=== block 1 ===
<file path="src/rtl/igbt_scr_pkg.sv">
// Shared types and sizing for the IGBT/SCR pulse-train sequencer.
// Pure declarations; no latency or flow-control implications.
package igbt_scr_pkg;

    localparam int N_IGBT = 5;
    localparam int N_SCR  = 2;

    typedef enum logic [2:0] {
        ST_IDLE  = 3'd0,
        ST_ON    = 3'd1,
        ST_DEAD1 = 3'd2,
        ST_SCR   = 3'd3,
        ST_DEAD2 = 3'd4,
        ST_GAP   = 3'd5,
        ST_FAULT = 3'd6
    } seq_state_e;

    typedef struct packed {
        logic [N_IGBT-1:0] igbt_mask;
        logic [N_SCR-1:0]  scr_sel;
        logic [15:0]       on_us;
        logic [7:0]        dead_us;
        logic [15:0]       scr_us;
        logic [15:0]       gap_us;
        logic [7:0]        pulse_cnt;
    } seq_cfg_t;

    function automatic logic [15:0] eff_dead_us(input logic [7:0] dead_us, input int min_us);
        if (int'(dead_us) < min_us) begin
            return 16'(min_us);
        end
        return {8'd0, dead_us};
    endfunction

endpackage

</file>
<file path="src/rtl/igbt_scr_sequencer_phase_timer.sv">
// Microsecond-resolution phase down-timer; expire_o is combinational and flags the last cycle
// of a D-us phase (D*TICK_DIV cycles, or 1 cycle when D is 0). No backpressure.
module phase_timer #(
    parameter int TICK_DIV = 50
) (
    input  logic        clk_i,
    input  logic        rst_i,
    input  logic        load_i,
    input  logic        count_i,
    input  logic [15:0] dur_i,
    output logic        expire_o
);

    localparam int CW = (TICK_DIV > 1) ? $clog2(TICK_DIV) : 1;
    localparam logic [CW-1:0] CYC_LAST = CW'(TICK_DIV - 1);

    logic [CW-1:0] cyc_q;
    logic [15:0]   us_q;

    always_ff @(posedge clk_i) begin
        if (rst_i) begin
            cyc_q <= '0;
            us_q  <= '0;
        end else if (load_i) begin
            cyc_q <= '0;
            us_q  <= dur_i;
        end else if (count_i && us_q != 16'd0) begin
            if (cyc_q == CYC_LAST) begin
                cyc_q <= '0;
                us_q  <= us_q - 16'd1;
            end else begin
                cyc_q <= cyc_q + 1'b1;
            end
        end
    end

    assign expire_o = (us_q == 16'd0) || (us_q == 16'd1 && cyc_q == CYC_LAST);

endmodule

</file>
<file path="src/rtl/igbt_scr_sequencer.sv">
// Interlocked IGBT-on / dead / SCR-fire / dead / gap pulse-train sequencer with driver feedback check.
// All outputs registered, 1 cycle after the deciding input; no backpressure (start while busy is dropped).
module igbt_scr_sequencer
    import igbt_scr_pkg::*;
#(
    parameter int TICK_DIV    = 50,
    parameter int FB_TIMEOUT  = 4,
    parameter int MIN_DEAD_US = 1
) (
    input  logic              sys_clk,
    input  logic              sys_rst,
    input  logic              start,
    input  logic              abort,
    input  logic              fault_clr,
    input  logic [N_IGBT-1:0] cfg_igbt_mask,
    input  logic [N_SCR-1:0]  cfg_scr_sel,
    input  logic [15:0]       cfg_on_us,
    input  logic [7:0]        cfg_dead_us,
    input  logic [15:0]       cfg_scr_us,
    input  logic [15:0]       cfg_gap_us,
    input  logic [7:0]        cfg_pulse_cnt,
    input  logic [N_IGBT-1:0] igbt_status,
    input  logic [N_SCR-1:0]  scr_status,
    output logic [N_IGBT-1:0] igbt_on_en,
    output logic [N_SCR-1:0]  scr_on_en,
    output logic              busy,
    output logic              done,
    output logic              fault,
    output logic              cfg_err,
    output logic [7:0]        pulse_idx
);

    localparam int FBW = $clog2(FB_TIMEOUT + 1);
    localparam logic [FBW-1:0] FB_LAST = FBW'(FB_TIMEOUT - 1);

    seq_state_e state_q, state_d;
    seq_cfg_t   cfg_q, cfg_d;
    logic [7:0] pulse_idx_q, pulse_idx_d;
    logic       done_d, cfg_err_d;

    logic [N_IGBT-1:0] igbt_on_en_q;
    logic [N_SCR-1:0]  scr_on_en_q;
    logic              busy_q, done_q, fault_q, cfg_err_q;

    logic [N_IGBT-1:0][FBW-1:0] igbt_fb_q, igbt_fb_d;
    logic [N_SCR-1:0][FBW-1:0]  scr_fb_q, scr_fb_d;
    logic                       fb_fault;

    logic        tmr_load, tmr_count, tmr_expire;
    logic [15:0] tmr_dur;

    // Per-bit disagreement counters compare feedback against what is being driven this cycle.
    always_comb begin
        fb_fault  = 1'b0;
        igbt_fb_d = '0;
        scr_fb_d  = '0;
        if (state_q != ST_FAULT) begin
            for (int i = 0; i < N_IGBT; i++) begin
                if (igbt_status[i] != igbt_on_en_q[i]) begin
                    igbt_fb_d[i] = igbt_fb_q[i] + 1'b1;
                    if (igbt_fb_q[i] == FB_LAST) fb_fault = 1'b1;
                end
            end
            for (int i = 0; i < N_SCR; i++) begin
                if (scr_status[i] != scr_on_en_q[i]) begin
                    scr_fb_d[i] = scr_fb_q[i] + 1'b1;
                    if (scr_fb_q[i] == FB_LAST) fb_fault = 1'b1;
                end
            end
        end
    end

    always_comb begin
        state_d     = state_q;
        cfg_d       = cfg_q;
        pulse_idx_d = pulse_idx_q;
        done_d      = 1'b0;
        cfg_err_d   = 1'b0;
        if (fb_fault) begin
            state_d = ST_FAULT;
        end else if (abort && state_q != ST_FAULT) begin
            state_d = ST_IDLE;
        end else begin
            case (state_q)
                ST_IDLE: begin
                    if (start) begin
                        if (cfg_on_us == 16'd0 || cfg_pulse_cnt == 8'd0) begin
                            cfg_err_d = 1'b1;
                        end else begin
                            cfg_d = '{igbt_mask: cfg_igbt_mask, scr_sel: cfg_scr_sel,
                                      on_us: cfg_on_us, dead_us: cfg_dead_us,
                                      scr_us: cfg_scr_us, gap_us: cfg_gap_us,
                                      pulse_cnt: cfg_pulse_cnt};
                            pulse_idx_d = '0;
                            state_d     = ST_ON;
                        end
                    end
                end
                ST_ON:    if (tmr_expire) state_d = ST_DEAD1;
                ST_DEAD1: if (tmr_expire) state_d = (cfg_q.scr_us != 16'd0) ? ST_SCR : ST_GAP;
                ST_SCR:   if (tmr_expire) state_d = ST_DEAD2;
                ST_DEAD2: if (tmr_expire) state_d = ST_GAP;
                ST_GAP: begin
                    if (tmr_expire) begin
                        if (pulse_idx_q == cfg_q.pulse_cnt - 8'd1) begin
                            state_d = ST_IDLE;
                            done_d  = 1'b1;
                        end else begin
                            state_d     = ST_ON;
                            pulse_idx_d = pulse_idx_q + 8'd1;
                        end
                    end
                end
                ST_FAULT: if (fault_clr) state_d = ST_IDLE;
                default:  state_d = ST_IDLE;
            endcase
        end
    end

    // The timer is reloaded on every state change with the duration of the state being entered.
    always_comb begin
        tmr_dur = '0;
        case (state_d)
            ST_ON:              tmr_dur = cfg_d.on_us;
            ST_DEAD1, ST_DEAD2: tmr_dur = eff_dead_us(cfg_d.dead_us, MIN_DEAD_US);
            ST_SCR:             tmr_dur = cfg_d.scr_us;
            ST_GAP:             tmr_dur = cfg_d.gap_us;
            default:            tmr_dur = '0;
        endcase
    end

    assign tmr_load  = (state_d != state_q);
    assign tmr_count = (state_q != ST_IDLE) && (state_q != ST_FAULT);

    phase_timer #(.TICK_DIV(TICK_DIV)) u_phase_timer (
        .clk_i   (sys_clk),
        .rst_i   (sys_rst),
        .load_i  (tmr_load),
        .count_i (tmr_count),
        .dur_i   (tmr_dur),
        .expire_o(tmr_expire)
    );

    always_ff @(posedge sys_clk) begin
        if (sys_rst) begin
            state_q      <= ST_IDLE;
            cfg_q        <= '0;
            pulse_idx_q  <= '0;
            igbt_on_en_q <= '0;
            scr_on_en_q  <= '0;
            busy_q       <= 1'b0;
            done_q       <= 1'b0;
            fault_q      <= 1'b0;
            cfg_err_q    <= 1'b0;
            igbt_fb_q    <= '0;
            scr_fb_q     <= '0;
        end else begin
            state_q      <= state_d;
            cfg_q        <= cfg_d;
            pulse_idx_q  <= pulse_idx_d;
            igbt_on_en_q <= (state_d == ST_ON)  ? cfg_d.igbt_mask : '0;
            scr_on_en_q  <= (state_d == ST_SCR) ? cfg_d.scr_sel   : '0;
            busy_q       <= (state_d != ST_IDLE) && (state_d != ST_FAULT);
            done_q       <= done_d;
            fault_q      <= (state_d == ST_FAULT);
            cfg_err_q    <= cfg_err_d;
            igbt_fb_q    <= igbt_fb_d;
            scr_fb_q     <= scr_fb_d;
        end
    end

    assign igbt_on_en = igbt_on_en_q;
    assign scr_on_en  = scr_on_en_q;
    assign busy       = busy_q;
    assign done       = done_q;
    assign fault      = fault_q;
    assign cfg_err    = cfg_err_q;
    assign pulse_idx  = pulse_idx_q;

endmodule

</file>
<file path="config.mk">
export PLATFORM = sky130hd
export DESIGN_NAME = igbt_scr_sequencer
export DESIGN_NICKNAME = d
export VERILOG_FILES = /design/src/rtl/igbt_scr_pkg.sv /design/src/rtl/igbt_scr_sequencer_phase_timer.sv /design/src/rtl/igbt_scr_sequencer.sv
export SDC_FILE = /design/constraint.sdc
export NUM_CORES = 1
export LEC_CHECK = 0
export CORE_ASPECT_RATIO = 1.1
export CORE_MARGIN = 4
export CORE_UTILIZATION = 50
export DETAILED_ROUTE_END_ITERATION = 10
export GPL_ROUTABILITY_DRIVEN = 0
export HOLD_SLACK_MARGIN = 0.12
export PLACE_DENSITY = 0.8
export SYNTH_ARGS = -nofsm -noshare
export SYNTH_HDL_FRONTEND = slang
export SYNTH_SLANG_ARGS = --single-unit
</file>
<file path="constraint.sdc">
create_clock -name sys_clk -period 4.35 [get_ports sys_clk]
set_input_delay 0.6525 -clock sys_clk [delete_from_list [all_inputs] [get_ports sys_clk]]
set_output_delay 0.6525 -clock sys_clk [all_outputs]
set_load 0.02 [all_outputs]
</file>
=== block 2 ===
`src/rtl/bng_pkg.sv`:
```
// Shared types and constants for the binary number game round controller.
package bng_pkg;

    localparam int TIME_W  = 5;
    localparam int LIVES_W = 2;

    // Feedback taps at bits 7, 5, 4 and 3.
    localparam logic [7:0] LFSR_TAPS = 8'hB8;

    typedef enum logic [2:0] {
        IDLE,
        LOAD,
        PLAY,
        CHECK,
        SHOW,
        OVER
    } state_t;

    function automatic logic [7:0] lfsr_step(input logic [7:0] cur);
        return {cur[6:0], ^(cur & LFSR_TAPS)};
    endfunction

endpackage

```
`src/rtl/bng_lfsr8.sv`:
```
// Free-running 8-bit Fibonacci LFSR; a non-zero seed keeps it off the all-zero lock-up state.
module bng_lfsr8
    import bng_pkg::*;
#(
    parameter logic [7:0] SEED = 8'hA5
) (
    input  logic       clk,
    input  logic       rst,
    output logic [7:0] value_o
);

    logic [7:0] lfsr_q;

    always_ff @(posedge clk or posedge rst) begin
        if (rst) begin
            lfsr_q <= SEED;
        end else begin
            lfsr_q <= lfsr_step(lfsr_q);
        end
    end

    assign value_o = lfsr_q;

endmodule

```
`src/rtl/game_round_ctrl.sv`:
```
// Round sequencer for the binary number game: target pick, timer arming, guess scoring.
// Build option BNG_TIME_BONUS_EN adds the seconds left at submit time to the score on a hit.
//
// state | meaning
// IDLE  | waiting for the first start
// LOAD  | strobe round time into the timer, latch a new target
// PLAY  | round running, waiting for submit or timer expiry
// CHECK | compare latched guess against target
// SHOW  | hold the round result for RESULT_CYCLES cycles
// OVER  | no lives left, waiting for start
module game_round_ctrl
    import bng_pkg::*;
#(
    parameter int         TARGET_W      = 8,
    parameter int         START_TIME    = 20,
    parameter int         MIN_TIME      = 5,
    parameter int         TIME_STEP     = 1,
    parameter int         LIVES         = 3,
    parameter int         RESULT_CYCLES = 50000000,
    parameter logic [7:0] LFSR_SEED     = 8'hA5
) (
    input  logic                clk,
    input  logic                rst,
    input  logic                start,
    input  logic                submit,
    input  logic [TARGET_W-1:0] guess,
    input  logic                tmr_end,
    input  logic [TIME_W-1:0]   tmr_left,
    output logic                tmr_load,
    output logic [TIME_W-1:0]   tmr_value,
    output logic [TARGET_W-1:0] target,
    output logic [TARGET_W-1:0] score,
    output logic [LIVES_W-1:0]  lives,
    output logic [3:0]          level,
    output logic                hit,
    output logic                playing,
    output logic                game_over
);

    localparam int                 CNT_W      = $clog2(RESULT_CYCLES + 1);
    localparam logic [CNT_W-1:0]   HOLD_LAST  = CNT_W'(RESULT_CYCLES - 1);
    localparam logic [LIVES_W-1:0] LIVES_INIT = LIVES_W'(LIVES);
    localparam int                 SUM_W      = TARGET_W + TIME_W + 1;

    state_t              state_q, state_d;
    logic [TARGET_W-1:0] target_q, target_d;
    logic [TARGET_W-1:0] score_q, score_d;
    logic [TARGET_W-1:0] guess_q, guess_d;
    logic [LIVES_W-1:0]  lives_q, lives_d;
    logic [3:0]          level_q, level_d;
    logic                hit_q, hit_d;
    logic                fresh_q, fresh_d;
    logic [CNT_W-1:0]    hold_q, hold_d;

    logic [7:0]          lfsr;
    logic [TIME_W-1:0]   round_time;
    int                  time_cut;
    logic [TIME_W-1:0]   bonus;
    logic [SUM_W-1:0]    score_sum;
    logic [TARGET_W-1:0] score_hit;
    logic [LIVES_W-1:0]  lives_dec;
    logic [3:0]          level_inc;

    bng_lfsr8 #(.SEED(LFSR_SEED)) u_lfsr (
        .clk     (clk),
        .rst     (rst),
        .value_o (lfsr)
    );

`ifdef BNG_TIME_BONUS_EN
    logic [TIME_W-1:0] bonus_q;

    always_ff @(posedge clk or posedge rst) begin
        if (rst) begin
            bonus_q <= '0;
        end else if (state_q == PLAY && submit) begin
            bonus_q <= tmr_left;
        end
    end

    assign bonus = bonus_q;
`else
    logic unused_tmr_left;

    assign unused_tmr_left = ^tmr_left;
    assign bonus           = '0;
`endif

    // Signed arithmetic so a large level simply drops below the floor instead of wrapping.
    always_comb begin
        time_cut = int'(level_q) * TIME_STEP;
        if (START_TIME - time_cut < MIN_TIME) begin
            round_time = TIME_W'(MIN_TIME);
        end else begin
            round_time = TIME_W'(START_TIME - time_cut);
        end
    end

    assign score_sum = SUM_W'(score_q) + SUM_W'(bonus) + SUM_W'(1);
    assign score_hit = (|score_sum[SUM_W-1:TARGET_W]) ? '1 : score_sum[TARGET_W-1:0];
    assign lives_dec = (lives_q == '0) ? '0 : lives_q - LIVES_W'(1);
    assign level_inc = (level_q == 4'hF) ? level_q : level_q + 4'd1;

    always_ff @(posedge clk or posedge rst) begin
        if (rst) begin
            state_q  <= IDLE;
            target_q <= '0;
            score_q  <= '0;
            guess_q  <= '0;
            lives_q  <= LIVES_INIT;
            level_q  <= '0;
            hit_q    <= 1'b0;
            fresh_q  <= 1'b0;
            hold_q   <= '0;
        end else begin
            state_q  <= state_d;
            target_q <= target_d;
            score_q  <= score_d;
            guess_q  <= guess_d;
            lives_q  <= lives_d;
            level_q  <= level_d;
            hit_q    <= hit_d;
            fresh_q  <= fresh_d;
            hold_q   <= hold_d;
        end
    end

    always_comb begin
        state_d   = state_q;
        target_d  = target_q;
        score_d   = score_q;
        guess_d   = guess_q;
        lives_d   = lives_q;
        level_d   = level_q;
        hit_d     = hit_q;
        hold_d    = hold_q;
        fresh_d   = 1'b0;
        tmr_load  = 1'b0;
        tmr_value = '0;

        case (state_q)
            IDLE, OVER: begin
                if (start) begin
                    score_d = '0;
                    lives_d = LIVES_INIT;
                    level_d = '0;
                    state_d = LOAD;
                end
            end
            LOAD: begin
                tmr_load  = 1'b1;
                tmr_value = round_time;
                target_d  = TARGET_W'(lfsr);
                fresh_d   = 1'b1;
                state_d   = PLAY;
            end
            PLAY: begin
                // The timer may still show the previous round's expiry right after a load.
                if (submit) begin
                    guess_d = guess;
                    state_d = CHECK;
                end else if (tmr_end && !fresh_q) begin
                    hit_d   = 1'b0;
                    lives_d = lives_dec;
                    hold_d  = HOLD_LAST;
                    state_d = SHOW;
                end
            end
            CHECK: begin
                if (guess_q == target_q) begin
                    hit_d   = 1'b1;
                    score_d = score_hit;
                    level_d = level_inc;
                end else begin
                    hit_d   = 1'b0;
                    lives_d = lives_dec;
                end
                hold_d  = HOLD_LAST;
                state_d = SHOW;
            end
            SHOW: begin
                if (hold_q == '0) begin
                    state_d = (lives_q == '0) ? OVER : LOAD;
                end else begin
                    hold_d = hold_q - CNT_W'(1);
                end
            end
            default: state_d = IDLE;
        endcase
    end

    assign target    = target_q;
    assign score     = score_q;
    assign lives     = lives_q;
    assign level     = level_q;
    assign hit       = hit_q;
    assign playing   = (state_q == PLAY);
    assign game_over = (state_q == OVER);

endmodule
```
`config.mk`:
```
export PLATFORM = sky130hd
export DESIGN_NAME = game_round_ctrl
export DESIGN_NICKNAME = d
export VERILOG_FILES = /design/src/rtl/bng_pkg.sv /design/src/rtl/bng_lfsr8.sv /design/src/rtl/game_round_ctrl.sv
export SDC_FILE = /design/constraint.sdc
export NUM_CORES = 1
export LEC_CHECK = 0
export CORE_ASPECT_RATIO = 1.75
export CORE_MARGIN = 5
export CORE_UTILIZATION = 50
export DETAILED_ROUTE_END_ITERATION = 10
export PLACE_DENSITY_LB_ADDON = 0.15
export SYNTH_ARGS = -nofsm -noshare
export SYNTH_HDL_FRONTEND = slang
export SYNTH_SLANG_ARGS = --single-unit
export TNS_END_PERCENT = 20
```
`constraint.sdc`:
```
create_clock -name clk -period 2.8 [get_ports clk]
set_clock_uncertainty 0.1 [all_clocks]
set_input_delay 0.56 -clock clk [delete_from_list [all_inputs] [get_ports clk]]
set_output_delay 0.56 -clock clk [all_outputs]
set_load 0.005 [all_outputs]
```
=== block 3 ===
$ cat src/rtl/button_irq_ctrl.sv
// Button debouncer with edge-selectable event capture and an interrupt register set
// (GIE / IER / STATUS / ACK / PENDING / LEVEL / EDGE) driving one level irq line.
module button_irq_ctrl #(
    parameter int   NUM_BTN          = 4,
    parameter int   DEBOUNCE_CYCLES  = 16,
    parameter logic IRQ_ACTIVE_STATE = 1'b1
) (
    input  logic               ACLK,
    input  logic               ARESET,
    input  logic [NUM_BTN-1:0] btn_in,
    input  logic               reg_wr,
    input  logic               reg_rd,
    input  logic [4:0]         reg_addr,
    input  logic [31:0]        reg_wdata,
    output logic [31:0]        reg_rdata,
    output logic               reg_rvalid,
    output logic               irq
);

    localparam int                CNT_W   = $clog2(DEBOUNCE_CYCLES);
    localparam logic [CNT_W-1:0] CNT_MAX = CNT_W'(DEBOUNCE_CYCLES - 1);

    localparam logic [2:0] SEL_GIE     = 3'd0;
    localparam logic [2:0] SEL_IER     = 3'd1;
    localparam logic [2:0] SEL_STATUS  = 3'd2;
    localparam logic [2:0] SEL_ACK     = 3'd3;
    localparam logic [2:0] SEL_PENDING = 3'd4;
    localparam logic [2:0] SEL_LEVEL   = 3'd5;
    localparam logic [2:0] SEL_EDGE    = 3'd6;

    // Input capture followed by the 2-FF synchronizer; sync_q is the debouncer's view.
    logic [NUM_BTN-1:0] meta_q;
    logic [NUM_BTN-1:0] sync1_q;
    logic [NUM_BTN-1:0] sync_q;
    logic [NUM_BTN-1:0] stable_q;
    logic [NUM_BTN-1:0] stable_d;
    logic [NUM_BTN-1:0] stable_dly_q;
    logic [CNT_W-1:0]   cnt_q [NUM_BTN];
    logic [CNT_W-1:0]   cnt_d [NUM_BTN];

    logic               gie_q;
    logic [NUM_BTN-1:0] ier_q;
    logic [NUM_BTN-1:0] status_q;
    logic [NUM_BTN-1:0] status_d;
    logic [NUM_BTN-1:0] edge_q;
    logic [31:0]        rdata_q;
    logic               rvalid_q;
    logic               irq_q;

    logic [2:0]         sel;
    logic [NUM_BTN-1:0] ack_mask;
    logic [NUM_BTN-1:0] rise;
    logic [NUM_BTN-1:0] fall;
    logic [NUM_BTN-1:0] event_w;
    logic [NUM_BTN-1:0] pending;
    logic [31:0]        rd_val;
    logic               unused_bits;

    generate
        for (genvar gi = 0; gi < NUM_BTN; gi++) begin : g_btn
            logic mismatch;
            logic settle;
            assign mismatch     = sync_q[gi] ^ stable_q[gi];
            assign settle       = mismatch && (cnt_q[gi] == CNT_MAX);
            assign cnt_d[gi]    = (!mismatch || settle) ? '0 : cnt_q[gi] + 1'b1;
            assign stable_d[gi] = settle ? sync_q[gi] : stable_q[gi];
        end
    endgenerate

    assign rise     = stable_q & ~stable_dly_q;
    assign fall     = ~stable_q & stable_dly_q;
    assign event_w  = (rise & edge_q) | (fall & ~edge_q);
    assign sel      = reg_addr[4:2];
    assign ack_mask = (reg_wr && sel == SEL_ACK) ? reg_wdata[NUM_BTN-1:0] : '0;
    // A new event beats an acknowledge of the same bit in the same cycle.
    assign status_d = (status_q & ~ack_mask) | event_w;
    assign pending  = status_q & ier_q;
    assign unused_bits = ^{reg_addr[1:0], reg_wdata};

    always_comb begin
        rd_val = '0;
        case (sel)
            SEL_GIE:     rd_val[0]           = gie_q;
            SEL_IER:     rd_val[NUM_BTN-1:0] = ier_q;
            SEL_STATUS:  rd_val[NUM_BTN-1:0] = status_q;
            SEL_PENDING: rd_val[NUM_BTN-1:0] = pending;
            SEL_LEVEL:   rd_val[NUM_BTN-1:0] = stable_q;
            SEL_EDGE:    rd_val[NUM_BTN-1:0] = edge_q;
            default:     rd_val              = '0;
        endcase
    end

    always_ff @(posedge ACLK) begin
        if (ARESET) begin
            meta_q       <= '0;
            sync1_q      <= '0;
            sync_q       <= '0;
            stable_q     <= '0;
            stable_dly_q <= '0;
            for (int i = 0; i < NUM_BTN; i++) cnt_q[i] <= '0;
        end else begin
            meta_q       <= btn_in;
            sync1_q      <= meta_q;
            sync_q       <= sync1_q;
            stable_q     <= stable_d;
            stable_dly_q <= stable_q;
            for (int i = 0; i < NUM_BTN; i++) cnt_q[i] <= cnt_d[i];
        end
    end

    always_ff @(posedge ACLK) begin
        if (ARESET) begin
            gie_q    <= 1'b0;
            ier_q    <= '0;
            status_q <= '0;
            edge_q   <= '1;
            rdata_q  <= '0;
            rvalid_q <= 1'b0;
            irq_q    <= ~IRQ_ACTIVE_STATE;
        end else begin
            if (reg_wr && sel == SEL_GIE)  gie_q  <= reg_wdata[0];
            if (reg_wr && sel == SEL_IER)  ier_q  <= reg_wdata[NUM_BTN-1:0];
            if (reg_wr && sel == SEL_EDGE) edge_q <= reg_wdata[NUM_BTN-1:0];
            status_q <= status_d;
            rvalid_q <= reg_rd;
            if (reg_rd) rdata_q <= rd_val;
            irq_q    <= (gie_q && |pending) ? IRQ_ACTIVE_STATE : ~IRQ_ACTIVE_STATE;
        end
    end

    assign reg_rdata  = rdata_q;
    assign reg_rvalid = rvalid_q;
    assign irq        = irq_q;

endmodule

$ cat config.mk
export PLATFORM = sky130hd
export DESIGN_NAME = button_irq_ctrl
export DESIGN_NICKNAME = d
export VERILOG_FILES = /design/src/rtl/button_irq_ctrl.sv
export SDC_FILE = /design/constraint.sdc
export NUM_CORES = 1
export LEC_CHECK = 0
export ABC_AREA = 1
export CAP_MARGIN = 20
export CORE_UTILIZATION = 44
export DETAILED_ROUTE_END_ITERATION = 10
export HOLD_SLACK_MARGIN = 0.06
export PLACE_DENSITY_LB_ADDON = 0.08
export SLEW_MARGIN = 10
export SYNTH_ARGS = -nofsm -noshare
export SYNTH_HDL_FRONTEND = slang
export SYNTH_SLANG_ARGS = --single-unit
export TNS_END_PERCENT = 1
$ cat constraint.sdc
create_clock -name ACLK -period 1.4 [get_ports ACLK]
set_input_delay 0.28 -clock ACLK [delete_from_list [all_inputs] [get_ports ACLK]]
set_output_delay 0.28 -clock ACLK [all_outputs]
set_load 0.03 [all_outputs]
Fig. 1: block 3, power grid
Bar = 20 um. Pins as bars on the die edge.
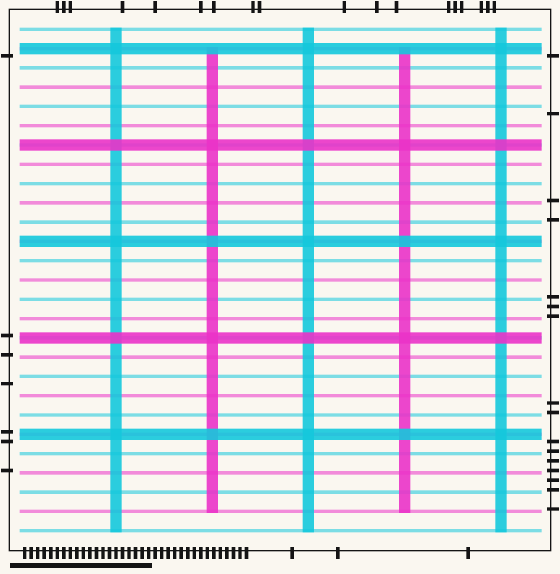
legend:
  VDD:
    color: magenta
  VSS:
    color: cyan
met5 straps: 5
signal pins: 79
met1 rails: 27
rows: 26
core area: 0.00520 mm^2
chip width: 76.2 um
maximum vdd drop: 0.799 mV
vertical die size: 76.2 um

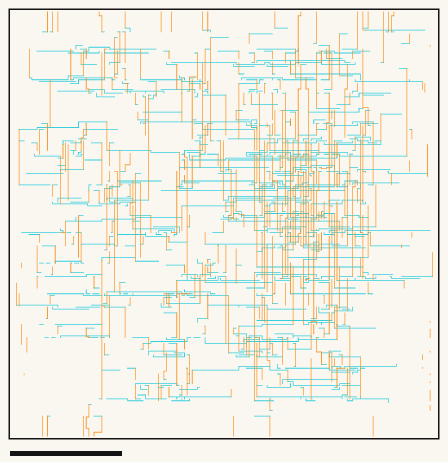
Fig. 2. Signal wires by layer (block 3).
Bar = 20 um. Two of the layers only.
legend:
  met1:
    color: cyan
    wire_length: 2060 um
  met2:
    color: orange
    wire_length: 1950 um

==> reports/results.ini, block 3 <==
[worst_setup_path]
crit_buf_inv=1
r2r_cells=6
critPathLaunchType=flip-flop
cp.required_ns=1.12
worst_setup_path_end_kind=output port
rr_startpoint=cnt_q[3][0]

[cts]
hold_buffers=0
root_buffer=clkbuf_8

[routing]
highest_layer=met4

[yosys]
synthArstFlopShare_pct=0
most_common_cell=dfxtp_1

[pwr]
power_leader=sequential cells
p_per_area_mw_per_mm2=1070
clkPwrFrac_pct=35.5

[floorplan]
ios=79
floorplan.rows=26
die_area_mm2=0.00580

[status]
status=completed

[final_layout]
lay_top_count=dfxtp_1

[block 3: through the flow]
step | setup TNS (ns) | instances | power [mW] | hold slack, ns
after floorplan | 0 | 347 | 1.91 | 0.387
after global placement | -4.13 | 416 | 1.95 | 0.388
after detailed placement | -4.62 | 416 | 1.95 | 0.392
after CTS | 0 | 424 | 3.01 | 0.406
after global routing | -0.0226 | 424 | 3.13 | 0.419
final | 0 | 424 | 2.97 | 0.404
[block 3: cells by family after synthesis]
logic type,Yosys count,share of synthesized area (%)
buffers and inverters,83,17.8
DFF,55,45.5
and+or+nand+nor,128,23.0
xor gates and xnor gates,4,1.45
other,1,0.155
adders and majority gates,4,2.07
AOI/OAI and AO/OA,45,10.0
[block 3: area by class of cell]
class,instances,area [um^2],share of cell area [%]
Sequential cell,55,1100,39.7
Multi-Input combinational cell,209,993,35.8
Timing Repair Buffer,34,303,10.9
Inverter,48,180,6.49
Tap cell,70,87.6,3.15
Clock buffer,6,72.6,2.61
Clock inverter,2,38.8,1.40
[block 3: worst min-delay path, stage by stage (launching register included)]
cell     delay [ns]
dfxtp_1        0.31
inv_1          0.04
nor2_1         0.03
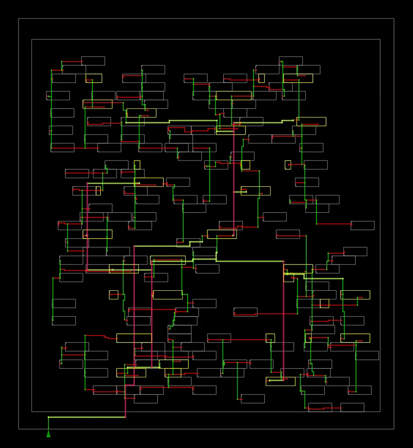
Fig. 3. Clock nets (block 1).
clk_skew: 0.00629 ns
clk sinks: 136
CLK BUF: 20
Inserted Clock Buffers: 17
flop count: 136

==> reports/results.ini, block 1 <==
[final_layout]
lay_top_count=dfxtp_1
most-common-layout-cells=dfxtp_1, nand2_1, clkdlybuf4s50_1, nor2_1, a21oi_1
finalInstanceArea_mm2=0.00839

[yosys]
synth.distinct_cells=72
ys_seq_share_pct=40.9
synth.net_count=876
syn_area_mm2=0.00665
aoi_share_pct=15.7

[routing]
viasPerCell=5.85
drt-met1-wl_mm=7.94
drtPass1Iterations=5
met2RoutedLength_mm=8.54

[floorplan]
ios=102
fp_util_pct=51.9

[final_timing]
setup_viol=0
tightest_slew_ns=0.942

[worst_setup_path]
critPathLaunchType=flip-flop
worst_setup_path_end_kind=flip-flop

[global_route]
grtUsageMet1_pct=30.5
grt_max_degree=61

[min_path]
hold_class=flip-flop to flip-flop

[pwr]
p_switching_mw=0.988
finalPower_mw=3.51
p_per_area_mw_per_mm2=418

[status]
status=completed

block 1: worst paths after layout:
kind / from / endpoint / slack [ns] / cells after the start
worst max-delay path: u_phase_timer.us_q[8] / u_phase_timer.us_q[11] / 0.55 / 8
worst min-delay path: igbt_fb_q[6] / igbt_fb_q[6] / 0.42 / 1
worst max register to register: u_phase_timer.us_q[8] / u_phase_timer.us_q[11] / 0.55 / 8
worst min register to register: igbt_fb_q[6] / igbt_fb_q[6] / 0.42 / 1
block 1: critical path, delay by kind of cell (launching register included):
kind            cells  cell delay, ns
compound gates      4            1.58
flops               1            0.36
simple gates        4            1.77
block 1: cell type report:
| cell class | instances | area, um^2 |
|---|---|---|
| fillers | 1067 | 4410 |
| clock inverters | 12 | 149 |
| multi-input cells | 578 | 3690 |
| flip-flops and latches | 136 | 2720 |
| inverters | 18 | 67.6 |
| well taps | 157 | 196 |
| repair buffers | 111 | 1110 |
| clock buffers | 20 | 457 |
block 1: sequential cells by signal (all words and copies together), names as in the netlist, 3 cells and up:
name	count
cfg_q	71
igbt_fb_q	15
igbt_on_en	5
pulse_idx	8
scr_fb_q	6
state_q	3
u_phase_timer.cyc_q	6
u_phase_timer.us_q	16
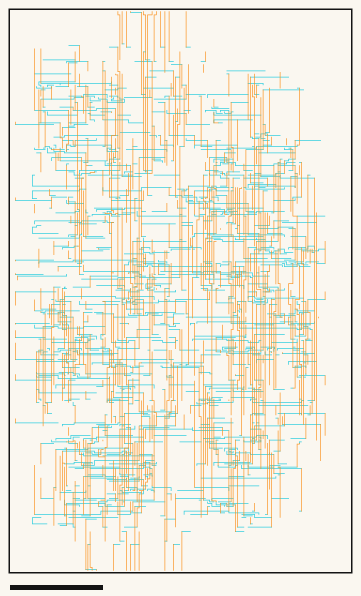
Fig. 4. Signal wires by layer (block 2).
Bar = 20 um. Two of the layers only.
legend:
  met2:
    color: orange
    wire_length: 4510 um
  met1:
    color: cyan
    wire_length: 3280 um
Tot GR Track Use: 20.5%
via count: 2890
drt wl/cell: 16.7 um

==> reports/results.ini, block 2 <==
[global_route]
grt-ovfl-total=0
grt_antenna_before_repair=0

[final_layout]
mi_logic_area_mm2=0.00169
buffers_excl_clock=53
largest_cell_class=flip-flops and latches
finalNetCount=425
fin_cells=491
buf_share_pct=11.9
n_clock_buffer=9

[floorplan]
core_area_mm2=0.00686

[yosys]
ys_seq_share_pct=49.2
yosys.area_share.simple_pct=23.2
ys_ff=69
syn_avg_cell_area_um2=10.0
ys_sh_adder_pct=1.78

[final_timing]
slew_viol_final=0
fin_crit_sh_pct=95.2

[worst_setup_path]
crit_chain=inv_2, nand2_1, or2_4, inv_1, buf_4, clkdlybuf4s50_1
r2r_end=hold_q[12]

[cts]
hold_buffers=0
cts-resized-gates=1

[job]
drv_cap=0

[placed_design]
numPortBuffers=43
dp.cells=473
dpl_cell_area_mm2=0.00407

[status]
status=completed

-- block 2: how the worst max path moves through the flow --
stage                          start           end  slack, ns  depth (start not counted)
after CTS                 state_q[1]  tmr_value[2]       0.04                          7
after detailed placement      submit      lives[0]       0.30                          6
final                     state_q[1]      tmr_load       0.13                          6
after floorplan                  rst       fresh_q       0.41                          1
after global routing      state_q[1]      tmr_load      0.007                          6
after global placement    state_q[1]  tmr_value[2]       0.29                          7
-- block 2: synthesized netlist by cell type (all sizes together), types with 3 or more instances --
master and number:
dfrtp 63, nand2 36, nor2 32, o21ai 20, a21oi 17, nor3 12, xnor2 12, a31oi 11
and3 10, mux2 10, and4 9, inv 9, nand3 9, clkbuf 8, dfstp 6, nand4 6
buf 5, ha 5, nor4 5, o2111ai 5, or3 5, xor2 5, a211oi 4, mux2i 4
or4 4, a311oi 3, and2 3, nand2b 3, o22a 3
-- block 2: registers in the layout, indices dropped and copies added (netlist names) --
name	flops
hold_q	26
guess_q	8
score	8
target	8
u_lfsr.value_o	8
level	4
state_q	3
lives	2
fresh_q	1
hit	1

=== block 4 ===
Fig. 5: block 4, signal wires by layer
Bar = 20 um. Two of the layers only.
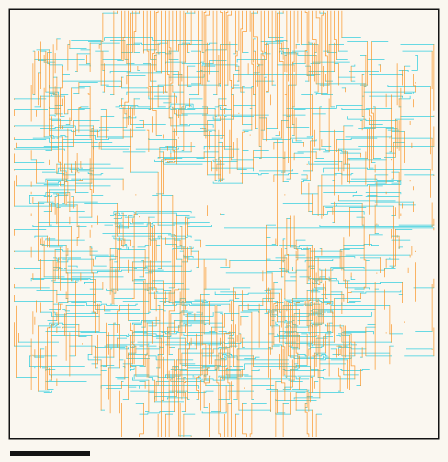

<file path="src/rtl/ddr_mem_initiator.sv">
// Host-to-memory request initiator: one outstanding read or write at a time,
// with a registered response channel and saturating completion counters.
module ddr_mem_initiator #(
    parameter int ADDR_WIDTH = 4,
    parameter int DATA_WIDTH = 32
) (
    input  logic                  clk,
    input  logic                  reset,
    input  logic                  req_valid,
    output logic                  req_ready,
    input  logic                  req_write,
    input  logic [ADDR_WIDTH-1:0] req_addr,
    input  logic [DATA_WIDTH-1:0] req_wdata,
    output logic                  rsp_valid,
    input  logic                  rsp_ready,
    output logic                  rsp_write,
    output logic [DATA_WIDTH-1:0] rsp_rdata,
    output logic                  rsp_err,
    output logic                  mem_wr,
    output logic                  mem_rd,
    output logic [ADDR_WIDTH-1:0] mem_addr,
    output logic [DATA_WIDTH-1:0] mem_wdata,
    input  logic [DATA_WIDTH-1:0] mem_rdata,
    input  logic                  mem_response,
    output logic [15:0]           wr_cnt,
    output logic [15:0]           rd_cnt
);

    typedef enum logic [2:0] {
        IDLE,
        WRITE,
        WACK,
        READ,
        RCAP,
        RESP
    } state_t;

    state_t                state_q, state_d;
    logic [ADDR_WIDTH-1:0] addr_q, addr_d;
    logic [DATA_WIDTH-1:0] wdata_q, wdata_d;
    logic                  rsp_write_q, rsp_write_d;
    logic                  rsp_err_q, rsp_err_d;
    logic [DATA_WIDTH-1:0] rsp_rdata_q, rsp_rdata_d;
    logic [15:0]           wr_cnt_q, wr_cnt_d;
    logic [15:0]           rd_cnt_q, rd_cnt_d;

    always_comb begin
        state_d     = state_q;
        addr_d      = addr_q;
        wdata_d     = wdata_q;
        rsp_write_d = rsp_write_q;
        rsp_err_d   = rsp_err_q;
        rsp_rdata_d = rsp_rdata_q;
        wr_cnt_d    = wr_cnt_q;
        rd_cnt_d    = rd_cnt_q;
        unique case (state_q)
            IDLE: begin
                if (req_valid) begin
                    addr_d  = req_addr;
                    wdata_d = req_wdata;
                    state_d = req_write ? WRITE : READ;
                end
            end
            WRITE: state_d = WACK;
            WACK: begin
                // the memory acknowledges in the cycle after the strobe
                rsp_err_d   = ~mem_response;
                rsp_write_d = 1'b1;
                rsp_rdata_d = '0;
                state_d     = RESP;
            end
            READ: state_d = RCAP;
            RCAP: begin
                rsp_rdata_d = mem_rdata;
                rsp_write_d = 1'b0;
                rsp_err_d   = 1'b0;
                state_d     = RESP;
            end
            RESP: begin
                if (rsp_ready) begin
                    state_d = IDLE;
                    if (rsp_write_q) begin
                        if (!(&wr_cnt_q)) wr_cnt_d = wr_cnt_q + 16'd1;
                    end else begin
                        if (!(&rd_cnt_q)) rd_cnt_d = rd_cnt_q + 16'd1;
                    end
                end
            end
            default: state_d = IDLE;
        endcase
    end

    always_ff @(posedge clk or posedge reset) begin
        if (reset) begin
            state_q     <= IDLE;
            addr_q      <= '0;
            wdata_q     <= '0;
            rsp_write_q <= 1'b0;
            rsp_err_q   <= 1'b0;
            rsp_rdata_q <= '0;
            wr_cnt_q    <= '0;
            rd_cnt_q    <= '0;
        end else begin
            state_q     <= state_d;
            addr_q      <= addr_d;
            wdata_q     <= wdata_d;
            rsp_write_q <= rsp_write_d;
            rsp_err_q   <= rsp_err_d;
            rsp_rdata_q <= rsp_rdata_d;
            wr_cnt_q    <= wr_cnt_d;
            rd_cnt_q    <= rd_cnt_d;
        end
    end

    // every output is a decode of the state register or a flop
    assign req_ready = (state_q == IDLE);
    assign rsp_valid = (state_q == RESP);
    assign mem_wr    = (state_q == WRITE);
    assign mem_rd    = (state_q == READ);
    assign mem_addr  = addr_q;
    assign mem_wdata = wdata_q;
    assign rsp_write = rsp_write_q;
    assign rsp_err   = rsp_err_q;
    assign rsp_rdata = rsp_rdata_q;
    assign wr_cnt    = wr_cnt_q;
    assign rd_cnt    = rd_cnt_q;

endmodule

</file>
<file path="config.mk">
export PLATFORM = sky130hd
export DESIGN_NAME = ddr_mem_initiator
export DESIGN_NICKNAME = d
export VERILOG_FILES = /design/src/rtl/ddr_mem_initiator.sv
export SDC_FILE = /design/constraint.sdc
export NUM_CORES = 1
export LEC_CHECK = 0
export CAP_MARGIN = 20
export CORE_MARGIN = 5
export CORE_UTILIZATION = 46
export CTS_CLUSTER_DIAMETER = 30
export DETAILED_ROUTE_END_ITERATION = 16
export GPL_ROUTABILITY_DRIVEN = 0
export HOLD_SLACK_MARGIN = 0.1
export PLACE_DENSITY = 0.87
export SYNTH_ARGS = -nofsm -noshare
export SYNTH_HDL_FRONTEND = slang
export SYNTH_SLANG_ARGS = --single-unit
</file>
<file path="constraint.sdc">
create_clock -name clk -period 9 [get_ports clk]
set_clock_uncertainty 0.1 [all_clocks]
set_input_delay 2.25 -clock clk [delete_from_list [all_inputs] [get_ports clk]]
set_output_delay 2.25 -clock clk [all_outputs]
set_load 0.01 [all_outputs]
</file>
=== block 5 ===
<file path="config.mk">
export PLATFORM = sky130hd
export DESIGN_NAME = nibbler_fetch_sequencer
export DESIGN_NICKNAME = d
export VERILOG_FILES = /design/src/rtl/nibbler_fetch_sequencer.sv
export SDC_FILE = /design/constraint.sdc
export NUM_CORES = 1
export LEC_CHECK = 0
export ABC_AREA = 1
export CAP_MARGIN = 30
export CORE_MARGIN = 2
export CORE_UTILIZATION = 45
export CTS_CLUSTER_SIZE = 30
export DETAILED_ROUTE_END_ITERATION = 10
export PLACE_DENSITY = 0.79
export SLEW_MARGIN = 15
export SYNTH_ARGS = -nofsm -noshare
export SYNTH_HDL_FRONTEND = slang
export SYNTH_SLANG_ARGS = --single-unit
</file>
<file path="constraint.sdc">
create_clock -name clock -period 1.49 [get_ports clock]
set_input_delay 0.2235 -clock clock [delete_from_list [all_inputs] [get_ports clock]]
set_output_delay 0.2235 -clock clock [all_outputs]
set_load 0.02 [all_outputs]
</file>
<file path="src/rtl/nibbler_fetch_sequencer.sv">
// nibbler_fetch_sequencer: PC, fetch/execute phase and jump resolution for the Nibbler CPU
module nibbler_fetch_sequencer #(
    parameter int                     PC_WIDTH     = 12,
    parameter logic [PC_WIDTH-1:0]    RESET_VECTOR = '0
) (
    input  logic                clock,
    input  logic                reset,
    input  logic                hold,
    input  logic [7:0]          program_byte,
    input  logic                c_flag,
    input  logic                z_flag,
    output logic                phase,
    output logic [PC_WIDTH-1:0] pc,
    output logic [3:0]          instr,
    output logic [3:0]          oprnd,
    output logic [PC_WIDTH-1:0] address_ram,
    output logic                jump_taken
);
    typedef enum logic {FETCH = 1'b0, EXECUTE = 1'b1} state_t;

    state_t              state, state_n;
    logic [PC_WIDTH-1:0] pc_n;
    logic [3:0]          instr_n, oprnd_n;
    logic                is_jump, cond;

    assign phase       = (state == EXECUTE);
    assign address_ram = PC_WIDTH'({oprnd, program_byte});
    assign is_jump     = (instr == 4'b0000) || (instr == 4'b0001) || (instr == 4'b1000) ||
                         (instr == 4'b1001) || (instr == 4'b1100);
    assign cond        = instr[3] ? (instr[2] | (instr[0] ^ z_flag)) : (instr[0] ^ c_flag);
    assign jump_taken  = phase & is_jump & cond;

    // Next state: fetch latches the byte and steps pc; execute resolves jumps; hold freezes everything
    always_comb begin
        state_n = state;
        pc_n    = pc;
        instr_n = instr;
        oprnd_n = oprnd;
        if (!hold) begin
            if (state == FETCH) begin
                state_n            = EXECUTE;
                {instr_n, oprnd_n} = program_byte;
                pc_n               = pc + PC_WIDTH'(1);
            end else begin
                state_n = FETCH;
                pc_n    = jump_taken ? address_ram : is_jump ? pc + PC_WIDTH'(1) : pc;
            end
        end
    end

    // State register; reset abandons any in-flight instruction
    always_ff @(posedge clock or posedge reset) begin
        if (reset) begin
            state <= FETCH;
            pc    <= RESET_VECTOR;
            instr <= '0;
            oprnd <= '0;
        end else begin
            state <= state_n;
            pc    <= pc_n;
            instr <= instr_n;
            oprnd <= oprnd_n;
        end
    end
endmodule

</file>
=== block 6 ===
==> config.mk <==
export PLATFORM = sky130hd
export DESIGN_NAME = univ_shift_reg
export DESIGN_NICKNAME = d
export VERILOG_FILES = /design/src/rtl/shift_reg_pkg.sv /design/src/rtl/shift_reg_step.sv /design/src/rtl/univ_shift_reg.sv
export SDC_FILE = /design/constraint.sdc
export NUM_CORES = 1
export LEC_CHECK = 0
export ABC_AREA = 1
export CELL_PAD_IN_SITES_DETAIL_PLACEMENT = 0
export CELL_PAD_IN_SITES_GLOBAL_PLACEMENT = 1
export CORE_UTILIZATION = 30
export CTS_CLUSTER_DIAMETER = 40
export DETAILED_ROUTE_END_ITERATION = 6
export GPL_ROUTABILITY_DRIVEN = 0
export PLACE_DENSITY_LB_ADDON = 0.12
export SYNTH_ARGS = -nofsm -noshare
export SYNTH_HDL_FRONTEND = slang
export SYNTH_SLANG_ARGS = --single-unit
==> constraint.sdc <==
create_clock -name clk -period 3.2 [get_ports clk]
set_input_delay 0.8 -clock clk [delete_from_list [all_inputs] [get_ports clk]]
set_output_delay 0.8 -clock clk [all_outputs]
set_load 0.05 [all_outputs]
==> src/rtl/shift_reg_pkg.sv <==
// Shared encodings for the universal shift register family: operation modes
// and burst-engine FSM states.
package shift_reg_pkg;

  localparam logic [2:0] MODE_HOLD = 3'd0;
  localparam logic [2:0] MODE_SHL  = 3'd1;
  localparam logic [2:0] MODE_SHR  = 3'd2;
  localparam logic [2:0] MODE_ROL  = 3'd3;
  localparam logic [2:0] MODE_ROR  = 3'd4;
  localparam logic [2:0] MODE_LOAD = 3'd5;
  localparam logic [2:0] MODE_ASR  = 3'd6;

  localparam logic [1:0] ST_IDLE = 2'd0;
  localparam logic [1:0] ST_RUN  = 2'd1;
  localparam logic [1:0] ST_DONE = 2'd2;

endpackage

==> src/rtl/shift_reg_step.sv <==
// Combinational next-value function for a STEP-bit shift/rotate/load of a
// WIDTH-bit register; shared by shift-based blocks.
import shift_reg_pkg::*;

module shift_reg_step #(
  parameter int WIDTH = 8,
  parameter int STEP  = 1
) (
  input  logic [WIDTH-1:0] q,
  input  logic [2:0]       mode,
  input  logic [STEP-1:0]  s_in_l,
  input  logic [STEP-1:0]  s_in_r,
  input  logic [WIDTH-1:0] p_in,
  output logic [WIDTH-1:0] q_next
);

  always_comb begin
    q_next = q;
    case (mode)
      MODE_SHL:  q_next = {q[WIDTH-1-STEP:0], s_in_r};
      MODE_SHR:  q_next = {s_in_l, q[WIDTH-1:STEP]};
      MODE_ROL:  q_next = {q[WIDTH-1-STEP:0], q[WIDTH-1:WIDTH-STEP]};
      MODE_ROR:  q_next = {q[STEP-1:0], q[WIDTH-1:STEP]};
      MODE_LOAD: q_next = p_in;
      MODE_ASR:  q_next = {{STEP{q[WIDTH-1]}}, q[WIDTH-1:STEP]};
      default:   q_next = q;
    endcase
  end

endmodule

==> src/rtl/univ_shift_reg.sv <==
// Universal shift register with a counted burst engine: one accepted start
// performs `count` shift operations, then pulses done for one cycle.
//
// state   | meaning
// --------+------------------------------------------------------------
// IDLE    | waiting for start; LOAD and count=0 requests finish here
// RUN     | one operation per cycle until the remaining count reaches 1
// DONE    | done pulse, all requests ignored, then back to IDLE
import shift_reg_pkg::*;

module univ_shift_reg #(
  parameter int WIDTH = 8,
  parameter int STEP  = 1,
  parameter int CNT_W = 4
) (
  input  logic             clk,
  input  logic             clr,
  input  logic             start,
  input  logic [2:0]       mode,
  input  logic [CNT_W-1:0] count,
  input  logic [WIDTH-1:0] p_in,
  input  logic [STEP-1:0]  s_in_l,
  input  logic [STEP-1:0]  s_in_r,
  output logic [WIDTH-1:0] q,
  output logic [STEP-1:0]  s_out_l,
  output logic [STEP-1:0]  s_out_r,
  output logic             busy,
  output logic             done
);

  logic [1:0]       state_q, state_d;
  logic [CNT_W-1:0] rem_q, rem_d;
  logic [2:0]       mode_q, mode_d;
  logic [WIDTH-1:0] q_q, q_d;
  logic [WIDTH-1:0] q_step;

  // Burst operations use the mode latched at start, never the live input.
  shift_reg_step #(
    .WIDTH (WIDTH),
    .STEP  (STEP)
  ) u_step (
    .q      (q_q),
    .mode   (mode_q),
    .s_in_l (s_in_l),
    .s_in_r (s_in_r),
    .p_in   (p_in),
    .q_next (q_step)
  );

  always_comb begin
    state_d = state_q;
    rem_d   = rem_q;
    mode_d  = mode_q;
    q_d     = q_q;
    case (state_q)
      ST_IDLE: begin
        if (start) begin
          mode_d = mode;
          if (mode == MODE_LOAD) begin
            q_d     = p_in;
            state_d = ST_DONE;
          end else if (count == '0) begin
            state_d = ST_DONE;
          end else begin
            rem_d   = count;
            state_d = ST_RUN;
          end
        end
      end
      ST_RUN: begin
        q_d   = q_step;
        rem_d = rem_q - CNT_W'(1);
        if (rem_q == CNT_W'(1)) begin
          state_d = ST_DONE;
        end
      end
      ST_DONE: begin
        state_d = ST_IDLE;
      end
      default: begin
        state_d = ST_IDLE;
      end
    endcase
  end

  always_ff @(posedge clk or negedge clr) begin
    if (!clr) begin
      state_q <= ST_IDLE;
      rem_q   <= '0;
      mode_q  <= MODE_HOLD;
      q_q     <= '0;
    end else begin
      state_q <= state_d;
      rem_q   <= rem_d;
      mode_q  <= mode_d;
      q_q     <= q_d;
    end
  end

  assign q       = q_q;
  assign s_out_l = q_q[WIDTH-1 -: STEP];
  assign s_out_r = q_q[STEP-1:0];
  assign busy    = (state_q == ST_RUN);
  assign done    = (state_q == ST_DONE);

endmodule

=== block 7 ===
## src/rtl/digitron_display_decoder.sv

```systemverilog
// rtl/digitron_display_decoder.sv - decodes the multiplexed 6-digit seven-segment bus back to BCD time and week
module digitron_display_decoder #(
    parameter int          STABLE_CNT = 4,
    parameter logic [15:0] WEEK_DWELL = 16'd1000
) (
    input  logic       CLK,
    input  logic       RSTn,
    input  logic [7:0] Seg_In,
    input  logic [5:0] SegCS_In,
    output logic [3:0] SecL,
    output logic [3:0] SecH,
    output logic [3:0] MinL,
    output logic [3:0] MinH,
    output logic [3:0] HourL,
    output logic [3:0] HourH,
    output logic [3:0] Week,
    output logic       Week_Mode,
    output logic       Time_Valid,
    output logic       Frame_Valid,
    output logic       Err,
    output logic [7:0] Err_Cnt
);

    localparam logic [5:0]  CS_SLOT0    = 6'b11_1110;
    localparam logic [7:0]  STAB_MAX    = 8'(STABLE_CNT);
    localparam logic [7:0]  STAB_COMMIT = 8'(STABLE_CNT - 2);
    localparam logic [15:0] DWELL_HIT   = WEEK_DWELL - 16'd1;

    // Result format: {valid, digit}
    function automatic logic [4:0] timeDecode(input logic [7:0] seg);
        case (seg)
            8'h3F:   return {1'b1, 4'd0};
            8'h06:   return {1'b1, 4'd1};
            8'h5B:   return {1'b1, 4'd2};
            8'h4F:   return {1'b1, 4'd3};
            8'h66:   return {1'b1, 4'd4};
            8'h6D:   return {1'b1, 4'd5};
            8'h7D:   return {1'b1, 4'd6};
            8'h07:   return {1'b1, 4'd7};
            8'h7F:   return {1'b1, 4'd8};
            8'h6F:   return {1'b1, 4'd9};
            default: return 5'd0;
        endcase
    endfunction

    // The driver shows day 7 either as a full "8" or as a plain "7"
    function automatic logic [4:0] weekDecode(input logic [7:0] seg);
        case (seg)
            8'h3F:        return {1'b1, 4'd0};
            8'h06:        return {1'b1, 4'd1};
            8'h5B:        return {1'b1, 4'd2};
            8'h4F:        return {1'b1, 4'd3};
            8'h66:        return {1'b1, 4'd4};
            8'h6D:        return {1'b1, 4'd5};
            8'h7D:        return {1'b1, 4'd6};
            8'h7F, 8'h07: return {1'b1, 4'd7};
            default:      return 5'd0;
        endcase
    endfunction

    logic [7:0]  segQ, segPrev, pendByte, stabCnt;
    logic [5:0]  csQ, csPrev, seenMask, maskSet, maskNext;
    logic [15:0] dwellCnt, dwellNext;
    logic [4:0]  segTime, segWeek, pendTime, pendWeek;
    logic        pendFlag, samePhase, commit, oneSel, inSlot0, leave;
    logic        dwellHit, flushSec, flushWeek, toWeek, errNow;

    assign segTime   = timeDecode(segQ);
    assign segWeek   = weekDecode(segQ);
    assign pendTime  = timeDecode(pendByte);
    assign pendWeek  = weekDecode(pendByte);
    assign samePhase = (segQ == segPrev) && (csQ == csPrev);
    assign commit    = samePhase && (stabCnt == STAB_COMMIT);
    assign oneSel    = ($countones(~csQ) == 1);
    assign inSlot0   = (csQ == CS_SLOT0);
    assign leave     = !inSlot0 && (csPrev == CS_SLOT0);
    assign dwellHit  = inSlot0 && (dwellCnt == DWELL_HIT);
    assign dwellNext = !inSlot0 ? 16'd0 : (dwellCnt == 16'hFFFF) ? dwellCnt : dwellCnt + 16'd1;
    assign flushSec  = leave && pendFlag;
    assign flushWeek = dwellHit && pendFlag;
    assign toWeek    = Week_Mode || dwellHit;

    always_comb begin
        errNow  = 1'b0;
        maskSet = 6'b0;
        if (flushSec) begin
            if (pendTime[4]) maskSet[0] = 1'b1;
            else             errNow     = 1'b1;
        end
        if (flushWeek && !pendWeek[4]) errNow = 1'b1;
        if (commit) begin
            if (!oneSel) begin
                errNow = 1'b1;
            end else if (inSlot0) begin
                if (toWeek && !segWeek[4]) errNow = 1'b1;
            end else if (segTime[4]) begin
                maskSet = maskSet | ~csQ;
            end else begin
                errNow = 1'b1;
            end
        end
        maskNext = seenMask | maskSet;
    end

    always_ff @(posedge CLK) begin
        if (!RSTn) begin
            segQ        <= 8'd0;
            segPrev     <= 8'd0;
            csQ         <= 6'd0;
            csPrev      <= 6'd0;
            stabCnt     <= 8'd0;
            dwellCnt    <= 16'd0;
            seenMask    <= 6'd0;
            pendByte    <= 8'd0;
            pendFlag    <= 1'b0;
            SecL        <= 4'd0;
            SecH        <= 4'd0;
            MinL        <= 4'd0;
            MinH        <= 4'd0;
            HourL       <= 4'd0;
            HourH       <= 4'd0;
            Week        <= 4'd0;
            Week_Mode   <= 1'b0;
            Time_Valid  <= 1'b0;
            Frame_Valid <= 1'b0;
            Err         <= 1'b0;
            Err_Cnt     <= 8'd0;
        end else begin
            segQ     <= Seg_In;
            csQ      <= SegCS_In;
            segPrev  <= segQ;
            csPrev   <= csQ;
            stabCnt  <= !samePhase ? 8'd0 : (stabCnt == STAB_MAX) ? stabCnt : stabCnt + 8'd1;
            dwellCnt <= dwellNext;

            if (dwellHit)   Week_Mode <= 1'b1;
            else if (leave) Week_Mode <= 1'b0;

            // A slot-0 byte is only resolved once we know how long the select dwelt there
            if (flushSec) begin
                pendFlag <= 1'b0;
                if (pendTime[4]) SecL <= pendTime[3:0];
            end
            if (flushWeek) begin
                pendFlag <= 1'b0;
                if (pendWeek[4]) Week <= pendWeek[3:0];
            end

            if (commit && oneSel) begin
                if (inSlot0) begin
                    if (toWeek) begin
                        if (segWeek[4]) Week <= segWeek[3:0];
                    end else begin
                        pendByte <= segQ;
                        pendFlag <= 1'b1;
                    end
                end else if (segTime[4]) begin
                    case (csQ)
                        6'b11_1101: SecH  <= segTime[3:0];
                        6'b11_1011: MinL  <= segTime[3:0];
                        6'b11_0111: MinH  <= segTime[3:0];
                        6'b10_1111: HourL <= segTime[3:0];
                        6'b01_1111: HourH <= segTime[3:0];
                        default:    ;
                    endcase
                end
            end

            Err <= errNow;
            if (errNow && Err_Cnt != 8'hFF) Err_Cnt <= Err_Cnt + 8'd1;

            if (maskNext == 6'b11_1111) begin
                Frame_Valid <= 1'b1;
                Time_Valid  <= 1'b1;
                seenMask    <= 6'd0;
            end else begin
                Frame_Valid <= 1'b0;
                seenMask    <= maskNext;
            end
        end
    end

endmodule

```

## config.mk

```make
export PLATFORM = sky130hd
export DESIGN_NAME = digitron_display_decoder
export DESIGN_NICKNAME = d
export VERILOG_FILES = /design/src/rtl/digitron_display_decoder.sv
export SDC_FILE = /design/constraint.sdc
export NUM_CORES = 1
export LEC_CHECK = 0
export CAP_MARGIN = 20
export CORE_MARGIN = 4
export CORE_UTILIZATION = 30
export CTS_BUF_LIST = sky130_fd_sc_hd__clkbuf_8
export CTS_CLUSTER_DIAMETER = 150
export DETAILED_ROUTE_END_ITERATION = 6
export HOLD_SLACK_MARGIN = 0.06
export SLEW_MARGIN = 0
export SYNTH_ARGS = -nofsm -noshare
export SYNTH_HDL_FRONTEND = slang
export SYNTH_SLANG_ARGS = --single-unit
```

## constraint.sdc

```tcl
create_clock -name CLK -period 4.34 [get_ports CLK]
set_input_delay 1.085 -clock CLK [delete_from_list [all_inputs] [get_ports CLK]]
set_output_delay 1.085 -clock CLK [all_outputs]
set_load 0.005 [all_outputs]
```

=== block 8 ===
$ cat src/rtl/mdio_master.sv
// mdio_master: Clause 22 MDIO frame engine with MDC generation.
// Define MDIO_READ_EN to include the read path (TA release, data capture, readData strobe).
module mdio_master #(
    parameter logic [4:0] PHY_ADDR = 5'd1,
    parameter int         CLK_DIV  = 50
) (
    input  logic        clk,
    input  logic        reset,
    input  logic [15:0] ctrlData,
    input  logic [4:0]  rgAd,
    input  logic        writeCtrlData,
    input  logic        readCtrlData,
    output logic        busy,
    output logic [15:0] readData,
    output logic        readDataValid,
    output logic        mdc,
    output logic        mdio_o,
    output logic        mdio_oe,
    input  logic        mdio_i
);
    localparam int DW = $clog2(CLK_DIV);
    typedef enum logic [2:0] {IDLE, PRE, HDR, TA, DATA, DONE} stateT;
    stateT state, stateNext;
    logic [DW-1:0] divCnt;
    logic [5:0]    bitCnt;
    logic [63:0]   frame;
    logic          startRd, start, active, divEnd, rise, bitEnd, rdFrame;
`ifdef MDIO_READ_EN
    logic        isRead;
    logic [15:0] rdShift;
    assign startRd = state == IDLE && readCtrlData && !writeCtrlData;
    assign rdFrame = isRead;
    always_ff @(posedge clk or negedge reset) begin
        if (!reset) begin
            isRead        <= 1'b0;
            rdShift       <= '0;
            readData      <= '0;
            readDataValid <= 1'b0;
        end else begin
            readDataValid <= 1'b0;
            if (start) isRead <= startRd;
            if (rise && state == DATA && isRead) rdShift <= {rdShift[14:0], mdio_i};
            if (bitEnd && bitCnt == 6'd63 && isRead) begin
                readData      <= rdShift;
                readDataValid <= 1'b1;
            end
        end
    end
`else
    logic unused;
    assign unused        = ^{readCtrlData, mdio_i};
    assign startRd       = 1'b0;
    assign rdFrame       = 1'b0;
    assign readData      = '0;
    assign readDataValid = 1'b0;
`endif
    assign start  = (state == IDLE && writeCtrlData) || startRd;
    assign active = state inside {PRE, HDR, TA, DATA};
    assign divEnd = divCnt == DW'(CLK_DIV - 1);
    assign rise   = active && divEnd && !mdc;
    assign bitEnd = active && divEnd && mdc;
    assign busy   = state != IDLE;
    // frame idles and drains to all ones, so its MSB doubles as the idle-high mdio_o
    assign mdio_o = frame[63];
    always_ff @(posedge clk or negedge reset) begin
        if (!reset) state <= IDLE;
        else        state <= stateNext;
    end
    always_comb begin
        stateNext = state;
        case (state)
            IDLE:    stateNext = start ? PRE : IDLE;
            PRE:     stateNext = (bitEnd && bitCnt == 6'd31) ? HDR : PRE;
            HDR:     stateNext = (bitEnd && bitCnt == 6'd45) ? TA : HDR;
            TA:      stateNext = (bitEnd && bitCnt == 6'd47) ? DATA : TA;
            DATA:    stateNext = (bitEnd && bitCnt == 6'd63) ? DONE : DATA;
            default: stateNext = IDLE;
        endcase
    end
    always_ff @(posedge clk or negedge reset) begin
        if (!reset) begin
            frame   <= '1;
            mdc     <= 1'b0;
            mdio_oe <= 1'b0;
            divCnt  <= '0;
            bitCnt  <= '0;
        end else if (start) begin
            frame   <= {32'hFFFF_FFFF, 2'b01, startRd ? 2'b10 : 2'b01, PHY_ADDR, rgAd,
                        startRd ? 18'h3FFFF : {2'b10, ctrlData}};
            mdc     <= 1'b0;
            mdio_oe <= 1'b1;
            divCnt  <= '0;
            bitCnt  <= '0;
        end else if (active) begin
            divCnt <= divEnd ? '0 : divCnt + 1'b1;
            if (rise) mdc <= 1'b1;
            if (bitEnd) begin
                mdc     <= 1'b0;
                frame   <= {frame[62:0], 1'b1};
                bitCnt  <= bitCnt == 6'd63 ? bitCnt : bitCnt + 6'd1;
                mdio_oe <= bitCnt != 6'd63 && !(rdFrame && bitCnt >= 6'd45);
            end
        end
    end
endmodule

$ cat config.mk
export PLATFORM = sky130hd
export DESIGN_NAME = mdio_master
export DESIGN_NICKNAME = d
export VERILOG_FILES = /design/src/rtl/mdio_master.sv
export SDC_FILE = /design/constraint.sdc
export NUM_CORES = 1
export LEC_CHECK = 0
export CORE_UTILIZATION = 60
export CTS_CLUSTER_SIZE = 10
export DETAILED_ROUTE_END_ITERATION = 8
export DONT_BUFFER_PORTS = 1
export PLACE_DENSITY = 0.76
export SYNTH_ARGS = -nofsm -noshare
export SYNTH_HDL_FRONTEND = slang
export SYNTH_SLANG_ARGS = --single-unit
$ cat constraint.sdc
create_clock -name clk -period 2.15 [get_ports clk]
set_input_delay 0.5375 -clock clk [delete_from_list [all_inputs] [get_ports clk]]
set_output_delay 0.5375 -clock clk [all_outputs]
set_load 0.01 [all_outputs]
Fig. 6: block 8, clock nets
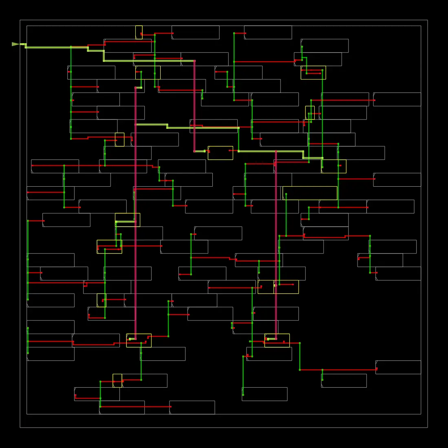
clk sinks: 81
Clk power: 1.06 mW
CLK BUF: 10
Inserted Clock Buffers: 9
clock latency (worst-skew pair): 0.35 ns

==> reports/results.ini, block 8 <==
[status]
status=completed

[yosys]
ys_chip_area_mm2=0.00391
synthArstFlopShare_pct=100
syn_avg_cell_area_um2=9.88
ys_sh_xor_pct=0.448
synth-main-ff-cell=dfstp_2

[cts]
path_clk_slew_ns=0.08
cts-resized-gates=0

[worst_setup_path]
r2r_setup_slack_ns=0.23
crit_chain=or3_1, buf_4

[final_layout]
nFillCells=493

[final_timing]
tightest_slew_ns=0.791
setup_tns_ns=0

[routing]
drtPass1Iterations=4
drc=0
drtAntennaViolNets=0

[pwr]
leakagePower_nw=1.80

[placed_design]
dp_hpwl_mm=4.39

[global_route]
met2_usage_pct=35.9

[floorplan]
core_area_mm2=0.00631

[block 8: timing repair]
action	in CTS	in global routing
endpoints found under the setup margin	0	0
hold buffers	1	0
hold endpoints to repair	17	0
[block 8: synthesized netlist by cell type (2+ instances only)]
| master | n |
|---|---|
| a211o_1 | 2 |
| a21o_1 | 16 |
| a21oi_1 | 6 |
| a22o_1 | 16 |
| and3_1 | 4 |
| buf_2 | 8 |
| buf_4 | 18 |
| buf_6 | 6 |
| clkbuf_1 | 11 |
| dfrtp_1 | 17 |
| dfstp_2 | 64 |
| ha_1 | 4 |
| inv_1 | 4 |
| mux2i_1 | 4 |
| nand2_1 | 103 |
| nand3_1 | 22 |
| nand4_1 | 2 |
| nor2_1 | 9 |
| o21ai_0 | 42 |
| o22ai_1 | 2 |
| or3_1 | 2 |
| or3b_2 | 3 |
[block 8: area by class of cell]
class                           instances  share of cell area, %
Tap cell                               77                   2.33
Clock inverter                          6                   1.42
Timing Repair Buffer                   14                   3.82
Sequential cell                        81                   51.0
Multi-Input combinational cell        284                   38.0
Clock buffer                           10                   3.09
Inverter                                4                  0.364
[block 8: report_power, final]
part / internal, mW / switching [mW]
registers: 2.62 / 0.437
clock network: 0.531 / 0.534
logic: 0.506 / 0.496
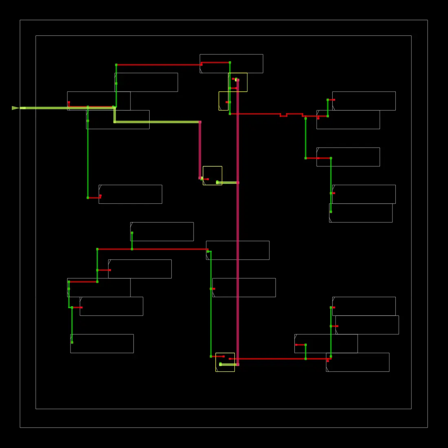
Fig. 7. Clock nets (block 5).
clk_skew: 0.00281 ns
clock latency (worst-skew pair): 0.31 ns
flop count: 21
clk sinks: 21
Clk power: 0.279 mW

==> reports/results.ini, block 5 <==
[worst_setup_path]
critPathKind=flip-flop to output port
cp.arrival_ns=1.30

[yosys]
ys_seq_share_pct=38.0
yosys-stat-cells=198
top_logic_kind=simple AND/OR/NAND/NOR gates
yosys_warnings=0

[global_route]
grt-busiest-layer=met2
grt-ovfl-total=0

[final_timing]
setup_viol=1
relSlewSlack_pct=82.4
layout_setup_ws_ns=-0.0320

[placed_design]
gp_congestion=0.821

[cts]
hold_buffers=0
path_clk_slew_ns=0.11
post_cts_buffers=0

[final_layout]
sh_comb_area_pct=33.2
lay_top_count=nand2_1
buffers_excl_clock=64

[status]
status=complete, but fails checks
violations=negative setup slack

[routing]
drtIter0Drc=34

[job]
drv_cap=0

==> block 5: per-stage QoR <==
step | setup TNS [ns] | std cells | setup WS (ns) | cell area (um^2)
2_1_floorplan | 0 | 198 | 0.101 | 1380
3_3_place_gp | -2.35 | 280 | -0.358 | 1900
3_5_place_dp | -3.04 | 280 | -0.381 | 1900
4_1_cts | -0.0440 | 284 | -0.0440 | 1890
5_1_grt | -0.442 | 284 | -0.112 | 1890
6_report | -0.0320 | 284 | -0.0320 | 1890
==> block 5: critical path, stage by stage (launching register included) <==
cell and delay, ns:
dfrtp_1 0.43, inv_2 0.10, nand2_1 0.05, nand3_1 0.07, nand2_1 0.09, nor2_4 0.11
buf_6 0.12
==> block 5: sequential cells by signal, summed over array words and instances, names as in the netlist <==
register	flops
phase	1
instr	4
oprnd	4
pc	12
==> block 5: synthesized netlist by cell type (2+ instances only) <==
master	n	area (um^2)
nand2_2	3	18.8
a21oi_1	3	15.0
nor2_4	3	33.8
nand2_1	78	293
o21ai_0	9	45.0
buf_6	2	22.5
inv_2	3	11.3
nor2_1	10	37.5
nand3_1	15	75.1
buf_4	12	90.1
xor2_1	3	26.3
xnor2_1	2	17.5
inv_1	27	101
dfrtp_1	21	526
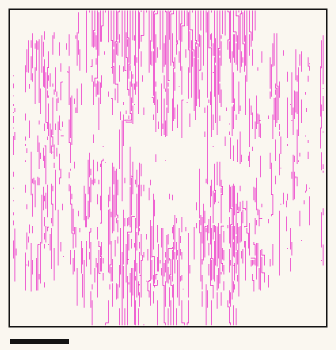
Fig. 8. Metal 2 (block 4).
Bar = 20 um.
longest straight run: 42.0 um
main direction: vertical
nets with wire on the layer: 525
via count: 3338
final WL: 11.4 mm

## Picture notes: Fig. 5
legend:
  met1:
    color: cyan
    wire_length: 4710 um
  met2:
    color: orange
    wire_length: 5660 um
Tot GR Track Use: 20.0%
drt wl/cell: 18.5 um

==> reports/results.ini, block 4 <==
[yosys]
synth.distinct_cells=39
synth_top_area_share_pct=60.7
top_logic_kind=simple AND/OR/NAND/NOR gates
synthArstFlopShare_pct=100
ys_ff=105

[pwr]
power_leader=combinational cells
switching_share_pct=30.5
ir_drop_mv=0.168

[final_timing]
layout_setup_ws_ns=4.78
max_freq_mhz=237

[routing]
viasPerCell=5.43
wl_met3_um=781

[floorplan]
core_area_mm2=0.00920
floorplan.rows=35
die_x_um=107

[worst_setup_path]
crit_buf_inv=2
endpoint=mem_rd
r2r_end=rsp_rdata[28]
critPathKind=flip-flop to output port
rr_startpoint=state_q[2]

[status]
status=completed

[final_layout]
finalInstanceArea_mm2=0.00652
finalNetCount=576
post-route-util_pct=70.9

[cts]
root_buffer=clkbuf_8
cts_tree=yes
numCtsBuffers=9

[placed_design]
numPortBuffers=179

[global_route]
grt_antenna_before_repair=0

## block 4: state kept, by name (all words and copies together), names as in the netlist
signal / count
mem_addr: 4
mem_wdata: 32
rd_cnt: 16
rsp_err: 1
rsp_rdata: 32
rsp_write: 1
state_q: 3
wr_cnt: 16
## block 4: placed cells by master, fill, tap and decap left out, types with 3 or more instances in the layout
master,synthesis,final
nand4_1,8,8
mux2_2,37,37
a21oi_1,3,3
dfrtp_1,105,105
xor2_1,22,22
nor2_1,7,6
nand2_1,9,9
inv_1,6,5
nand3_1,10,10
o21ai_0,8,8
clkbuf_8,0,9
nor4_1,4,4
and3_1,6,6
bufinv_16,0,5
clkdlybuf4s50_1,0,179
xnor2_1,7,7
and4_1,3,3
a22o_1,32,32
nor3b_1,4,4
nor3_1,12,12
## block 4: final cells by class
type	instances	area, um^2
sequential	105	2630
tap	111	139
multi-input combinational	196	1610
fill	662	2680
inverter	6	25.0
clock buffer	9	124
clock inverter	6	155
timing repair buffer	182	1830
## block 4: metrics by stage
step	power, mW	hold WS [ns]
2_1_floorplan	1.12	0.416
3_3_place_gp	1.53	0.375
3_5_place_dp	1.58	0.382
4_1_cts	1.98	0.403
5_1_grt	2.06	0.421
6_report	1.96	0.403
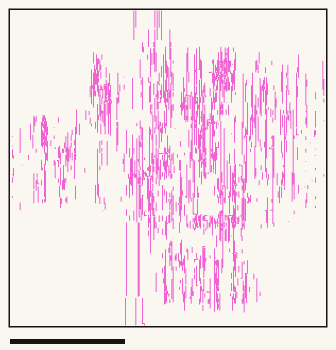
Fig. 9. Metal 2 (block 7).
Bar = 50 um.
main direction: vertical
longest straight run: 39.1 um
share of all routed wire: 44%
wire length on this layer: 5240 um
final WL: 11.9 mm
met2 usage in global routing: 20.3%
via count: 4105

==> reports/results.ini, block 7 <==
[status]
status=completed

[pwr]
p_seq_share_pct=59.5
finalPower_mw=1.70
switching_share_pct=25.9

[cts]
root_buffer=clkbuf_8
post_cts_buffers=0
htreeDepth=3
numCtsBuffers=9

[floorplan]
floorplan.rows=46
core_area_mm2=0.0161

[yosys]
synth_top_area_share_pct=43.0
edf_count=0
synth-main-ff-cell=dfxtp_1
synth.distinct_cells=62

[worst_setup_path]
cp.arrival_ns=4.28
crit_chain=fa_1, inv_1, fa_1, ha_1, inv_1, fa_1, nand3_1, nor4_2, a31oi_1, a211oi_1, a41oi_1, and2_1

[job]
tool_warnings=31

[final_timing]
layout_setup_ws_ns=0.358

[final_layout]
drive_gt1_share_pct=6.46
synthToLayoutAreaGrowth_pct=19.0

block 7: worst min path at each step:
stage	from	to	cells past startpoint
finish	Time_Valid	Time_Valid	2
global route	Time_Valid	Time_Valid	2
CTS	Time_Valid	Time_Valid	2
detailed placement	Time_Valid	Time_Valid	2
global placement	Time_Valid	Time_Valid	2
floorplan	Time_Valid	Time_Valid	2
block 7: sequential cells by signal, summed over array words and instances, names as in the netlist, 8 cells and up:
register,flops
dwellCnt,16
Err_Cnt,8
pendByte,8
segPrev,8
segQ,8
stabCnt,8
block 7: cells in the final DEF (no fill, tap or decap), types with 17 or more instances in the layout:
master / n
dfxtp_1: 107
nor2_1: 72
clkdlybuf4s50_1: 55
nand2_1: 38
a21oi_1: 31
nand3_1: 29
and2_1: 28
mux2i_1: 23
xor2_1: 22
inv_1: 19
nor3_1: 17
block 7: layer usage:
layer  GRT usage (%)  part of all wire, %  vias to the layer above
met5               0                    0                        -
met4            5.04                  2.1                        0
met3            3.16                  5.2                       19
met2            20.3                   44                      102
met1            17.7                   49                     1921
li1                -                    -                     2063
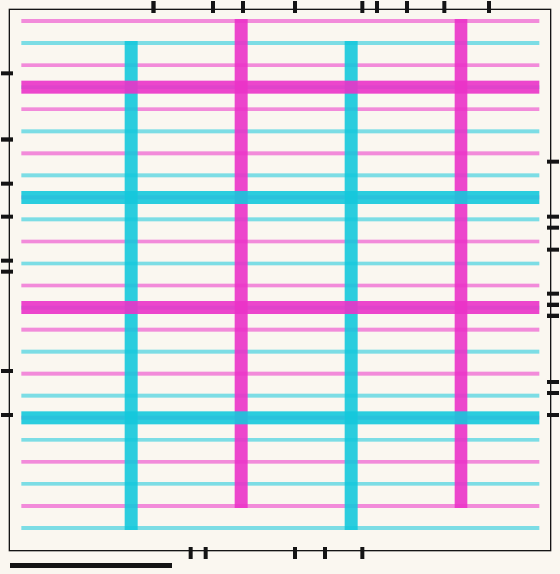
Fig. 10. Power grid (block 6).
Bar = 20 um. Pins as bars on the die edge.
legend:
  VDD:
    color: magenta
  VSS:
    color: cyan
met5 straps: 4
signal pins: 32
core area: 0.00400 mm^2
maximum vdd drop: 0.417 mV
vertical die size: 66.6 um
chip width: 66.6 um

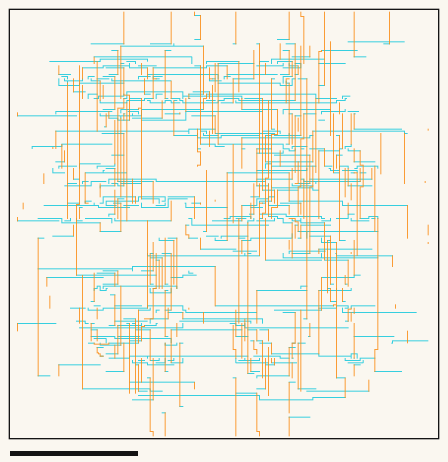
Fig. 11. Signal wires by layer (block 6).
Bar = 20 um. Two of the layers only.
legend:
  met2:
    color: orange
    wire_length: 1450 um
  met1:
    color: cyan
    wire_length: 1710 um
via count: 1287
drt wl/cell: 12.4 um
Tot GR Track Use: 17.5%
final WL: 3.34 mm

==> reports/results.ini, block 6 <==
[final_layout]
buffers_excl_clock=32
nFillCells=429
nNonClkInverters=20
n_clock_buffer=3

[placed_design]
numPortBuffers=31
dp_hpwl_mm=2.34

[yosys]
syn_avg_cell_area_um2=6.53
yosys.area_share.simple_pct=40.8
yosysTopAreaCell=dfrtp_1

[floorplan]
die_area_mm2=0.00444
n_tap_cell=50

[final_timing]
skew_ns=0.00533
grt_setup_unrepaired=false
setup_tns_ns=0

[job]
tool_warnings=27

[worst_setup_path]
r2r_end=q[7]
cp_slowest_cell=clkdlybuf4s50_1
worst_setup_path_end_kind=output port
r2r_setup_slack_ns=1.26
crit_buf_inv=1

[cts]
path_clk_slew_ns=0.08
insertion_delay_ns=0.26
cts_tree=yes
htreeDepth=1

[pwr]
leakagePower_nw=0.783
switching_share_pct=55.8

[routing]
drc=0

[status]
status=completed

==> block 6: placed cells by master, fill, tap and decap left out, drive strengths merged <==
cell and instances:
nand2 52, nor2 37, clkdlybuf4s50 31, nand3 24, inv 20, dfrtp 17
o21ai 13, a21oi 10, nand4 4, clkbuf 3, or2 2, ha 2
o211ai 1, o21bai 1, o21a 1, clkinv 1, buf 1
==> block 6: stage by stage <==
stage,utilization (%),area [um^2],std cells,setup WS (ns)
after floorplan,-,1250,192,1.31
after global placement,39.3,1570,266,1.05
after detailed placement,39.3,1570,266,1.04
after CTS,40.5,1620,270,0.746
after global routing,40.5,1620,270,0.704
final,40.5,1620,270,0.766
==> block 6: how the worst min path moves through the flow <==
stage               depth (start not counted)        to
detailed placement                          2  rem_q[1]
finish                                      2  rem_q[1]
global route                                2  rem_q[1]
global placement                            2  rem_q[1]
CTS                                         2  rem_q[1]
floorplan                                   2  rem_q[1]
==> block 6: metal layers <==
layer,part of all wire [%],routed length (um),GRT usage [%],vias to the layer above
met5,0,0,0,-
met3,3.7,123,3.08,5
met1,51,1710,24.1,595
li1,-,-,-,666
met4,1.5,51,6.91,0
met2,44,1450,26.9,21

=== block 9 ===
Fig. 12: block 9, power grid
Bar = 20 um. Pins as bars on the die edge.
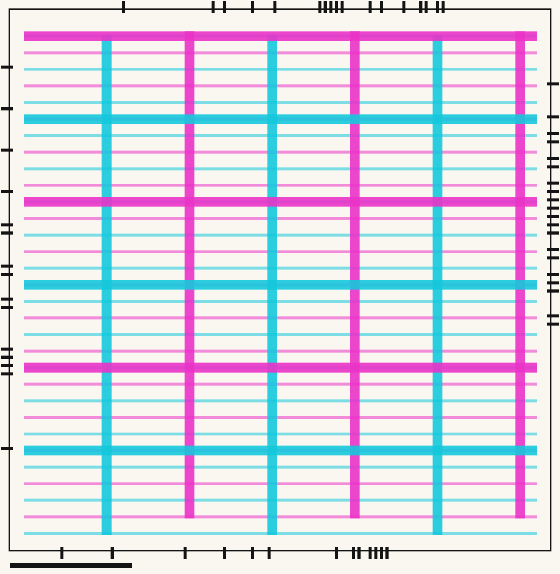

<file path="config.mk">
export PLATFORM = sky130hd
export DESIGN_NAME = irq_controller
export DESIGN_NICKNAME = d
export VERILOG_FILES = /design/src/rtl/irq_controller.sv
export SDC_FILE = /design/constraint.sdc
export NUM_CORES = 1
export LEC_CHECK = 0
export ABC_AREA = 1
export CORE_MARGIN = 2
export CORE_UTILIZATION = 40
export CTS_BUF_LIST = sky130_fd_sc_hd__clkbuf_8
export CTS_CLUSTER_SIZE = 10
export DETAILED_ROUTE_END_ITERATION = 8
export DONT_BUFFER_PORTS = 1
export GPL_TIMING_DRIVEN = 0
export HOLD_SLACK_MARGIN = 0.1
export PLACE_DENSITY = 0.59
export SETUP_SLACK_MARGIN = 0.4
export SLEW_MARGIN = 10
export SYNTH_ARGS = -nofsm -noshare
export SYNTH_HDL_FRONTEND = slang
export SYNTH_SLANG_ARGS = --single-unit
</file>
<file path="constraint.sdc">
create_clock -name clock -period 2.95 [get_ports clock]
set_input_delay 0.59 -clock clock [delete_from_list [all_inputs] [get_ports clock]]
set_output_delay 0.59 -clock clock [all_outputs]
set_load 0.05 [all_outputs]
</file>
<file path="src/rtl/irq_controller.sv">
// Edge-triggered interrupt controller with fixed lowest-index-first priority.
// One request at a time: IDLE arbitrates, ASSERT waits for ack, SERVICE waits for EOI.
module irq_controller #(
   parameter int NUM_SRC = 8
) (
   input  logic                clock,
   input  logic                reset,
   input  logic [NUM_SRC-1:0]  irq_src,
   input  logic                cfg_write,
   input  logic [1:0]          cfg_addr,
   input  logic [15:0]         cfg_wdata,
   output logic [15:0]         cfg_rdata,
   output logic                irq,
   output logic [15:0]         irq_vector,
   input  logic                reset_irq,
   output logic [1:0]          fsm_state
);

   typedef enum logic [1:0] {
      IDLE    = 2'd0,
      ASSERT  = 2'd1,
      SERVICE = 2'd2
   } state_t;

   localparam logic [1:0] ADDR_MASK    = 2'd0;
   localparam logic [1:0] ADDR_PENDING = 2'd1;
   localparam logic [1:0] ADDR_BASE    = 2'd2;
   localparam logic [1:0] ADDR_EOI     = 2'd3;

   state_t               state;
   logic [NUM_SRC-1:0]   sync_1;
   logic [NUM_SRC-1:0]   sync_2;
   logic [NUM_SRC-1:0]   history;
   logic [NUM_SRC-1:0]   mask;
   logic [NUM_SRC-1:0]   pending;
   logic [15:0]          vector_base;
   logic [2:0]           active_idx;
   logic                 in_service;

   logic [NUM_SRC-1:0]   edge_seen;
   logic [NUM_SRC-1:0]   clear_bits;
   logic [NUM_SRC-1:0]   eligible;
   logic [2:0]           winner_idx;
   logic                 ack_fire;
   logic                 eoi_write;

   assign edge_seen = sync_2 & ~history;
   assign eligible  = pending & mask;
   assign ack_fire  = (state == ASSERT) && reset_irq;
   assign eoi_write = cfg_write && (cfg_addr == ADDR_EOI);

   // Walk downward so the lowest set index is the last one assigned.
   always_comb begin
      winner_idx = 3'd0;
      for (int i = NUM_SRC - 1; i >= 0; i--) begin
         if (eligible[i]) winner_idx = 3'(i);
      end
   end

   always_comb begin
      clear_bits = '0;
      if (cfg_write && (cfg_addr == ADDR_PENDING)) clear_bits = cfg_wdata[NUM_SRC-1:0];
      if (ack_fire) clear_bits[active_idx] = 1'b1;
   end

   // A fresh edge wins over any clear landing in the same cycle.
   always_ff @(posedge clock or negedge reset) begin
      if (!reset) begin
         sync_1      <= '0;
         sync_2      <= '0;
         history     <= '0;
         pending     <= '0;
         mask        <= '0;
         vector_base <= '0;
      end else begin
         sync_1  <= irq_src;
         sync_2  <= sync_1;
         history <= sync_2;
         pending <= (pending & ~clear_bits) | edge_seen;
         if (cfg_write && (cfg_addr == ADDR_MASK)) mask <= cfg_wdata[NUM_SRC-1:0];
         if (cfg_write && (cfg_addr == ADDR_BASE)) vector_base <= cfg_wdata;
      end
   end

   always_ff @(posedge clock or negedge reset) begin
      if (!reset) begin
         state      <= IDLE;
         irq        <= 1'b0;
         active_idx <= 3'd0;
         in_service <= 1'b0;
      end else begin
         case (state)
            IDLE: begin
               if (|eligible) begin
                  active_idx <= winner_idx;
                  irq        <= 1'b1;
                  state      <= ASSERT;
               end
            end
            ASSERT: begin
               if (reset_irq) begin
                  irq        <= 1'b0;
                  in_service <= 1'b1;
                  state      <= SERVICE;
               end
            end
            SERVICE: begin
               if (eoi_write) begin
                  in_service <= 1'b0;
                  state      <= IDLE;
               end
            end
            default: begin
               irq        <= 1'b0;
               in_service <= 1'b0;
               state      <= IDLE;
            end
         endcase
      end
   end

   // Follows vector_base live so a base rewrite during ASSERT shows up next cycle.
   assign irq_vector = vector_base + {11'd0, active_idx, 2'b00};
   assign fsm_state  = state;

   always_comb begin
      cfg_rdata = '0;
      case (cfg_addr)
         ADDR_MASK:    cfg_rdata = {{(16 - NUM_SRC){1'b0}}, mask};
         ADDR_PENDING: cfg_rdata = {{(16 - NUM_SRC){1'b0}}, pending};
         ADDR_BASE:    cfg_rdata = vector_base;
         ADDR_EOI:     cfg_rdata = {12'h000, in_service, active_idx};
         default:      cfg_rdata = '0;
      endcase
   end

endmodule

</file>
=== block 10 ===
## config.mk

```make
export PLATFORM = sky130hd
export DESIGN_NAME = gauss5_window_ctrl
export DESIGN_NICKNAME = d
export VERILOG_FILES = /design/src/rtl/gauss5_window_ctrl.sv
export SDC_FILE = /design/constraint.sdc
export NUM_CORES = 1
export LEC_CHECK = 0
export ABC_AREA = 0
export CAP_MARGIN = 20
export CORE_ASPECT_RATIO = 1.25
export CORE_MARGIN = 4
export CORE_UTILIZATION = 35
export DETAILED_ROUTE_END_ITERATION = 8
export PLACE_DENSITY = 0.5
export SLEW_MARGIN = 10
export SYNTH_ARGS = -nofsm -noshare
export SYNTH_HDL_FRONTEND = slang
export SYNTH_SLANG_ARGS = --single-unit
```

## constraint.sdc

```tcl
create_clock -name clk -period 3.2 [get_ports clk]
set_input_delay 0.64 -clock clk [delete_from_list [all_inputs] [get_ports clk]]
set_output_delay 0.64 -clock clk [all_outputs]
set_load 0.01 [all_outputs]
```

## src/rtl/gauss5_window_ctrl.sv

```systemverilog
// Sequencer for a 5x5 Gaussian window: pixel row/column tracking, line-buffer enables,
// matrix valid_in beats, result tagging and end-of-frame drain.
module gauss5_window_ctrl #(
    parameter int PIC_WIDTH  = 640,
    parameter int PIC_HEIGHT = 480,
    parameter int MATRIX_LAT = 3
) (
    input  logic        clk,
    input  logic        rst,
    input  logic        pix_valid,
    input  logic        sof,
    input  logic        clr_err,
    output logic        lb_wr_en,
    output logic [3:0]  lb_rd_en,
    output logic        win_valid,
    output logic        flush,
    output logic        out_valid,
    output logic        out_border,
    output logic [10:0] out_row,
    output logic [10:0] out_col,
    output logic        eof,
    output logic        busy,
    output logic        err_sof,
    output logic        err_drop
);

    typedef enum logic [1:0] {IDLE, FILL, RUN, DRAIN} state_t;

    typedef struct packed {
        logic        v;
        logic        border;
        logic [10:0] row;
        logic [10:0] col;
    } tag_t;

    localparam int          DCW        = (MATRIX_LAT > 2) ? $clog2(MATRIX_LAT - 1) : 1;
    localparam logic [10:0] LAST_COL   = 11'(PIC_WIDTH - 1);
    localparam logic [10:0] LAST_ROW   = 11'(PIC_HEIGHT - 1);
    localparam logic [DCW-1:0] LAST_DRAIN = DCW'(MATRIX_LAT - 2);

    state_t          state;
    logic [10:0]     col, row;
    logic [DCW-1:0]  drain_cnt;
    tag_t            pipe [1:MATRIX_LAT-1];

    logic        in_frame, acc, abort, drop, restart, real_beat, drain_beat;
    logic [10:0] cur_col, cur_row;
    tag_t        new_tag;

    // A restarting pixel (IDLE accept or mid-frame sof) is always (0,0), whatever the counters hold.
    always_comb begin
        // NOTE: every always_comb output gets a default first so no path leaves it unassigned (no latch).
        new_tag    = '0;
        in_frame   = (state == FILL) || (state == RUN);
        abort      = pix_valid && sof && in_frame;
        acc        = pix_valid && (in_frame || ((state == IDLE) && sof));
        drop       = pix_valid && !acc;
        restart    = abort || (state == IDLE);
        cur_col    = restart ? 11'd0 : col;
        cur_row    = restart ? 11'd0 : row;
        real_beat  = acc && (cur_row >= 11'd4);
        drain_beat = (state == DRAIN);
        if (real_beat) begin
            new_tag = '{v: 1'b1, border: (cur_col < 11'd4), row: cur_row - 11'd2, col: cur_col - 11'd2};
        end
    end

    always_comb begin
        lb_rd_en = '0;
        for (int k = 0; k < 4; k++) begin
            lb_rd_en[k] = acc && (cur_row > 11'(k));
        end
    end

    assign lb_wr_en  = acc;
    assign win_valid = real_beat || drain_beat;
    assign flush     = drain_beat;
    assign busy      = (state != IDLE);

    always_ff @(posedge clk or posedge rst) begin
        if (rst) begin
            state     <= IDLE;
            col       <= '0;
            row       <= '0;
            drain_cnt <= '0;
            eof       <= 1'b0;
            err_sof   <= 1'b0;
            err_drop  <= 1'b0;
        end else begin
            // NOTE: sequential state uses non-blocking assignments so every register samples pre-edge values.
            eof <= 1'b0;
            if (acc) begin
                if (cur_col == LAST_COL) begin
                    col <= '0;
                    row <= (cur_row == LAST_ROW) ? 11'd0 : cur_row + 11'd1;
                end else begin
                    col <= cur_col + 11'd1;
                    row <= cur_row;
                end
            end
            case (state)
                IDLE: if (acc) state <= FILL;
                FILL: begin
                    if (!abort && acc && (cur_col == LAST_COL) && (cur_row == 11'd3)) state <= RUN;
                end
                RUN: begin
                    if (abort) begin
                        state <= FILL;
                    end else if (acc && (cur_col == LAST_COL) && (cur_row == LAST_ROW)) begin
                        state     <= DRAIN;
                        drain_cnt <= '0;
                    end
                end
                DRAIN: begin
                    if (drain_cnt == LAST_DRAIN) begin
                        state <= IDLE;
                        eof   <= 1'b1;
                    end else begin
                        drain_cnt <= drain_cnt + DCW'(1);
                    end
                end
                default: state <= IDLE;
            endcase
            err_sof  <= abort || (err_sof && !clr_err);
            err_drop <= drop || (err_drop && !clr_err);
        end
    end

    // The last stage is the output register; it only pulses for one cycle per beat.
    always_ff @(posedge clk or posedge rst) begin
        if (rst) begin
            // NOTE: the tag pipe is reset because its valid bits gate out_valid; stale tags must never emerge.
            for (int i = 1; i < MATRIX_LAT; i++) pipe[i] <= '0;
            out_valid  <= 1'b0;
            out_border <= 1'b0;
            out_row    <= '0;
            out_col    <= '0;
        end else if (abort) begin
            for (int i = 1; i < MATRIX_LAT; i++) pipe[i] <= '0;
            out_valid  <= 1'b0;
            out_border <= 1'b0;
        end else if (win_valid) begin
            pipe[1] <= new_tag;
            for (int i = 2; i < MATRIX_LAT; i++) pipe[i] <= pipe[i-1];
            out_valid  <= pipe[MATRIX_LAT-1].v;
            out_border <= pipe[MATRIX_LAT-1].v && pipe[MATRIX_LAT-1].border;
            out_row    <= pipe[MATRIX_LAT-1].row;
            out_col    <= pipe[MATRIX_LAT-1].col;
        end else begin
            out_valid  <= 1'b0;
            out_border <= 1'b0;
        end
    end

endmodule
```

=== block 11 ===
$ cat config.mk
export PLATFORM = sky130hd
export DESIGN_NAME = min_sec_timebase_flat
export DESIGN_NICKNAME = d
export VERILOG_FILES = /design/src/rtl/min_sec_timebase_if.sv /design/src/rtl/min_sec_timebase.sv /design/src/flat_wrapper.sv
export SDC_FILE = /design/constraint.sdc
export NUM_CORES = 1
export LEC_CHECK = 0
export CORE_ASPECT_RATIO = 1.1
export CORE_MARGIN = 5
export CORE_UTILIZATION = 48
export CTS_CLUSTER_SIZE = 14
export DETAILED_ROUTE_END_ITERATION = 10
export HOLD_SLACK_MARGIN = 0.06
export PLACE_DENSITY = 0.8
export SETUP_SLACK_MARGIN = 0.1
export SLEW_MARGIN = 15
export SYNTH_ARGS = -nofsm -noshare
export SYNTH_HDL_FRONTEND = slang
export SYNTH_SLANG_ARGS = --single-unit
$ cat constraint.sdc
create_clock -name clk -period 2.77 [get_ports clk]
set_clock_uncertainty 0.15 [all_clocks]
set_input_delay 0.554 -clock clk [delete_from_list [all_inputs] [get_ports clk]]
set_output_delay 0.554 -clock clk [all_outputs]
set_load 0.02 [all_outputs]
$ cat src/rtl/min_sec_timebase_if.sv
// Signal bundle between the minute/second timebase and its user: run/set controls in,
// BCD time, tick pulses and colon drive out.
interface min_sec_timebase_if;
  logic       enable;
  logic       set_min;
  logic       set_hour;
  logic [7:0] sec_bcd;
  logic [7:0] min_bcd;
  logic       sec_tick;
  logic       hour_tick;
  logic       colon;

  // There is no valid/ready pair here. Controls are level-sampled on every posedge,
  // one step per cycle held high. Ticks are one-cycle pulses aligned with the BCD update.
  modport master (
    output enable, set_min, set_hour,
    input  sec_bcd, min_bcd, sec_tick, hour_tick, colon
  );

  modport slave (
    input  enable, set_min, set_hour,
    output sec_bcd, min_bcd, sec_tick, hour_tick, colon
  );
endinterface

$ cat src/rtl/min_sec_timebase.sv
// One-second prescaler plus BCD seconds/minutes counters feeding the hour counter.
// Optional colon blink is built when TIMEBASE_COLON_EN is defined.
module min_sec_timebase #(
  parameter  int TICKS_PER_SEC = 50_000_000,
  localparam int PW            = $clog2(TICKS_PER_SEC)
) (
  input  logic          clk,
  input  logic          reset,
  min_sec_timebase_if.slave bus
);

  localparam logic [PW-1:0] PMAX = PW'(TICKS_PER_SEC - 1);

  logic [PW-1:0] pcnt_q, pcnt_d;
  logic [7:0]    sec_q, sec_d;
  logic [7:0]    min_q, min_d;
  logic          sec_tick_q, sec_tick_d;
  logic          hour_tick_q, hour_tick_d;
  logic          sec_evt;
  logic [8:0]    sec_inc, min_inc;

  // Returns {carry, next} for a 00..59 BCD pair, stepping the digits directly.
  function automatic logic [8:0] bcd60_inc(input logic [7:0] v);
    if (v[3:0] == 4'd9) begin
      if (v[7:4] == 4'd5) return 9'h100;
      return {1'b0, v[7:4] + 4'd1, 4'd0};
    end
    return {1'b0, v[7:4], v[3:0] + 4'd1};
  endfunction

  assign sec_evt = bus.enable && (pcnt_q == PMAX);
  assign sec_inc = bcd60_inc(sec_q);
  assign min_inc = bcd60_inc(min_q);

  always_comb begin
    pcnt_d      = pcnt_q;
    sec_d       = sec_q;
    min_d       = min_q;
    sec_tick_d  = 1'b0;
    hour_tick_d = 1'b0;
    if (bus.set_min) begin
      // Manual minute step restarts the second and swallows any coincident second event.
      min_d  = min_inc[7:0];
      sec_d  = 8'h00;
      pcnt_d = '0;
    end else begin
      hour_tick_d = bus.set_hour;
      if (sec_evt) begin
        pcnt_d     = '0;
        sec_tick_d = 1'b1;
        sec_d      = sec_inc[7:0];
        if (sec_inc[8]) begin
          min_d = min_inc[7:0];
          // Rollover pulse ORs with a manual hour step so the hour moves once.
          if (min_inc[8]) hour_tick_d = 1'b1;
        end
      end else if (bus.enable) begin
        pcnt_d = pcnt_q + PW'(1);
      end
    end
  end

  always_ff @(posedge clk) begin
    if (!reset) begin
      pcnt_q      <= '0;
      sec_q       <= 8'h00;
      min_q       <= 8'h00;
      sec_tick_q  <= 1'b0;
      hour_tick_q <= 1'b0;
    end else begin
      pcnt_q      <= pcnt_d;
      sec_q       <= sec_d;
      min_q       <= min_d;
      sec_tick_q  <= sec_tick_d;
      hour_tick_q <= hour_tick_d;
    end
  end

  assign bus.sec_bcd   = sec_q;
  assign bus.min_bcd   = min_q;
  assign bus.sec_tick  = sec_tick_q;
  assign bus.hour_tick = hour_tick_q;

`ifdef TIMEBASE_COLON_EN
  localparam logic [PW-1:0] HALF = PW'(TICKS_PER_SEC / 2);
  logic colon_q;

  // Derived from the next prescaler value so it stays in phase and holds when paused.
  always_ff @(posedge clk) begin
    if (!reset) colon_q <= 1'b1;
    else        colon_q <= (pcnt_d < HALF);
  end

  assign bus.colon = colon_q;
`else
  assign bus.colon = 1'b1;
`endif

endmodule
$ cat src/flat_wrapper.sv
// flat-port wrapper written by rule: the top's interface ports become plain ports
module min_sec_timebase_flat 
#(
  parameter  int TICKS_PER_SEC = 50_000_000,
  localparam int PW            = $clog2(TICKS_PER_SEC)
)
  (clk, reset, bus_enable, bus_set_min, bus_set_hour, bus_sec_bcd, bus_min_bcd, bus_sec_tick, bus_hour_tick, bus_colon);
  min_sec_timebase_if bus_i ();
  input  logic clk;
  input  logic reset;
  input wire logic [$bits(bus_i.enable)-1:0] bus_enable;
  input wire logic [$bits(bus_i.set_min)-1:0] bus_set_min;
  input wire logic [$bits(bus_i.set_hour)-1:0] bus_set_hour;
  output wire logic [$bits(bus_i.sec_bcd)-1:0] bus_sec_bcd;
  output wire logic [$bits(bus_i.min_bcd)-1:0] bus_min_bcd;
  output wire logic [$bits(bus_i.sec_tick)-1:0] bus_sec_tick;
  output wire logic [$bits(bus_i.hour_tick)-1:0] bus_hour_tick;
  output wire logic [$bits(bus_i.colon)-1:0] bus_colon;
  assign bus_i.enable = bus_enable;
  assign bus_i.set_min = bus_set_min;
  assign bus_i.set_hour = bus_set_hour;
  assign bus_sec_bcd = bus_i.sec_bcd;
  assign bus_min_bcd = bus_i.min_bcd;
  assign bus_sec_tick = bus_i.sec_tick;
  assign bus_hour_tick = bus_i.hour_tick;
  assign bus_colon = bus_i.colon;
  min_sec_timebase #(.TICKS_PER_SEC(TICKS_PER_SEC)) u_core (.clk(clk), .reset(reset), .bus(bus_i));
endmodule
Fig. 13: block 9, signal wires by layer
Bar = 20 um. Two of the layers only.
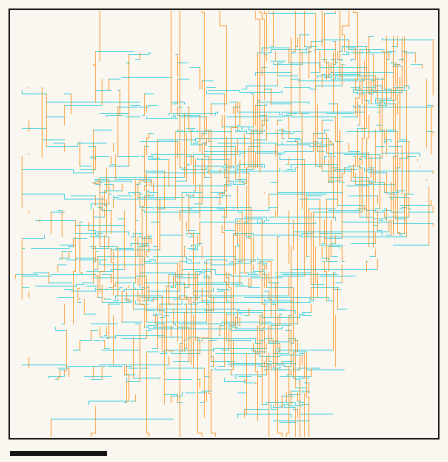
legend:
  met1:
    color: cyan
    wire_length: 2940 um
  met2:
    color: orange
    wire_length: 3310 um

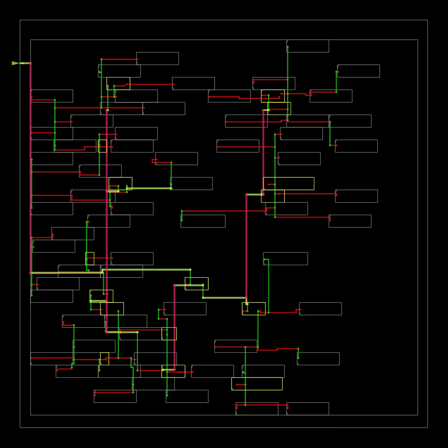
Fig. 14. Clock nets (block 9).
Inserted Clock Buffers: 9
clk sinks: 63
clock latency (worst-skew pair): 0.34 ns
clk_skew: 0.00754 ns

About Fig. 12:
legend:
  VDD:
    color: magenta
  VSS:
    color: cyan
met4 straps: 6
met5 straps: 6
signal pins: 65
vertical die size: 88.6 um
core area: 0.00687 mm^2
chip width: 88.6 um
maximum vdd drop: 0.434 mV

==> reports/results.ini, block 9 <==
[yosys]
synth_top_area_share_pct=55.0
syn_avg_cell_area_um2=8.47
ys_ff=63
syn_area_mm2=0.00286

[floorplan]
n_tap_cell=96

[final_layout]
ff_count=63
logic_gates=218
nFillCells=633
nNonClkInverters=50
sh_comb_area_pct=36.5
n_clock_buffer=10

[pwr]
p_comb_mw=1.13
p_seq_share_pct=38.1

[final_timing]
setup_viol=0
grt_setup_unrepaired=true
fin_crit_sh_pct=93.7
hold_violations=0

[worst_setup_path]
cp_max_fo=3
cp_slowest_cell=dfrtp_2

[placed_design]
gp_congestion=0.877

[status]
status=completed

[cts]
cts_tree=yes
post_cts_buffers=7

[routing]
drt-wirelength-per-cell_um=14.9

-- block 9: kinds of logic after synthesis --
family	count (synthesis)	share of synthesized area, %
adder cells (fa/ha/maj)	4	2.01
XOR/XNOR	9	2.75
buffers and inverters	57	8.47
AND-OR/OR-AND	47	9.13
flip-flops	63	55.0
AND/OR/NAND/NOR	158	22.6
-- block 9: layer usage --
layer  track usage [%]  routed length [um]  vias to the layer above
li1                  -                   -                     1115
met1              23.9                2940                     1108
met2              29.5                3310                       81
met3              4.76                 494                       14
met4              10.6                 168                        0
met5                 0                   0                        -
-- block 9: registers in the layout, indices dropped and copies added (netlist names) --
register / count
pending: 8
active_idx: 3
irq: 1
mask: 8
fsm_state: 2
sync_1: 8
history: 8
vector_base: 16
in_service: 1
sync_2: 8
-- block 9: worst paths after layout --
| kind | to | cells past startpoint | slack (ns) |
|---|---|---|---|
| max in group asynchronous | active_idx[2] | 1 | 2.55 |
| worst min register to register | sync_2[1] | 0 | 0.35 |
| worst max-delay path | irq_vector[12] | 9 | 0.19 |
| min in group clock | sync_1[4] | 0 | 0.27 |
| worst max register to register | pending[4] | 7 | 1.20 |
| worst min-delay path | irq | 1 | 0.11 |
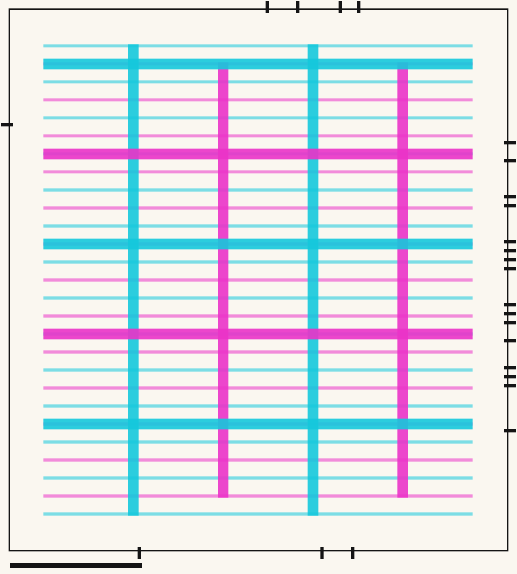
Fig. 15. Power grid (block 11).
Bar = 20 um. Pins as bars on the die edge.
legend:
  VSS:
    color: cyan
  VDD:
    color: magenta
met5 straps: 5
met1 rails: 27
rows: 26
signal pins: 24

==> reports/results.ini, block 11 <==
[worst_setup_path]
r2r_setup_slack_ns=0.69
critPathKind=input port to flip-flop
cp_slowest_cell=clkdlybuf4s50_1

[routing]
drtAntennaViolNets=0

[pwr]
power_leader=sequential cells
pg_seq_mw=0.641
finalPower_mw=1.25
ir_drop_mv=0.406

[floorplan]
n_tap_cell=56

[final_layout]
n_clock_buffer=5
buf_share_pct=10.8

[yosys]
yosysTopAreaCell=dfxtp_1
synth-main-ff-cell=dfxtp_1
common_cells=dfxtp_1, nor2_1, nand2_1, xnor2_1

[cts]
numCtsBuffers=5

[final_timing]
fin_hold_ws_ns=0.358
period_needed_ns=2.26

[min_path]
worstHoldPathCells=2
min_to=u_core.bus.min_bcd[7]

[status]
status=completed

block 11: cells by family (layout without fill, tap and decap cells):
| family | Yosys count | after routing | synth area share, % |
|---|---|---|---|
| AOI/OAI and AO/OA | 26 | 26 | 7.50 |
| xor gates and xnor gates | 27 | 27 | 10.6 |
| adders and majority gates | 1 | 1 | 0.560 |
| buffers and inverters | 24 | 48 | 5.09 |
| DFF | 44 | 44 | 39.4 |
| muxes | 7 | 7 | 3.13 |
| other | 1 | 1 | 0.168 |
| and+or+nand+nor | 130 | 130 | 33.6 |
block 11: flip-flops by register name, indices dropped and copies added, names as in the netlist:
name and flops:
u_core.pcnt_q 26, u_core.bus.sec_tick 1, u_core.bus.min_bcd 8, u_core.bus.hour_tick 1
u_core.bus.sec_bcd 8
block 11: routing by layer:
layer	up-vias	GRT usage, %	routed length (um)
met5	-	0	0
met4	0	4.27	46
met3	6	4.16	192
met2	28	25.3	2050
met1	857	19.2	1990
li1	949	-	-
block 11: worst reg2reg max path, cell delays in order (launching register included):
cell and delay (ns):
dfxtp_1 0.36, or3b_2 0.53, nor2_1 0.19, and4_1 0.39
o21ai_0 0.12, o221a_2 0.24
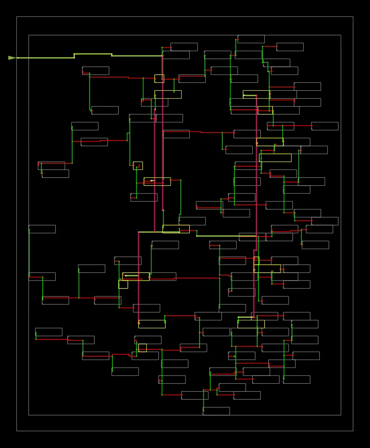
Fig. 16. Clock nets (block 10).
clk sinks: 100
CLK BUF: 10
clk_skew: 0.0105 ns
Inserted Clock Buffers: 9
flop count: 100

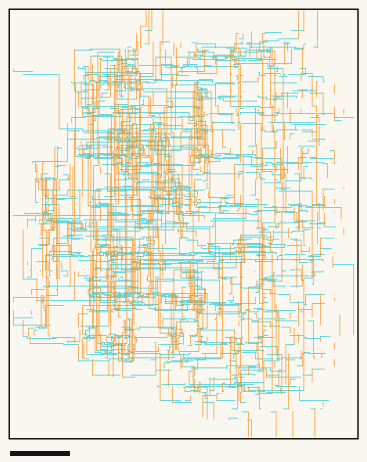
Fig. 17. Signal wires by layer (block 10).
Bar = 20 um. Two of the layers only.
legend:
  met1:
    color: cyan
    wire_length: 5700 um
  met2:
    color: orange
    wire_length: 6020 um
Tot GR Track Use: 16.1%
final WL: 12.4 mm
drt wl/cell: 15.7 um
via count: 4114

==> reports/results.ini, block 10 <==
[worst_setup_path]
endpoint=win_valid
startpoint=sof
cpPeakStageDelay_ns=0.55
r2r_setup_slack_ns=0.20

[final_layout]
seq_area_mm2=0.00250
nFillCells=1371
logic_gates=382

[status]
status=completed

[yosys]
edf_count=0
ys_chip_area_mm2=0.00505
yosys.area_share.simple_pct=19.3
top_logic_kind=simple AND/OR/NAND/NOR gates
syn_inst=542
syn_avg_cell_area_um2=9.33

[cts]
cts_tree=yes
insertion_delay_ns=0.35
hold_buffers=0
post_cts_buffers=3

[floorplan]
n_tap_cell=175
die_area_mm2=0.0164
die_x_um=115

[routing]
viasPerCell=5.19
drc=0

[pwr]
ir_drop_mv=0.391

-- block 10: where the power goes --
part           internal, mW  total, mW  switching [mW]
registers              1.31       1.36          0.0447
clock network         0.635       1.14           0.500
logic                 0.580       1.48           0.899
-- block 10: through the flow --
| stage | total power [mW] | utilization, % | TNS [ns] | instances |
|---|---|---|---|---|
| 4_1_cts | 4.03 | 45.3 | 0 | 793 |
| 2_1_floorplan | 2.29 | - | -0.0169 | 542 |
| 3_5_place_dp | 2.81 | 42.8 | -1.16 | 774 |
| 3_3_place_gp | 2.79 | 42.8 | -0.740 | 774 |
| 6_report | 3.97 | 45.4 | 0 | 793 |
| 5_1_grt | 4.22 | 45.4 | -0.00730 | 793 |
-- block 10: state kept, by name, indices dropped and copies added, names as in the netlist --
| register | cells |
|---|---|
| out_border | 1 |
| out_col | 11 |
| out_valid | 1 |
| pipe | 48 |
| state | 2 |
| drain_cnt | 1 |
| err_sof | 1 |
| err_drop | 1 |
| eof | 1 |
| out_row | 11 |
| row | 11 |
| col | 11 |
-- block 10: metal layers --
layer	part of all wire (%)	track usage [%]	vias up
li1	-	-	2040
met1	46	22.1	1967
met2	48	25.8	85
met3	3.3	2.00	20
met4	2.3	6.49	2
met5	0.16	0	-

=== block 12 ===
Fig. 18: block 12, metal 2
Bar = 10 um.
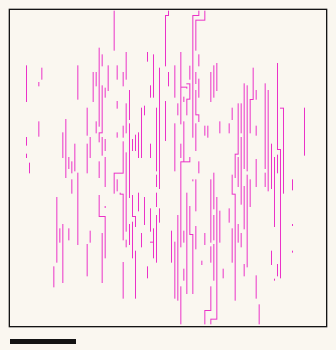

<file path="src/rtl/subtrator_serial_if.sv">
// Handshake and data bundle for the bit-serial subtractor.
// The requester drives start/a/b; the subtractor answers with busy/done/d/bout.
interface subtrator_serial_if #(
  parameter int N = 4
);
  logic         start;
  logic [N-1:0] a;
  logic [N-1:0] b;
  logic         busy;
  logic         done;
  logic [N-1:0] d;
  logic         bout;

  modport master (
    output start, a, b,
    input  busy, done, d, bout
  );

  modport slave (
    input  start, a, b,
    output busy, done, d, bout
  );
endinterface

</file>
<file path="src/rtl/subtrator_serial.sv">
// Bit-serial N-bit subtractor: d = a - b, LSB first, one full-subtractor
// step per clock with a single borrow flip-flop. A start pulse loads the
// operands; done pulses for one cycle once d and the final borrow are valid.
module subtrator_serial #(
  parameter int N = 4
) (
  input  logic                  clk,
  input  logic                  rst_n,
  subtrator_serial_if.slave     bus
);

  localparam int CW = (N > 1) ? $clog2(N + 1) : 1;
  localparam logic [CW-1:0] LAST_BIT = CW'(N - 1);

  typedef enum logic [1:0] {
    S_IDLE  = 2'd0,
    S_SHIFT = 2'd1,
    S_DONE  = 2'd2
  } state_t;

  state_t        state;
  state_t        next_state;
  logic          accept;
  logic          last_bit;

  logic [N-1:0]  a_sr;
  logic [N-1:0]  b_sr;
  logic          borrow;
  logic [CW-1:0] count;
  logic [N-1:0]  d_q;
  logic          bout_q;
  logic          busy_q;
  logic          done_q;

  logic          di;
  logic          bnew;
  logic [N-1:0]  d_next;

  // One full-subtractor step on the current operand LSBs and stored borrow.
  assign di       = a_sr[0] ^ b_sr[0] ^ borrow;
  assign bnew     = (~a_sr[0] & b_sr[0]) | (~(a_sr[0] ^ b_sr[0]) & borrow);
  // New difference bit enters from the MSB side so that after N steps
  // bit 0 of the result has travelled down to d[0].
  assign d_next   = (d_q >> 1) | (N'(di) << (N - 1));
  assign last_bit = (count == LAST_BIT);

  // Next-state logic: start is honoured only in IDLE or DONE.
  always_comb begin
    // NOTE: every variable written here gets a default first, so no path
    // leaves it unassigned and no latch is inferred.
    next_state = state;
    accept     = 1'b0;
    unique case (state)
      S_IDLE: begin
        if (bus.start) begin
          accept     = 1'b1;
          next_state = S_SHIFT;
        end
      end
      S_SHIFT: begin
        if (last_bit) next_state = S_DONE;
      end
      S_DONE: begin
        if (bus.start) begin
          accept     = 1'b1;
          next_state = S_SHIFT;
        end else begin
          next_state = S_IDLE;
        end
      end
      default: next_state = S_IDLE;
    endcase
  end

  // State register with registered busy/done flags derived from next state.
  always_ff @(posedge clk or negedge rst_n) begin
    // NOTE: sequential state uses non-blocking assignments so every flop
    // samples pre-edge values regardless of statement order.
    if (!rst_n) begin
      state  <= S_IDLE;
      busy_q <= 1'b0;
      done_q <= 1'b0;
    end else begin
      state  <= next_state;
      busy_q <= (next_state == S_SHIFT);
      done_q <= (next_state == S_DONE);
    end
  end

  // Datapath: load operands on accept, otherwise shift one bit per SHIFT cycle.
  always_ff @(posedge clk or negedge rst_n) begin
    // NOTE: the shift registers are ordinary flops, not a memory array, so
    // they are all cleared by reset and an aborted operation leaves no trace.
    if (!rst_n) begin
      a_sr   <= '0;
      b_sr   <= '0;
      borrow <= 1'b0;
      count  <= '0;
      d_q    <= '0;
      bout_q <= 1'b0;
    end else if (accept) begin
      a_sr   <= bus.a;
      b_sr   <= bus.b;
      borrow <= 1'b0;
      count  <= '0;
    end else if (state == S_SHIFT) begin
      a_sr   <= a_sr >> 1;
      b_sr   <= b_sr >> 1;
      borrow <= bnew;
      count  <= count + CW'(1);
      d_q    <= d_next;
      if (last_bit) bout_q <= bnew;
    end
  end

  assign bus.busy = busy_q;
  assign bus.done = done_q;
  assign bus.d    = d_q;
  assign bus.bout = bout_q;

endmodule

</file>
<file path="src/flat_wrapper.sv">
// flat-port wrapper written by rule: the top's interface ports become plain ports
module subtrator_serial_flat 
#(
  parameter int N = 4
)
  (clk, rst_n, bus_start, bus_a, bus_b, bus_busy, bus_done, bus_d, bus_bout);
  subtrator_serial_if #(.N(N)) bus_i ();
  input  logic clk;
  input  logic rst_n;
  input wire logic [$bits(bus_i.start)-1:0] bus_start;
  input wire logic [$bits(bus_i.a)-1:0] bus_a;
  input wire logic [$bits(bus_i.b)-1:0] bus_b;
  output wire logic [$bits(bus_i.busy)-1:0] bus_busy;
  output wire logic [$bits(bus_i.done)-1:0] bus_done;
  output wire logic [$bits(bus_i.d)-1:0] bus_d;
  output wire logic [$bits(bus_i.bout)-1:0] bus_bout;
  assign bus_i.start = bus_start;
  assign bus_i.a = bus_a;
  assign bus_i.b = bus_b;
  assign bus_busy = bus_i.busy;
  assign bus_done = bus_i.done;
  assign bus_d = bus_i.d;
  assign bus_bout = bus_i.bout;
  subtrator_serial #(.N(N)) u_core (.clk(clk), .rst_n(rst_n), .bus(bus_i));
endmodule
</file>
<file path="config.mk">
export PLATFORM = sky130hd
export DESIGN_NAME = subtrator_serial_flat
export DESIGN_NICKNAME = d
export VERILOG_FILES = /design/src/rtl/subtrator_serial_if.sv /design/src/rtl/subtrator_serial.sv /design/src/flat_wrapper.sv
export SDC_FILE = /design/constraint.sdc
export NUM_CORES = 1
export LEC_CHECK = 0
export ABC_AREA = 1
export CAP_MARGIN = 15
export CORE_MARGIN = 2
export CORE_UTILIZATION = 49
export DETAILED_ROUTE_END_ITERATION = 12
export PLACE_DENSITY = 0.76
export SLEW_MARGIN = 25
export SYNTH_ARGS = -nofsm -noshare
export SYNTH_HDL_FRONTEND = slang
export SYNTH_SLANG_ARGS = --single-unit
</file>
<file path="constraint.sdc">
create_clock -name clk -period 1.45 [get_ports clk]
set_input_delay 0.435 -clock clk [delete_from_list [all_inputs] [get_ports clk]]
set_output_delay 0.435 -clock clk [all_outputs]
set_load 0.005 [all_outputs]
</file>
=== block 13 ===
$ cat config.mk
export PLATFORM = sky130hd
export DESIGN_NAME = shift_frame_arbiter
export DESIGN_NICKNAME = d
export VERILOG_FILES = /design/src/rtl/shift_ctrl_pkg.sv /design/src/rtl/piso_shifter.sv /design/src/rtl/shift_frame_arbiter.sv
export SDC_FILE = /design/constraint.sdc
export NUM_CORES = 1
export LEC_CHECK = 0
export CAP_MARGIN = 20
export CORE_MARGIN = 3
export CORE_UTILIZATION = 45
export DETAILED_ROUTE_END_ITERATION = 12
export PLACE_DENSITY = 0.82
export SLEW_MARGIN = 40
export SYNTH_ARGS = -nofsm -noshare
export SYNTH_HDL_FRONTEND = slang
export SYNTH_SLANG_ARGS = --single-unit
$ cat constraint.sdc
create_clock -name clk -period 1.7 [get_ports clk]
set_input_delay 0.17 -clock clk [delete_from_list [all_inputs] [get_ports clk]]
set_output_delay 0.17 -clock clk [all_outputs]
set_load 0.05 [all_outputs]
$ cat src/rtl/shift_ctrl_pkg.sv
// Shared types and constants for the shift-frame arbiter and its serialiser.
package shift_ctrl_pkg;

  typedef enum logic [1:0] {
    S_IDLE  = 2'd0,
    S_SHIFT = 2'd1,
    S_GAP   = 2'd2
  } frame_state_t;

  localparam int DEF_DATA_W = 8;
  localparam int DEF_GAP    = 1;

  // Bits needed to hold values 0..n-1; returns 0 for n <= 1.
  function automatic int clog2(input int n);
    int r;
    r = 0;
    while ((1 << r) < n) r++;
    return r;
  endfunction

endpackage

$ cat src/rtl/piso_shifter.sv
// Parallel-load, shift-left register exposing its MSB; feeds the serial output.
module piso_shifter #(
  parameter int DATA_W = 8
) (
  input  logic              clk,
  input  logic              rst,
  input  logic              i_load,
  input  logic [DATA_W-1:0] i_data,
  input  logic              i_shift,
  output logic              o_msb
);

  logic [DATA_W-1:0] r_data;

  // NOTE: this is a single word, not a memory, so it is reset to keep o_msb
  // defined from the first cycle; array storage would normally be left unreset.
  always_ff @(posedge clk or negedge rst) begin
    if (!rst) begin
      r_data <= '0;
    end else if (i_load) begin
      r_data <= i_data;
    end else if (i_shift) begin
      r_data <= {r_data[DATA_W-2:0], 1'b0};
    end
  end

  assign o_msb = r_data[DATA_W-1];

endmodule

$ cat src/rtl/shift_frame_arbiter.sv
// Round-robin arbiter serialising one DATA_W-bit frame (MSB first) from either
// of two valid/ready requesters, followed by a programmable idle gap.
module shift_frame_arbiter
  import shift_ctrl_pkg::*;
#(
  parameter int DATA_W = DEF_DATA_W,
  parameter int GAP    = DEF_GAP
) (
  input  logic              clk,
  input  logic              rst,
  input  logic              req0_valid,
  input  logic [DATA_W-1:0] req0_data,
  output logic              req0_ready,
  input  logic              req1_valid,
  input  logic [DATA_W-1:0] req1_data,
  output logic              req1_ready,
  output logic              sdin_o,
  output logic              shift_en,
  output logic              grant_id,
  output logic              busy,
  output logic              frame_done
);

  localparam int CNT_W = (clog2(DATA_W) > 0) ? clog2(DATA_W) : 1;
  localparam int GAP_W = (clog2(GAP + 1) > 0) ? clog2(GAP + 1) : 1;
  localparam logic [CNT_W-1:0] BIT_LOAD = CNT_W'(DATA_W - 1);
  localparam logic [GAP_W-1:0] GAP_LOAD = GAP_W'((GAP > 0) ? GAP - 1 : 0);

  frame_state_t      r_state;
  frame_state_t      w_next_state;
  logic [CNT_W-1:0]  r_bit_cnt;
  logic [GAP_W-1:0]  r_gap_cnt;
  logic              r_last_grant;
  logic              r_grant_id;
  logic              r_sdin;
  logic              r_shift_en;
  logic              r_frame_done;

  logic              w_winner;
  logic              w_any_valid;
  logic              w_handshake;
  logic              w_shift;
  logic              w_sh_msb;
  logic [DATA_W-1:0] w_win_data;
  logic [DATA_W-1:0] w_load_val;

  // NOTE: every always_comb output gets a default before any branch, so no
  // path leaves a signal unassigned and no latch is inferred.
  always_comb begin
    w_any_valid = req0_valid | req1_valid;
    w_winner    = 1'b0;
    if (req0_valid && req1_valid) begin
      w_winner = ~r_last_grant;
    end else if (!req0_valid) begin
      w_winner = 1'b1;
    end
  end

  // Readys are also held low while reset is asserted.
  assign w_handshake = (r_state == S_IDLE) && w_any_valid && rst;
  assign req0_ready  = w_handshake && !w_winner;
  assign req1_ready  = w_handshake &&  w_winner;

  // The MSB leaves directly from the input mux at the handshake edge, so the
  // shifter is preloaded with the remaining bits already aligned to its MSB.
  assign w_win_data = w_winner ? req1_data : req0_data;
  assign w_load_val = {w_win_data[DATA_W-2:0], 1'b0};
  assign w_shift    = (r_state == S_SHIFT) && (r_bit_cnt != '0);

  piso_shifter #(
    .DATA_W (DATA_W)
  ) u_shifter (
    .clk     (clk),
    .rst     (rst),
    .i_load  (w_handshake),
    .i_data  (w_load_val),
    .i_shift (w_shift),
    .o_msb   (w_sh_msb)
  );

  always_ff @(posedge clk or negedge rst) begin
    if (!rst) begin
      r_state <= S_IDLE;
    end else begin
      r_state <= w_next_state;
    end
  end

  always_comb begin
    w_next_state = r_state;
    case (r_state)
      S_IDLE: begin
        if (w_handshake) w_next_state = S_SHIFT;
      end
      S_SHIFT: begin
        if (r_bit_cnt == '0) w_next_state = (GAP > 0) ? S_GAP : S_IDLE;
      end
      S_GAP: begin
        if (r_gap_cnt == '0) w_next_state = S_IDLE;
      end
      default: w_next_state = S_IDLE;
    endcase
  end

  // NOTE: sequential state uses non-blocking assignments only, so every
  // register samples pre-edge values regardless of statement order.
  always_ff @(posedge clk or negedge rst) begin
    if (!rst) begin
      r_bit_cnt    <= '0;
      r_gap_cnt    <= '0;
      r_sdin       <= 1'b0;
      r_shift_en   <= 1'b0;
      r_frame_done <= 1'b0;
      r_grant_id   <= 1'b0;
      r_last_grant <= 1'b1;
    end else begin
      r_frame_done <= 1'b0;
      case (r_state)
        S_IDLE: begin
          if (w_handshake) begin
            r_grant_id   <= w_winner;
            r_last_grant <= w_winner;
            r_bit_cnt    <= BIT_LOAD;
            r_sdin       <= w_win_data[DATA_W-1];
            r_shift_en   <= 1'b1;
          end
        end
        S_SHIFT: begin
          if (r_bit_cnt == '0) begin
            r_sdin       <= 1'b0;
            r_shift_en   <= 1'b0;
            r_frame_done <= 1'b1;
            r_gap_cnt    <= GAP_LOAD;
          end else begin
            r_bit_cnt  <= r_bit_cnt - 1'b1;
            r_sdin     <= w_sh_msb;
            r_shift_en <= 1'b1;
          end
        end
        S_GAP: begin
          if (r_gap_cnt != '0) r_gap_cnt <= r_gap_cnt - 1'b1;
        end
        default: ;
      endcase
    end
  end

  assign sdin_o     = r_sdin;
  assign shift_en   = r_shift_en;
  assign grant_id   = r_grant_id;
  assign busy       = (r_state != S_IDLE);
  assign frame_done = r_frame_done;

endmodule

Fig. 19: block 12, signal wires by layer
Bar = 10 um. Two of the layers only.
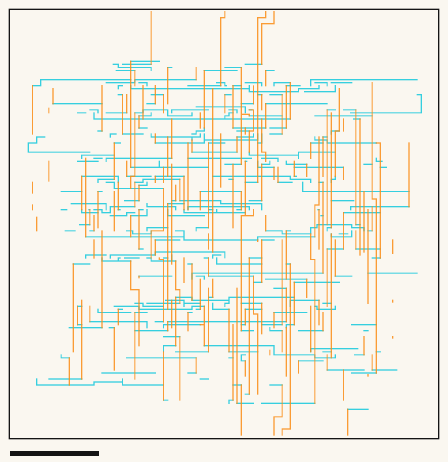
legend:
  met1:
    color: cyan
    wire_length: 824 um
  met2:
    color: orange
    wire_length: 864 um

About Fig. 18:
main direction: vertical
longest straight run: 19.6 um

==> reports/results.ini, block 12 <==
[global_route]
grt_max_degree=22
met2_usage_pct=31.5
grt_pass1_wl_mm=3.05
grt_antenna_before_repair=0

[routing]
drtIter0Drc=11
drtAntennaViolNets=0

[pwr]
power_leader=combinational cells
intPower_mw=1.46
p_comb_mw=1.16
finalPower_mw=2.44

[worst_setup_path]
critPathLaunchType=flip-flop
crit_chain=dlygate4sd2_1

[final_timing]
max_freq_mhz=721
fin_hold_ws_ns=0.471
grt_setup_unrepaired=false

[yosys]
yosys-stat-cells=110
yosys_warnings=0
synth_top_area_share_pct=55.1
ys_ff=21
common_cells=nand2_1, dfrtp_1, inv_1
edf_count=0

[status]
status=completed

[cts]
root_buffer=clkbuf_4
cts_tree=yes
htreeDepth=1
insertion_delay_ns=0.29

[min_path]
hold_class=input port to asynchronous set/reset pin

[floorplan]
die_x_um=48.1
core_area_mm2=0.00178

## block 12: registers in the layout, summed over array words and instances, names as in the netlist
register,flops
u_core.bus.d,4
u_core.borrow,1
u_core.state,2
u_core.bus.busy,1
u_core.a_sr,4
u_core.count,3
u_core.bus.done,1
u_core.bus.bout,1
u_core.b_sr,4
## block 12: path summary, 6_finish.rpt
kind | slack, ns | cells past startpoint | to | startpoint
worst min register to register | 0.49 | 2 | u_core.b_sr[3] | u_core.b_sr[3]
max in group asynchronous | 0.77 | 2 | u_core.bus.bout | rst_n
worst max-delay path | 0.06 | 1 | bus_d[3] | u_core.bus.d[3]
worst max register to register | 0.19 | 4 | u_core.count[2] | u_core.count[0]
min in group clk | 0.49 | 2 | u_core.b_sr[3] | u_core.b_sr[3]
worst min-delay path | 0.47 | 2 | u_core.a_sr[0] | rst_n
## block 12: cell type report
class                           instances  area [um^2]  share of cell area (%)
Sequential cell                        21          526                    43.3
Multi-Input combinational cell         69          345                    28.5
Timing Repair Buffer                   24          214                    17.6
Inverter                               19         71.3                    5.88
Tap cell                               25         31.3                    2.58
Clock buffer                            4         26.3                    2.16
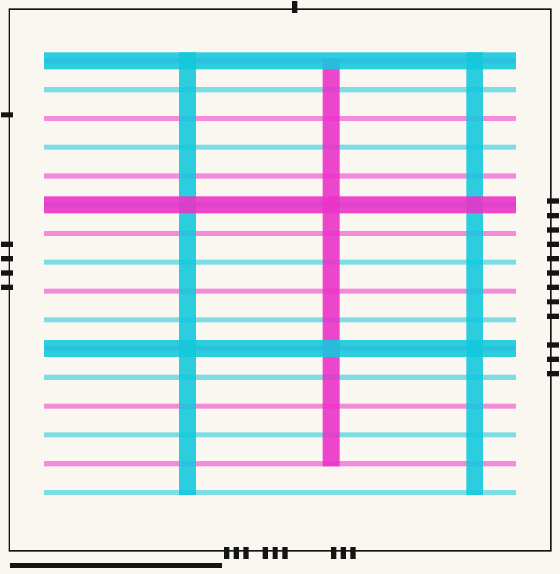
Fig. 20. Power grid (block 13).
Bar = 20 um. Pins as bars on the die edge.
legend:
  VSS:
    color: cyan
  VDD:
    color: magenta
rows: 15
met5 straps: 3
met1 rails: 16
signal pins: 27
met4 straps: 3
maximum vdd drop: 0.878 mV
chip width: 51.1 um
core area: 0.00182 mm^2
vertical die size: 51.1 um

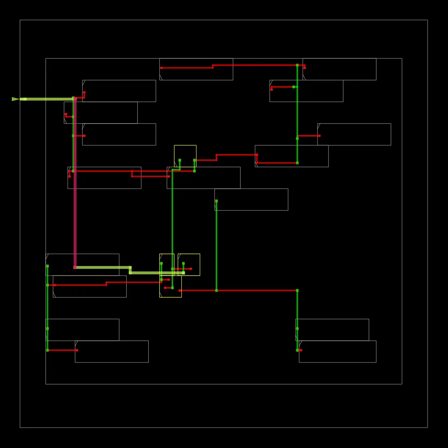
Fig. 21. Clock nets (block 13).
clk sinks: 17
Clk power: 0.215 mW

==> reports/results.ini, block 13 <==
[status]
status=complete, but fails checks
violations=negative setup slack

[placed_design]
dp_slack_ns=0.0371

[final_timing]
fin_crit_sh_pct=103
grt_setup_unrepaired=true
layout_setup_ws_ns=-0.0489
setup_viol=1
tightest_slew_ns=0.500
hold_violations=0
fin_hold_ws_ns=0.245

[worst_setup_path]
critPathKind=flip-flop to output port
crit_buf_inv=1
cpPeakStageDelay_ns=0.41

[yosys]
ys_ff=17
ys_chip_area_um2=913
most_common_cell=dfrtp_1
topCellsByArea=dfrtp_1, a211oi_2, o2bb2ai_1
yosys-stat-cells=82

[floorplan]
fp_util_pct=50.2
ios=27
die_area_mm2=0.00261

[global_route]
grt_pass1_vias=825
grt_use_met3_pct=3.79
grt_antenna_before_repair=0

[final_layout]
nFillCells=130

[job]
tool_warnings=28

[cts]
path_clk_slew_ns=0.11

[routing]
drc=0

[pwr]
p_per_area_mw_per_mm2=1400

[block 13: kinds of logic (layout without fill, tap and decap cells)]
family                   count (synthesis)  count (layout)  synth area share (%)
AND/OR/NAND/NOR                         21              21                  15.1
adder cells (fa/ha/maj)                  2               2                  2.74
AND-OR/OR-AND                           34              34                  30.0
flip-flops                              17              17                  46.7
multiplexers                             1               1                  1.10
buffers and inverters                    7              49                  4.38
[block 13: flip-flops by register name (all words and copies together) (netlist names)]
register and flops:
u_shifter.r_data 7, r_bit_cnt 3, r_state 2, frame_done 1
grant_id 1, r_last_grant 1, sdin_o 1, shift_en 1
[block 13: area by class of cell]
class	instances	area (um^2)	share of cell area (%)
multi-input cells	58	460	34.0
repair buffers	40	383	28.3
clock buffers	3	22.5	1.67
well taps	25	31.3	2.31
flip-flops and latches	17	427	31.5
inverters	5	23.8	1.76
clock inverters	1	5.00	0.370
[block 13: power breakdown]
part | switching, mW | total (mW) | internal [mW]
sequential | 0.0822 | 0.655 | 0.572
clock | 0.128 | 0.215 | 0.0873
combinational | 0.583 | 1.02 | 0.439
total | 0.793 | 1.89 | 1.10


==> gallery <==
Signal wires by layer.
shot_01.png
Bar = 50 um. Two of the layers only.
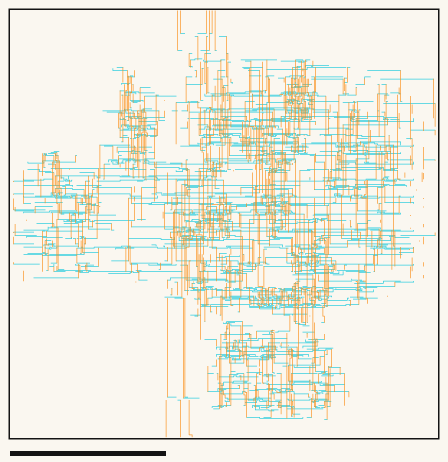
shot_02.png
Bar = 20 um. Two of the layers only.
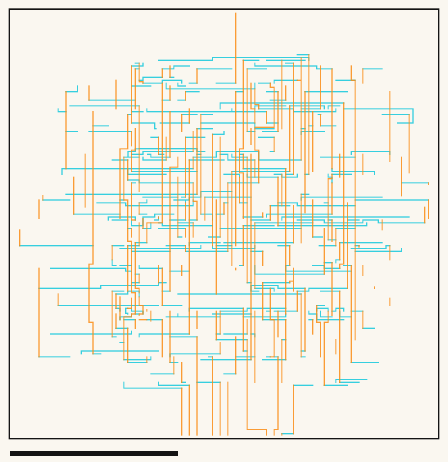
shot_03.png
Bar = 20 um. Two of the layers only.
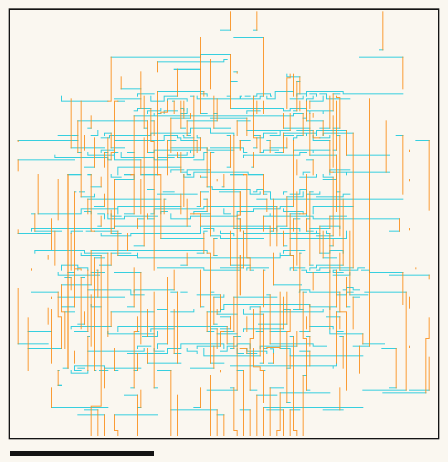
shot_04.png
Bar = 20 um. Two of the layers only.
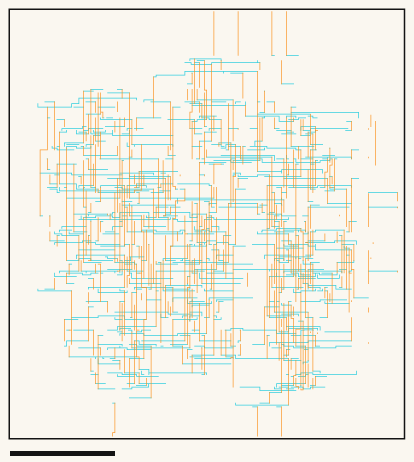
shot_05.png
Bar = 20 um. Two of the layers only.
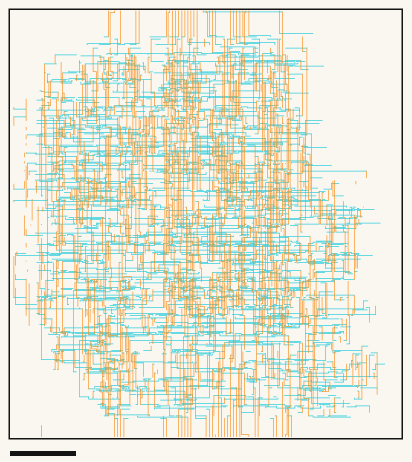
shot_06.png
Bar = 20 um. Two of the layers only.
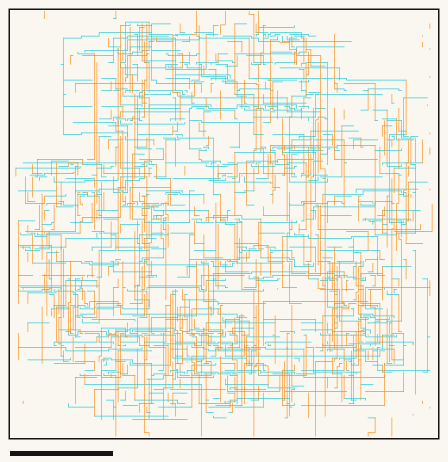
- block 5 = shot_03.png
- block 1 = shot_05.png
- block 7 = shot_01.png
- block 13 = shot_02.png
- block 11 = shot_04.png
- block 8 = shot_06.png
The one with the largest die is shot_01.png.
The one with the most wire is shot_05.png.

Key to shot_04.png:
legend:
  met2:
    color: orange
    wire_length: 2050 um
  met1:
    color: cyan
    wire_length: 1990 um


## Gallery

Power grid.
image #1
Bar = 20 um. Pins as bars on the die edge.
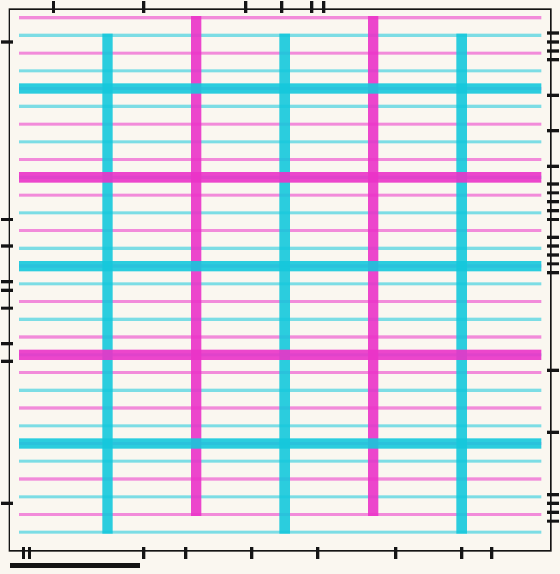
image #2
Bar = 50 um. Pins as bars on the die edge.
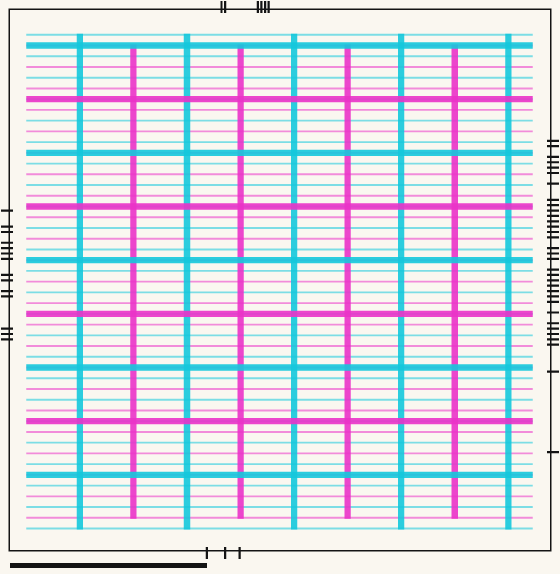
image #3
Bar = 10 um. Pins as bars on the die edge.
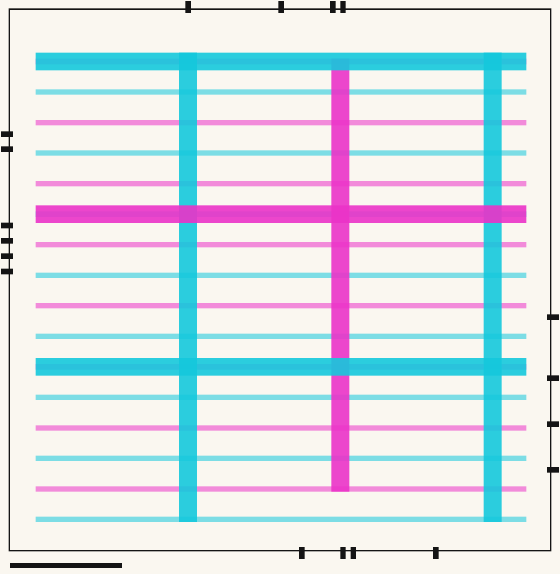
image #4
Bar = 20 um. Pins as bars on the die edge.
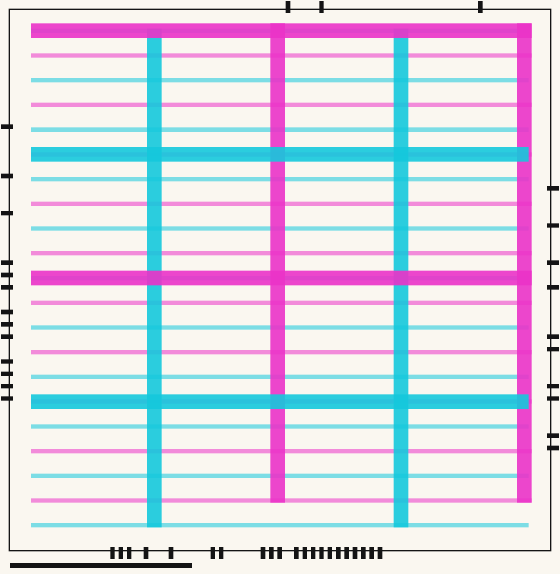
image #5
Bar = 20 um. Pins as bars on the die edge.
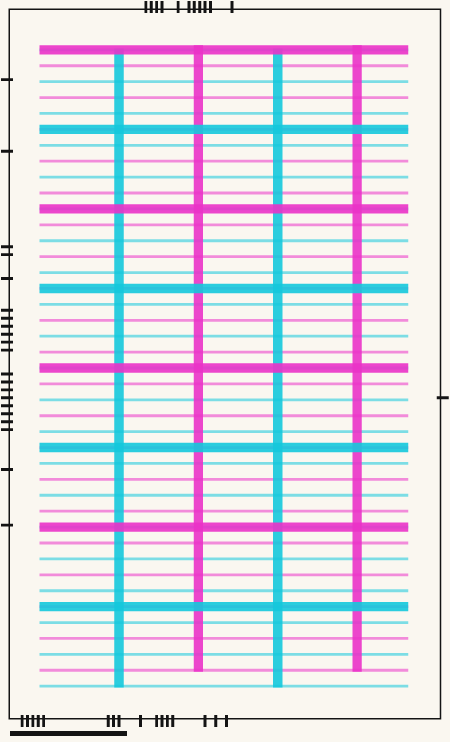
image #6
Bar = 20 um. Pins as bars on the die edge.
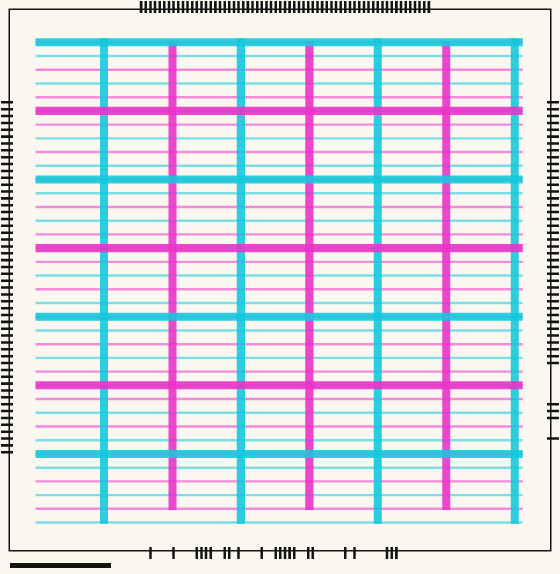
Of these, largest die: image #2
Of these, fewest pins: image #3
block 8 -> image #1
block 7 -> image #2
block 2 -> image #5
block 12 -> image #3
block 5 -> image #4
block 4 -> image #6

Power figures rest on the tool's default switching activity, not on a simulated workload.
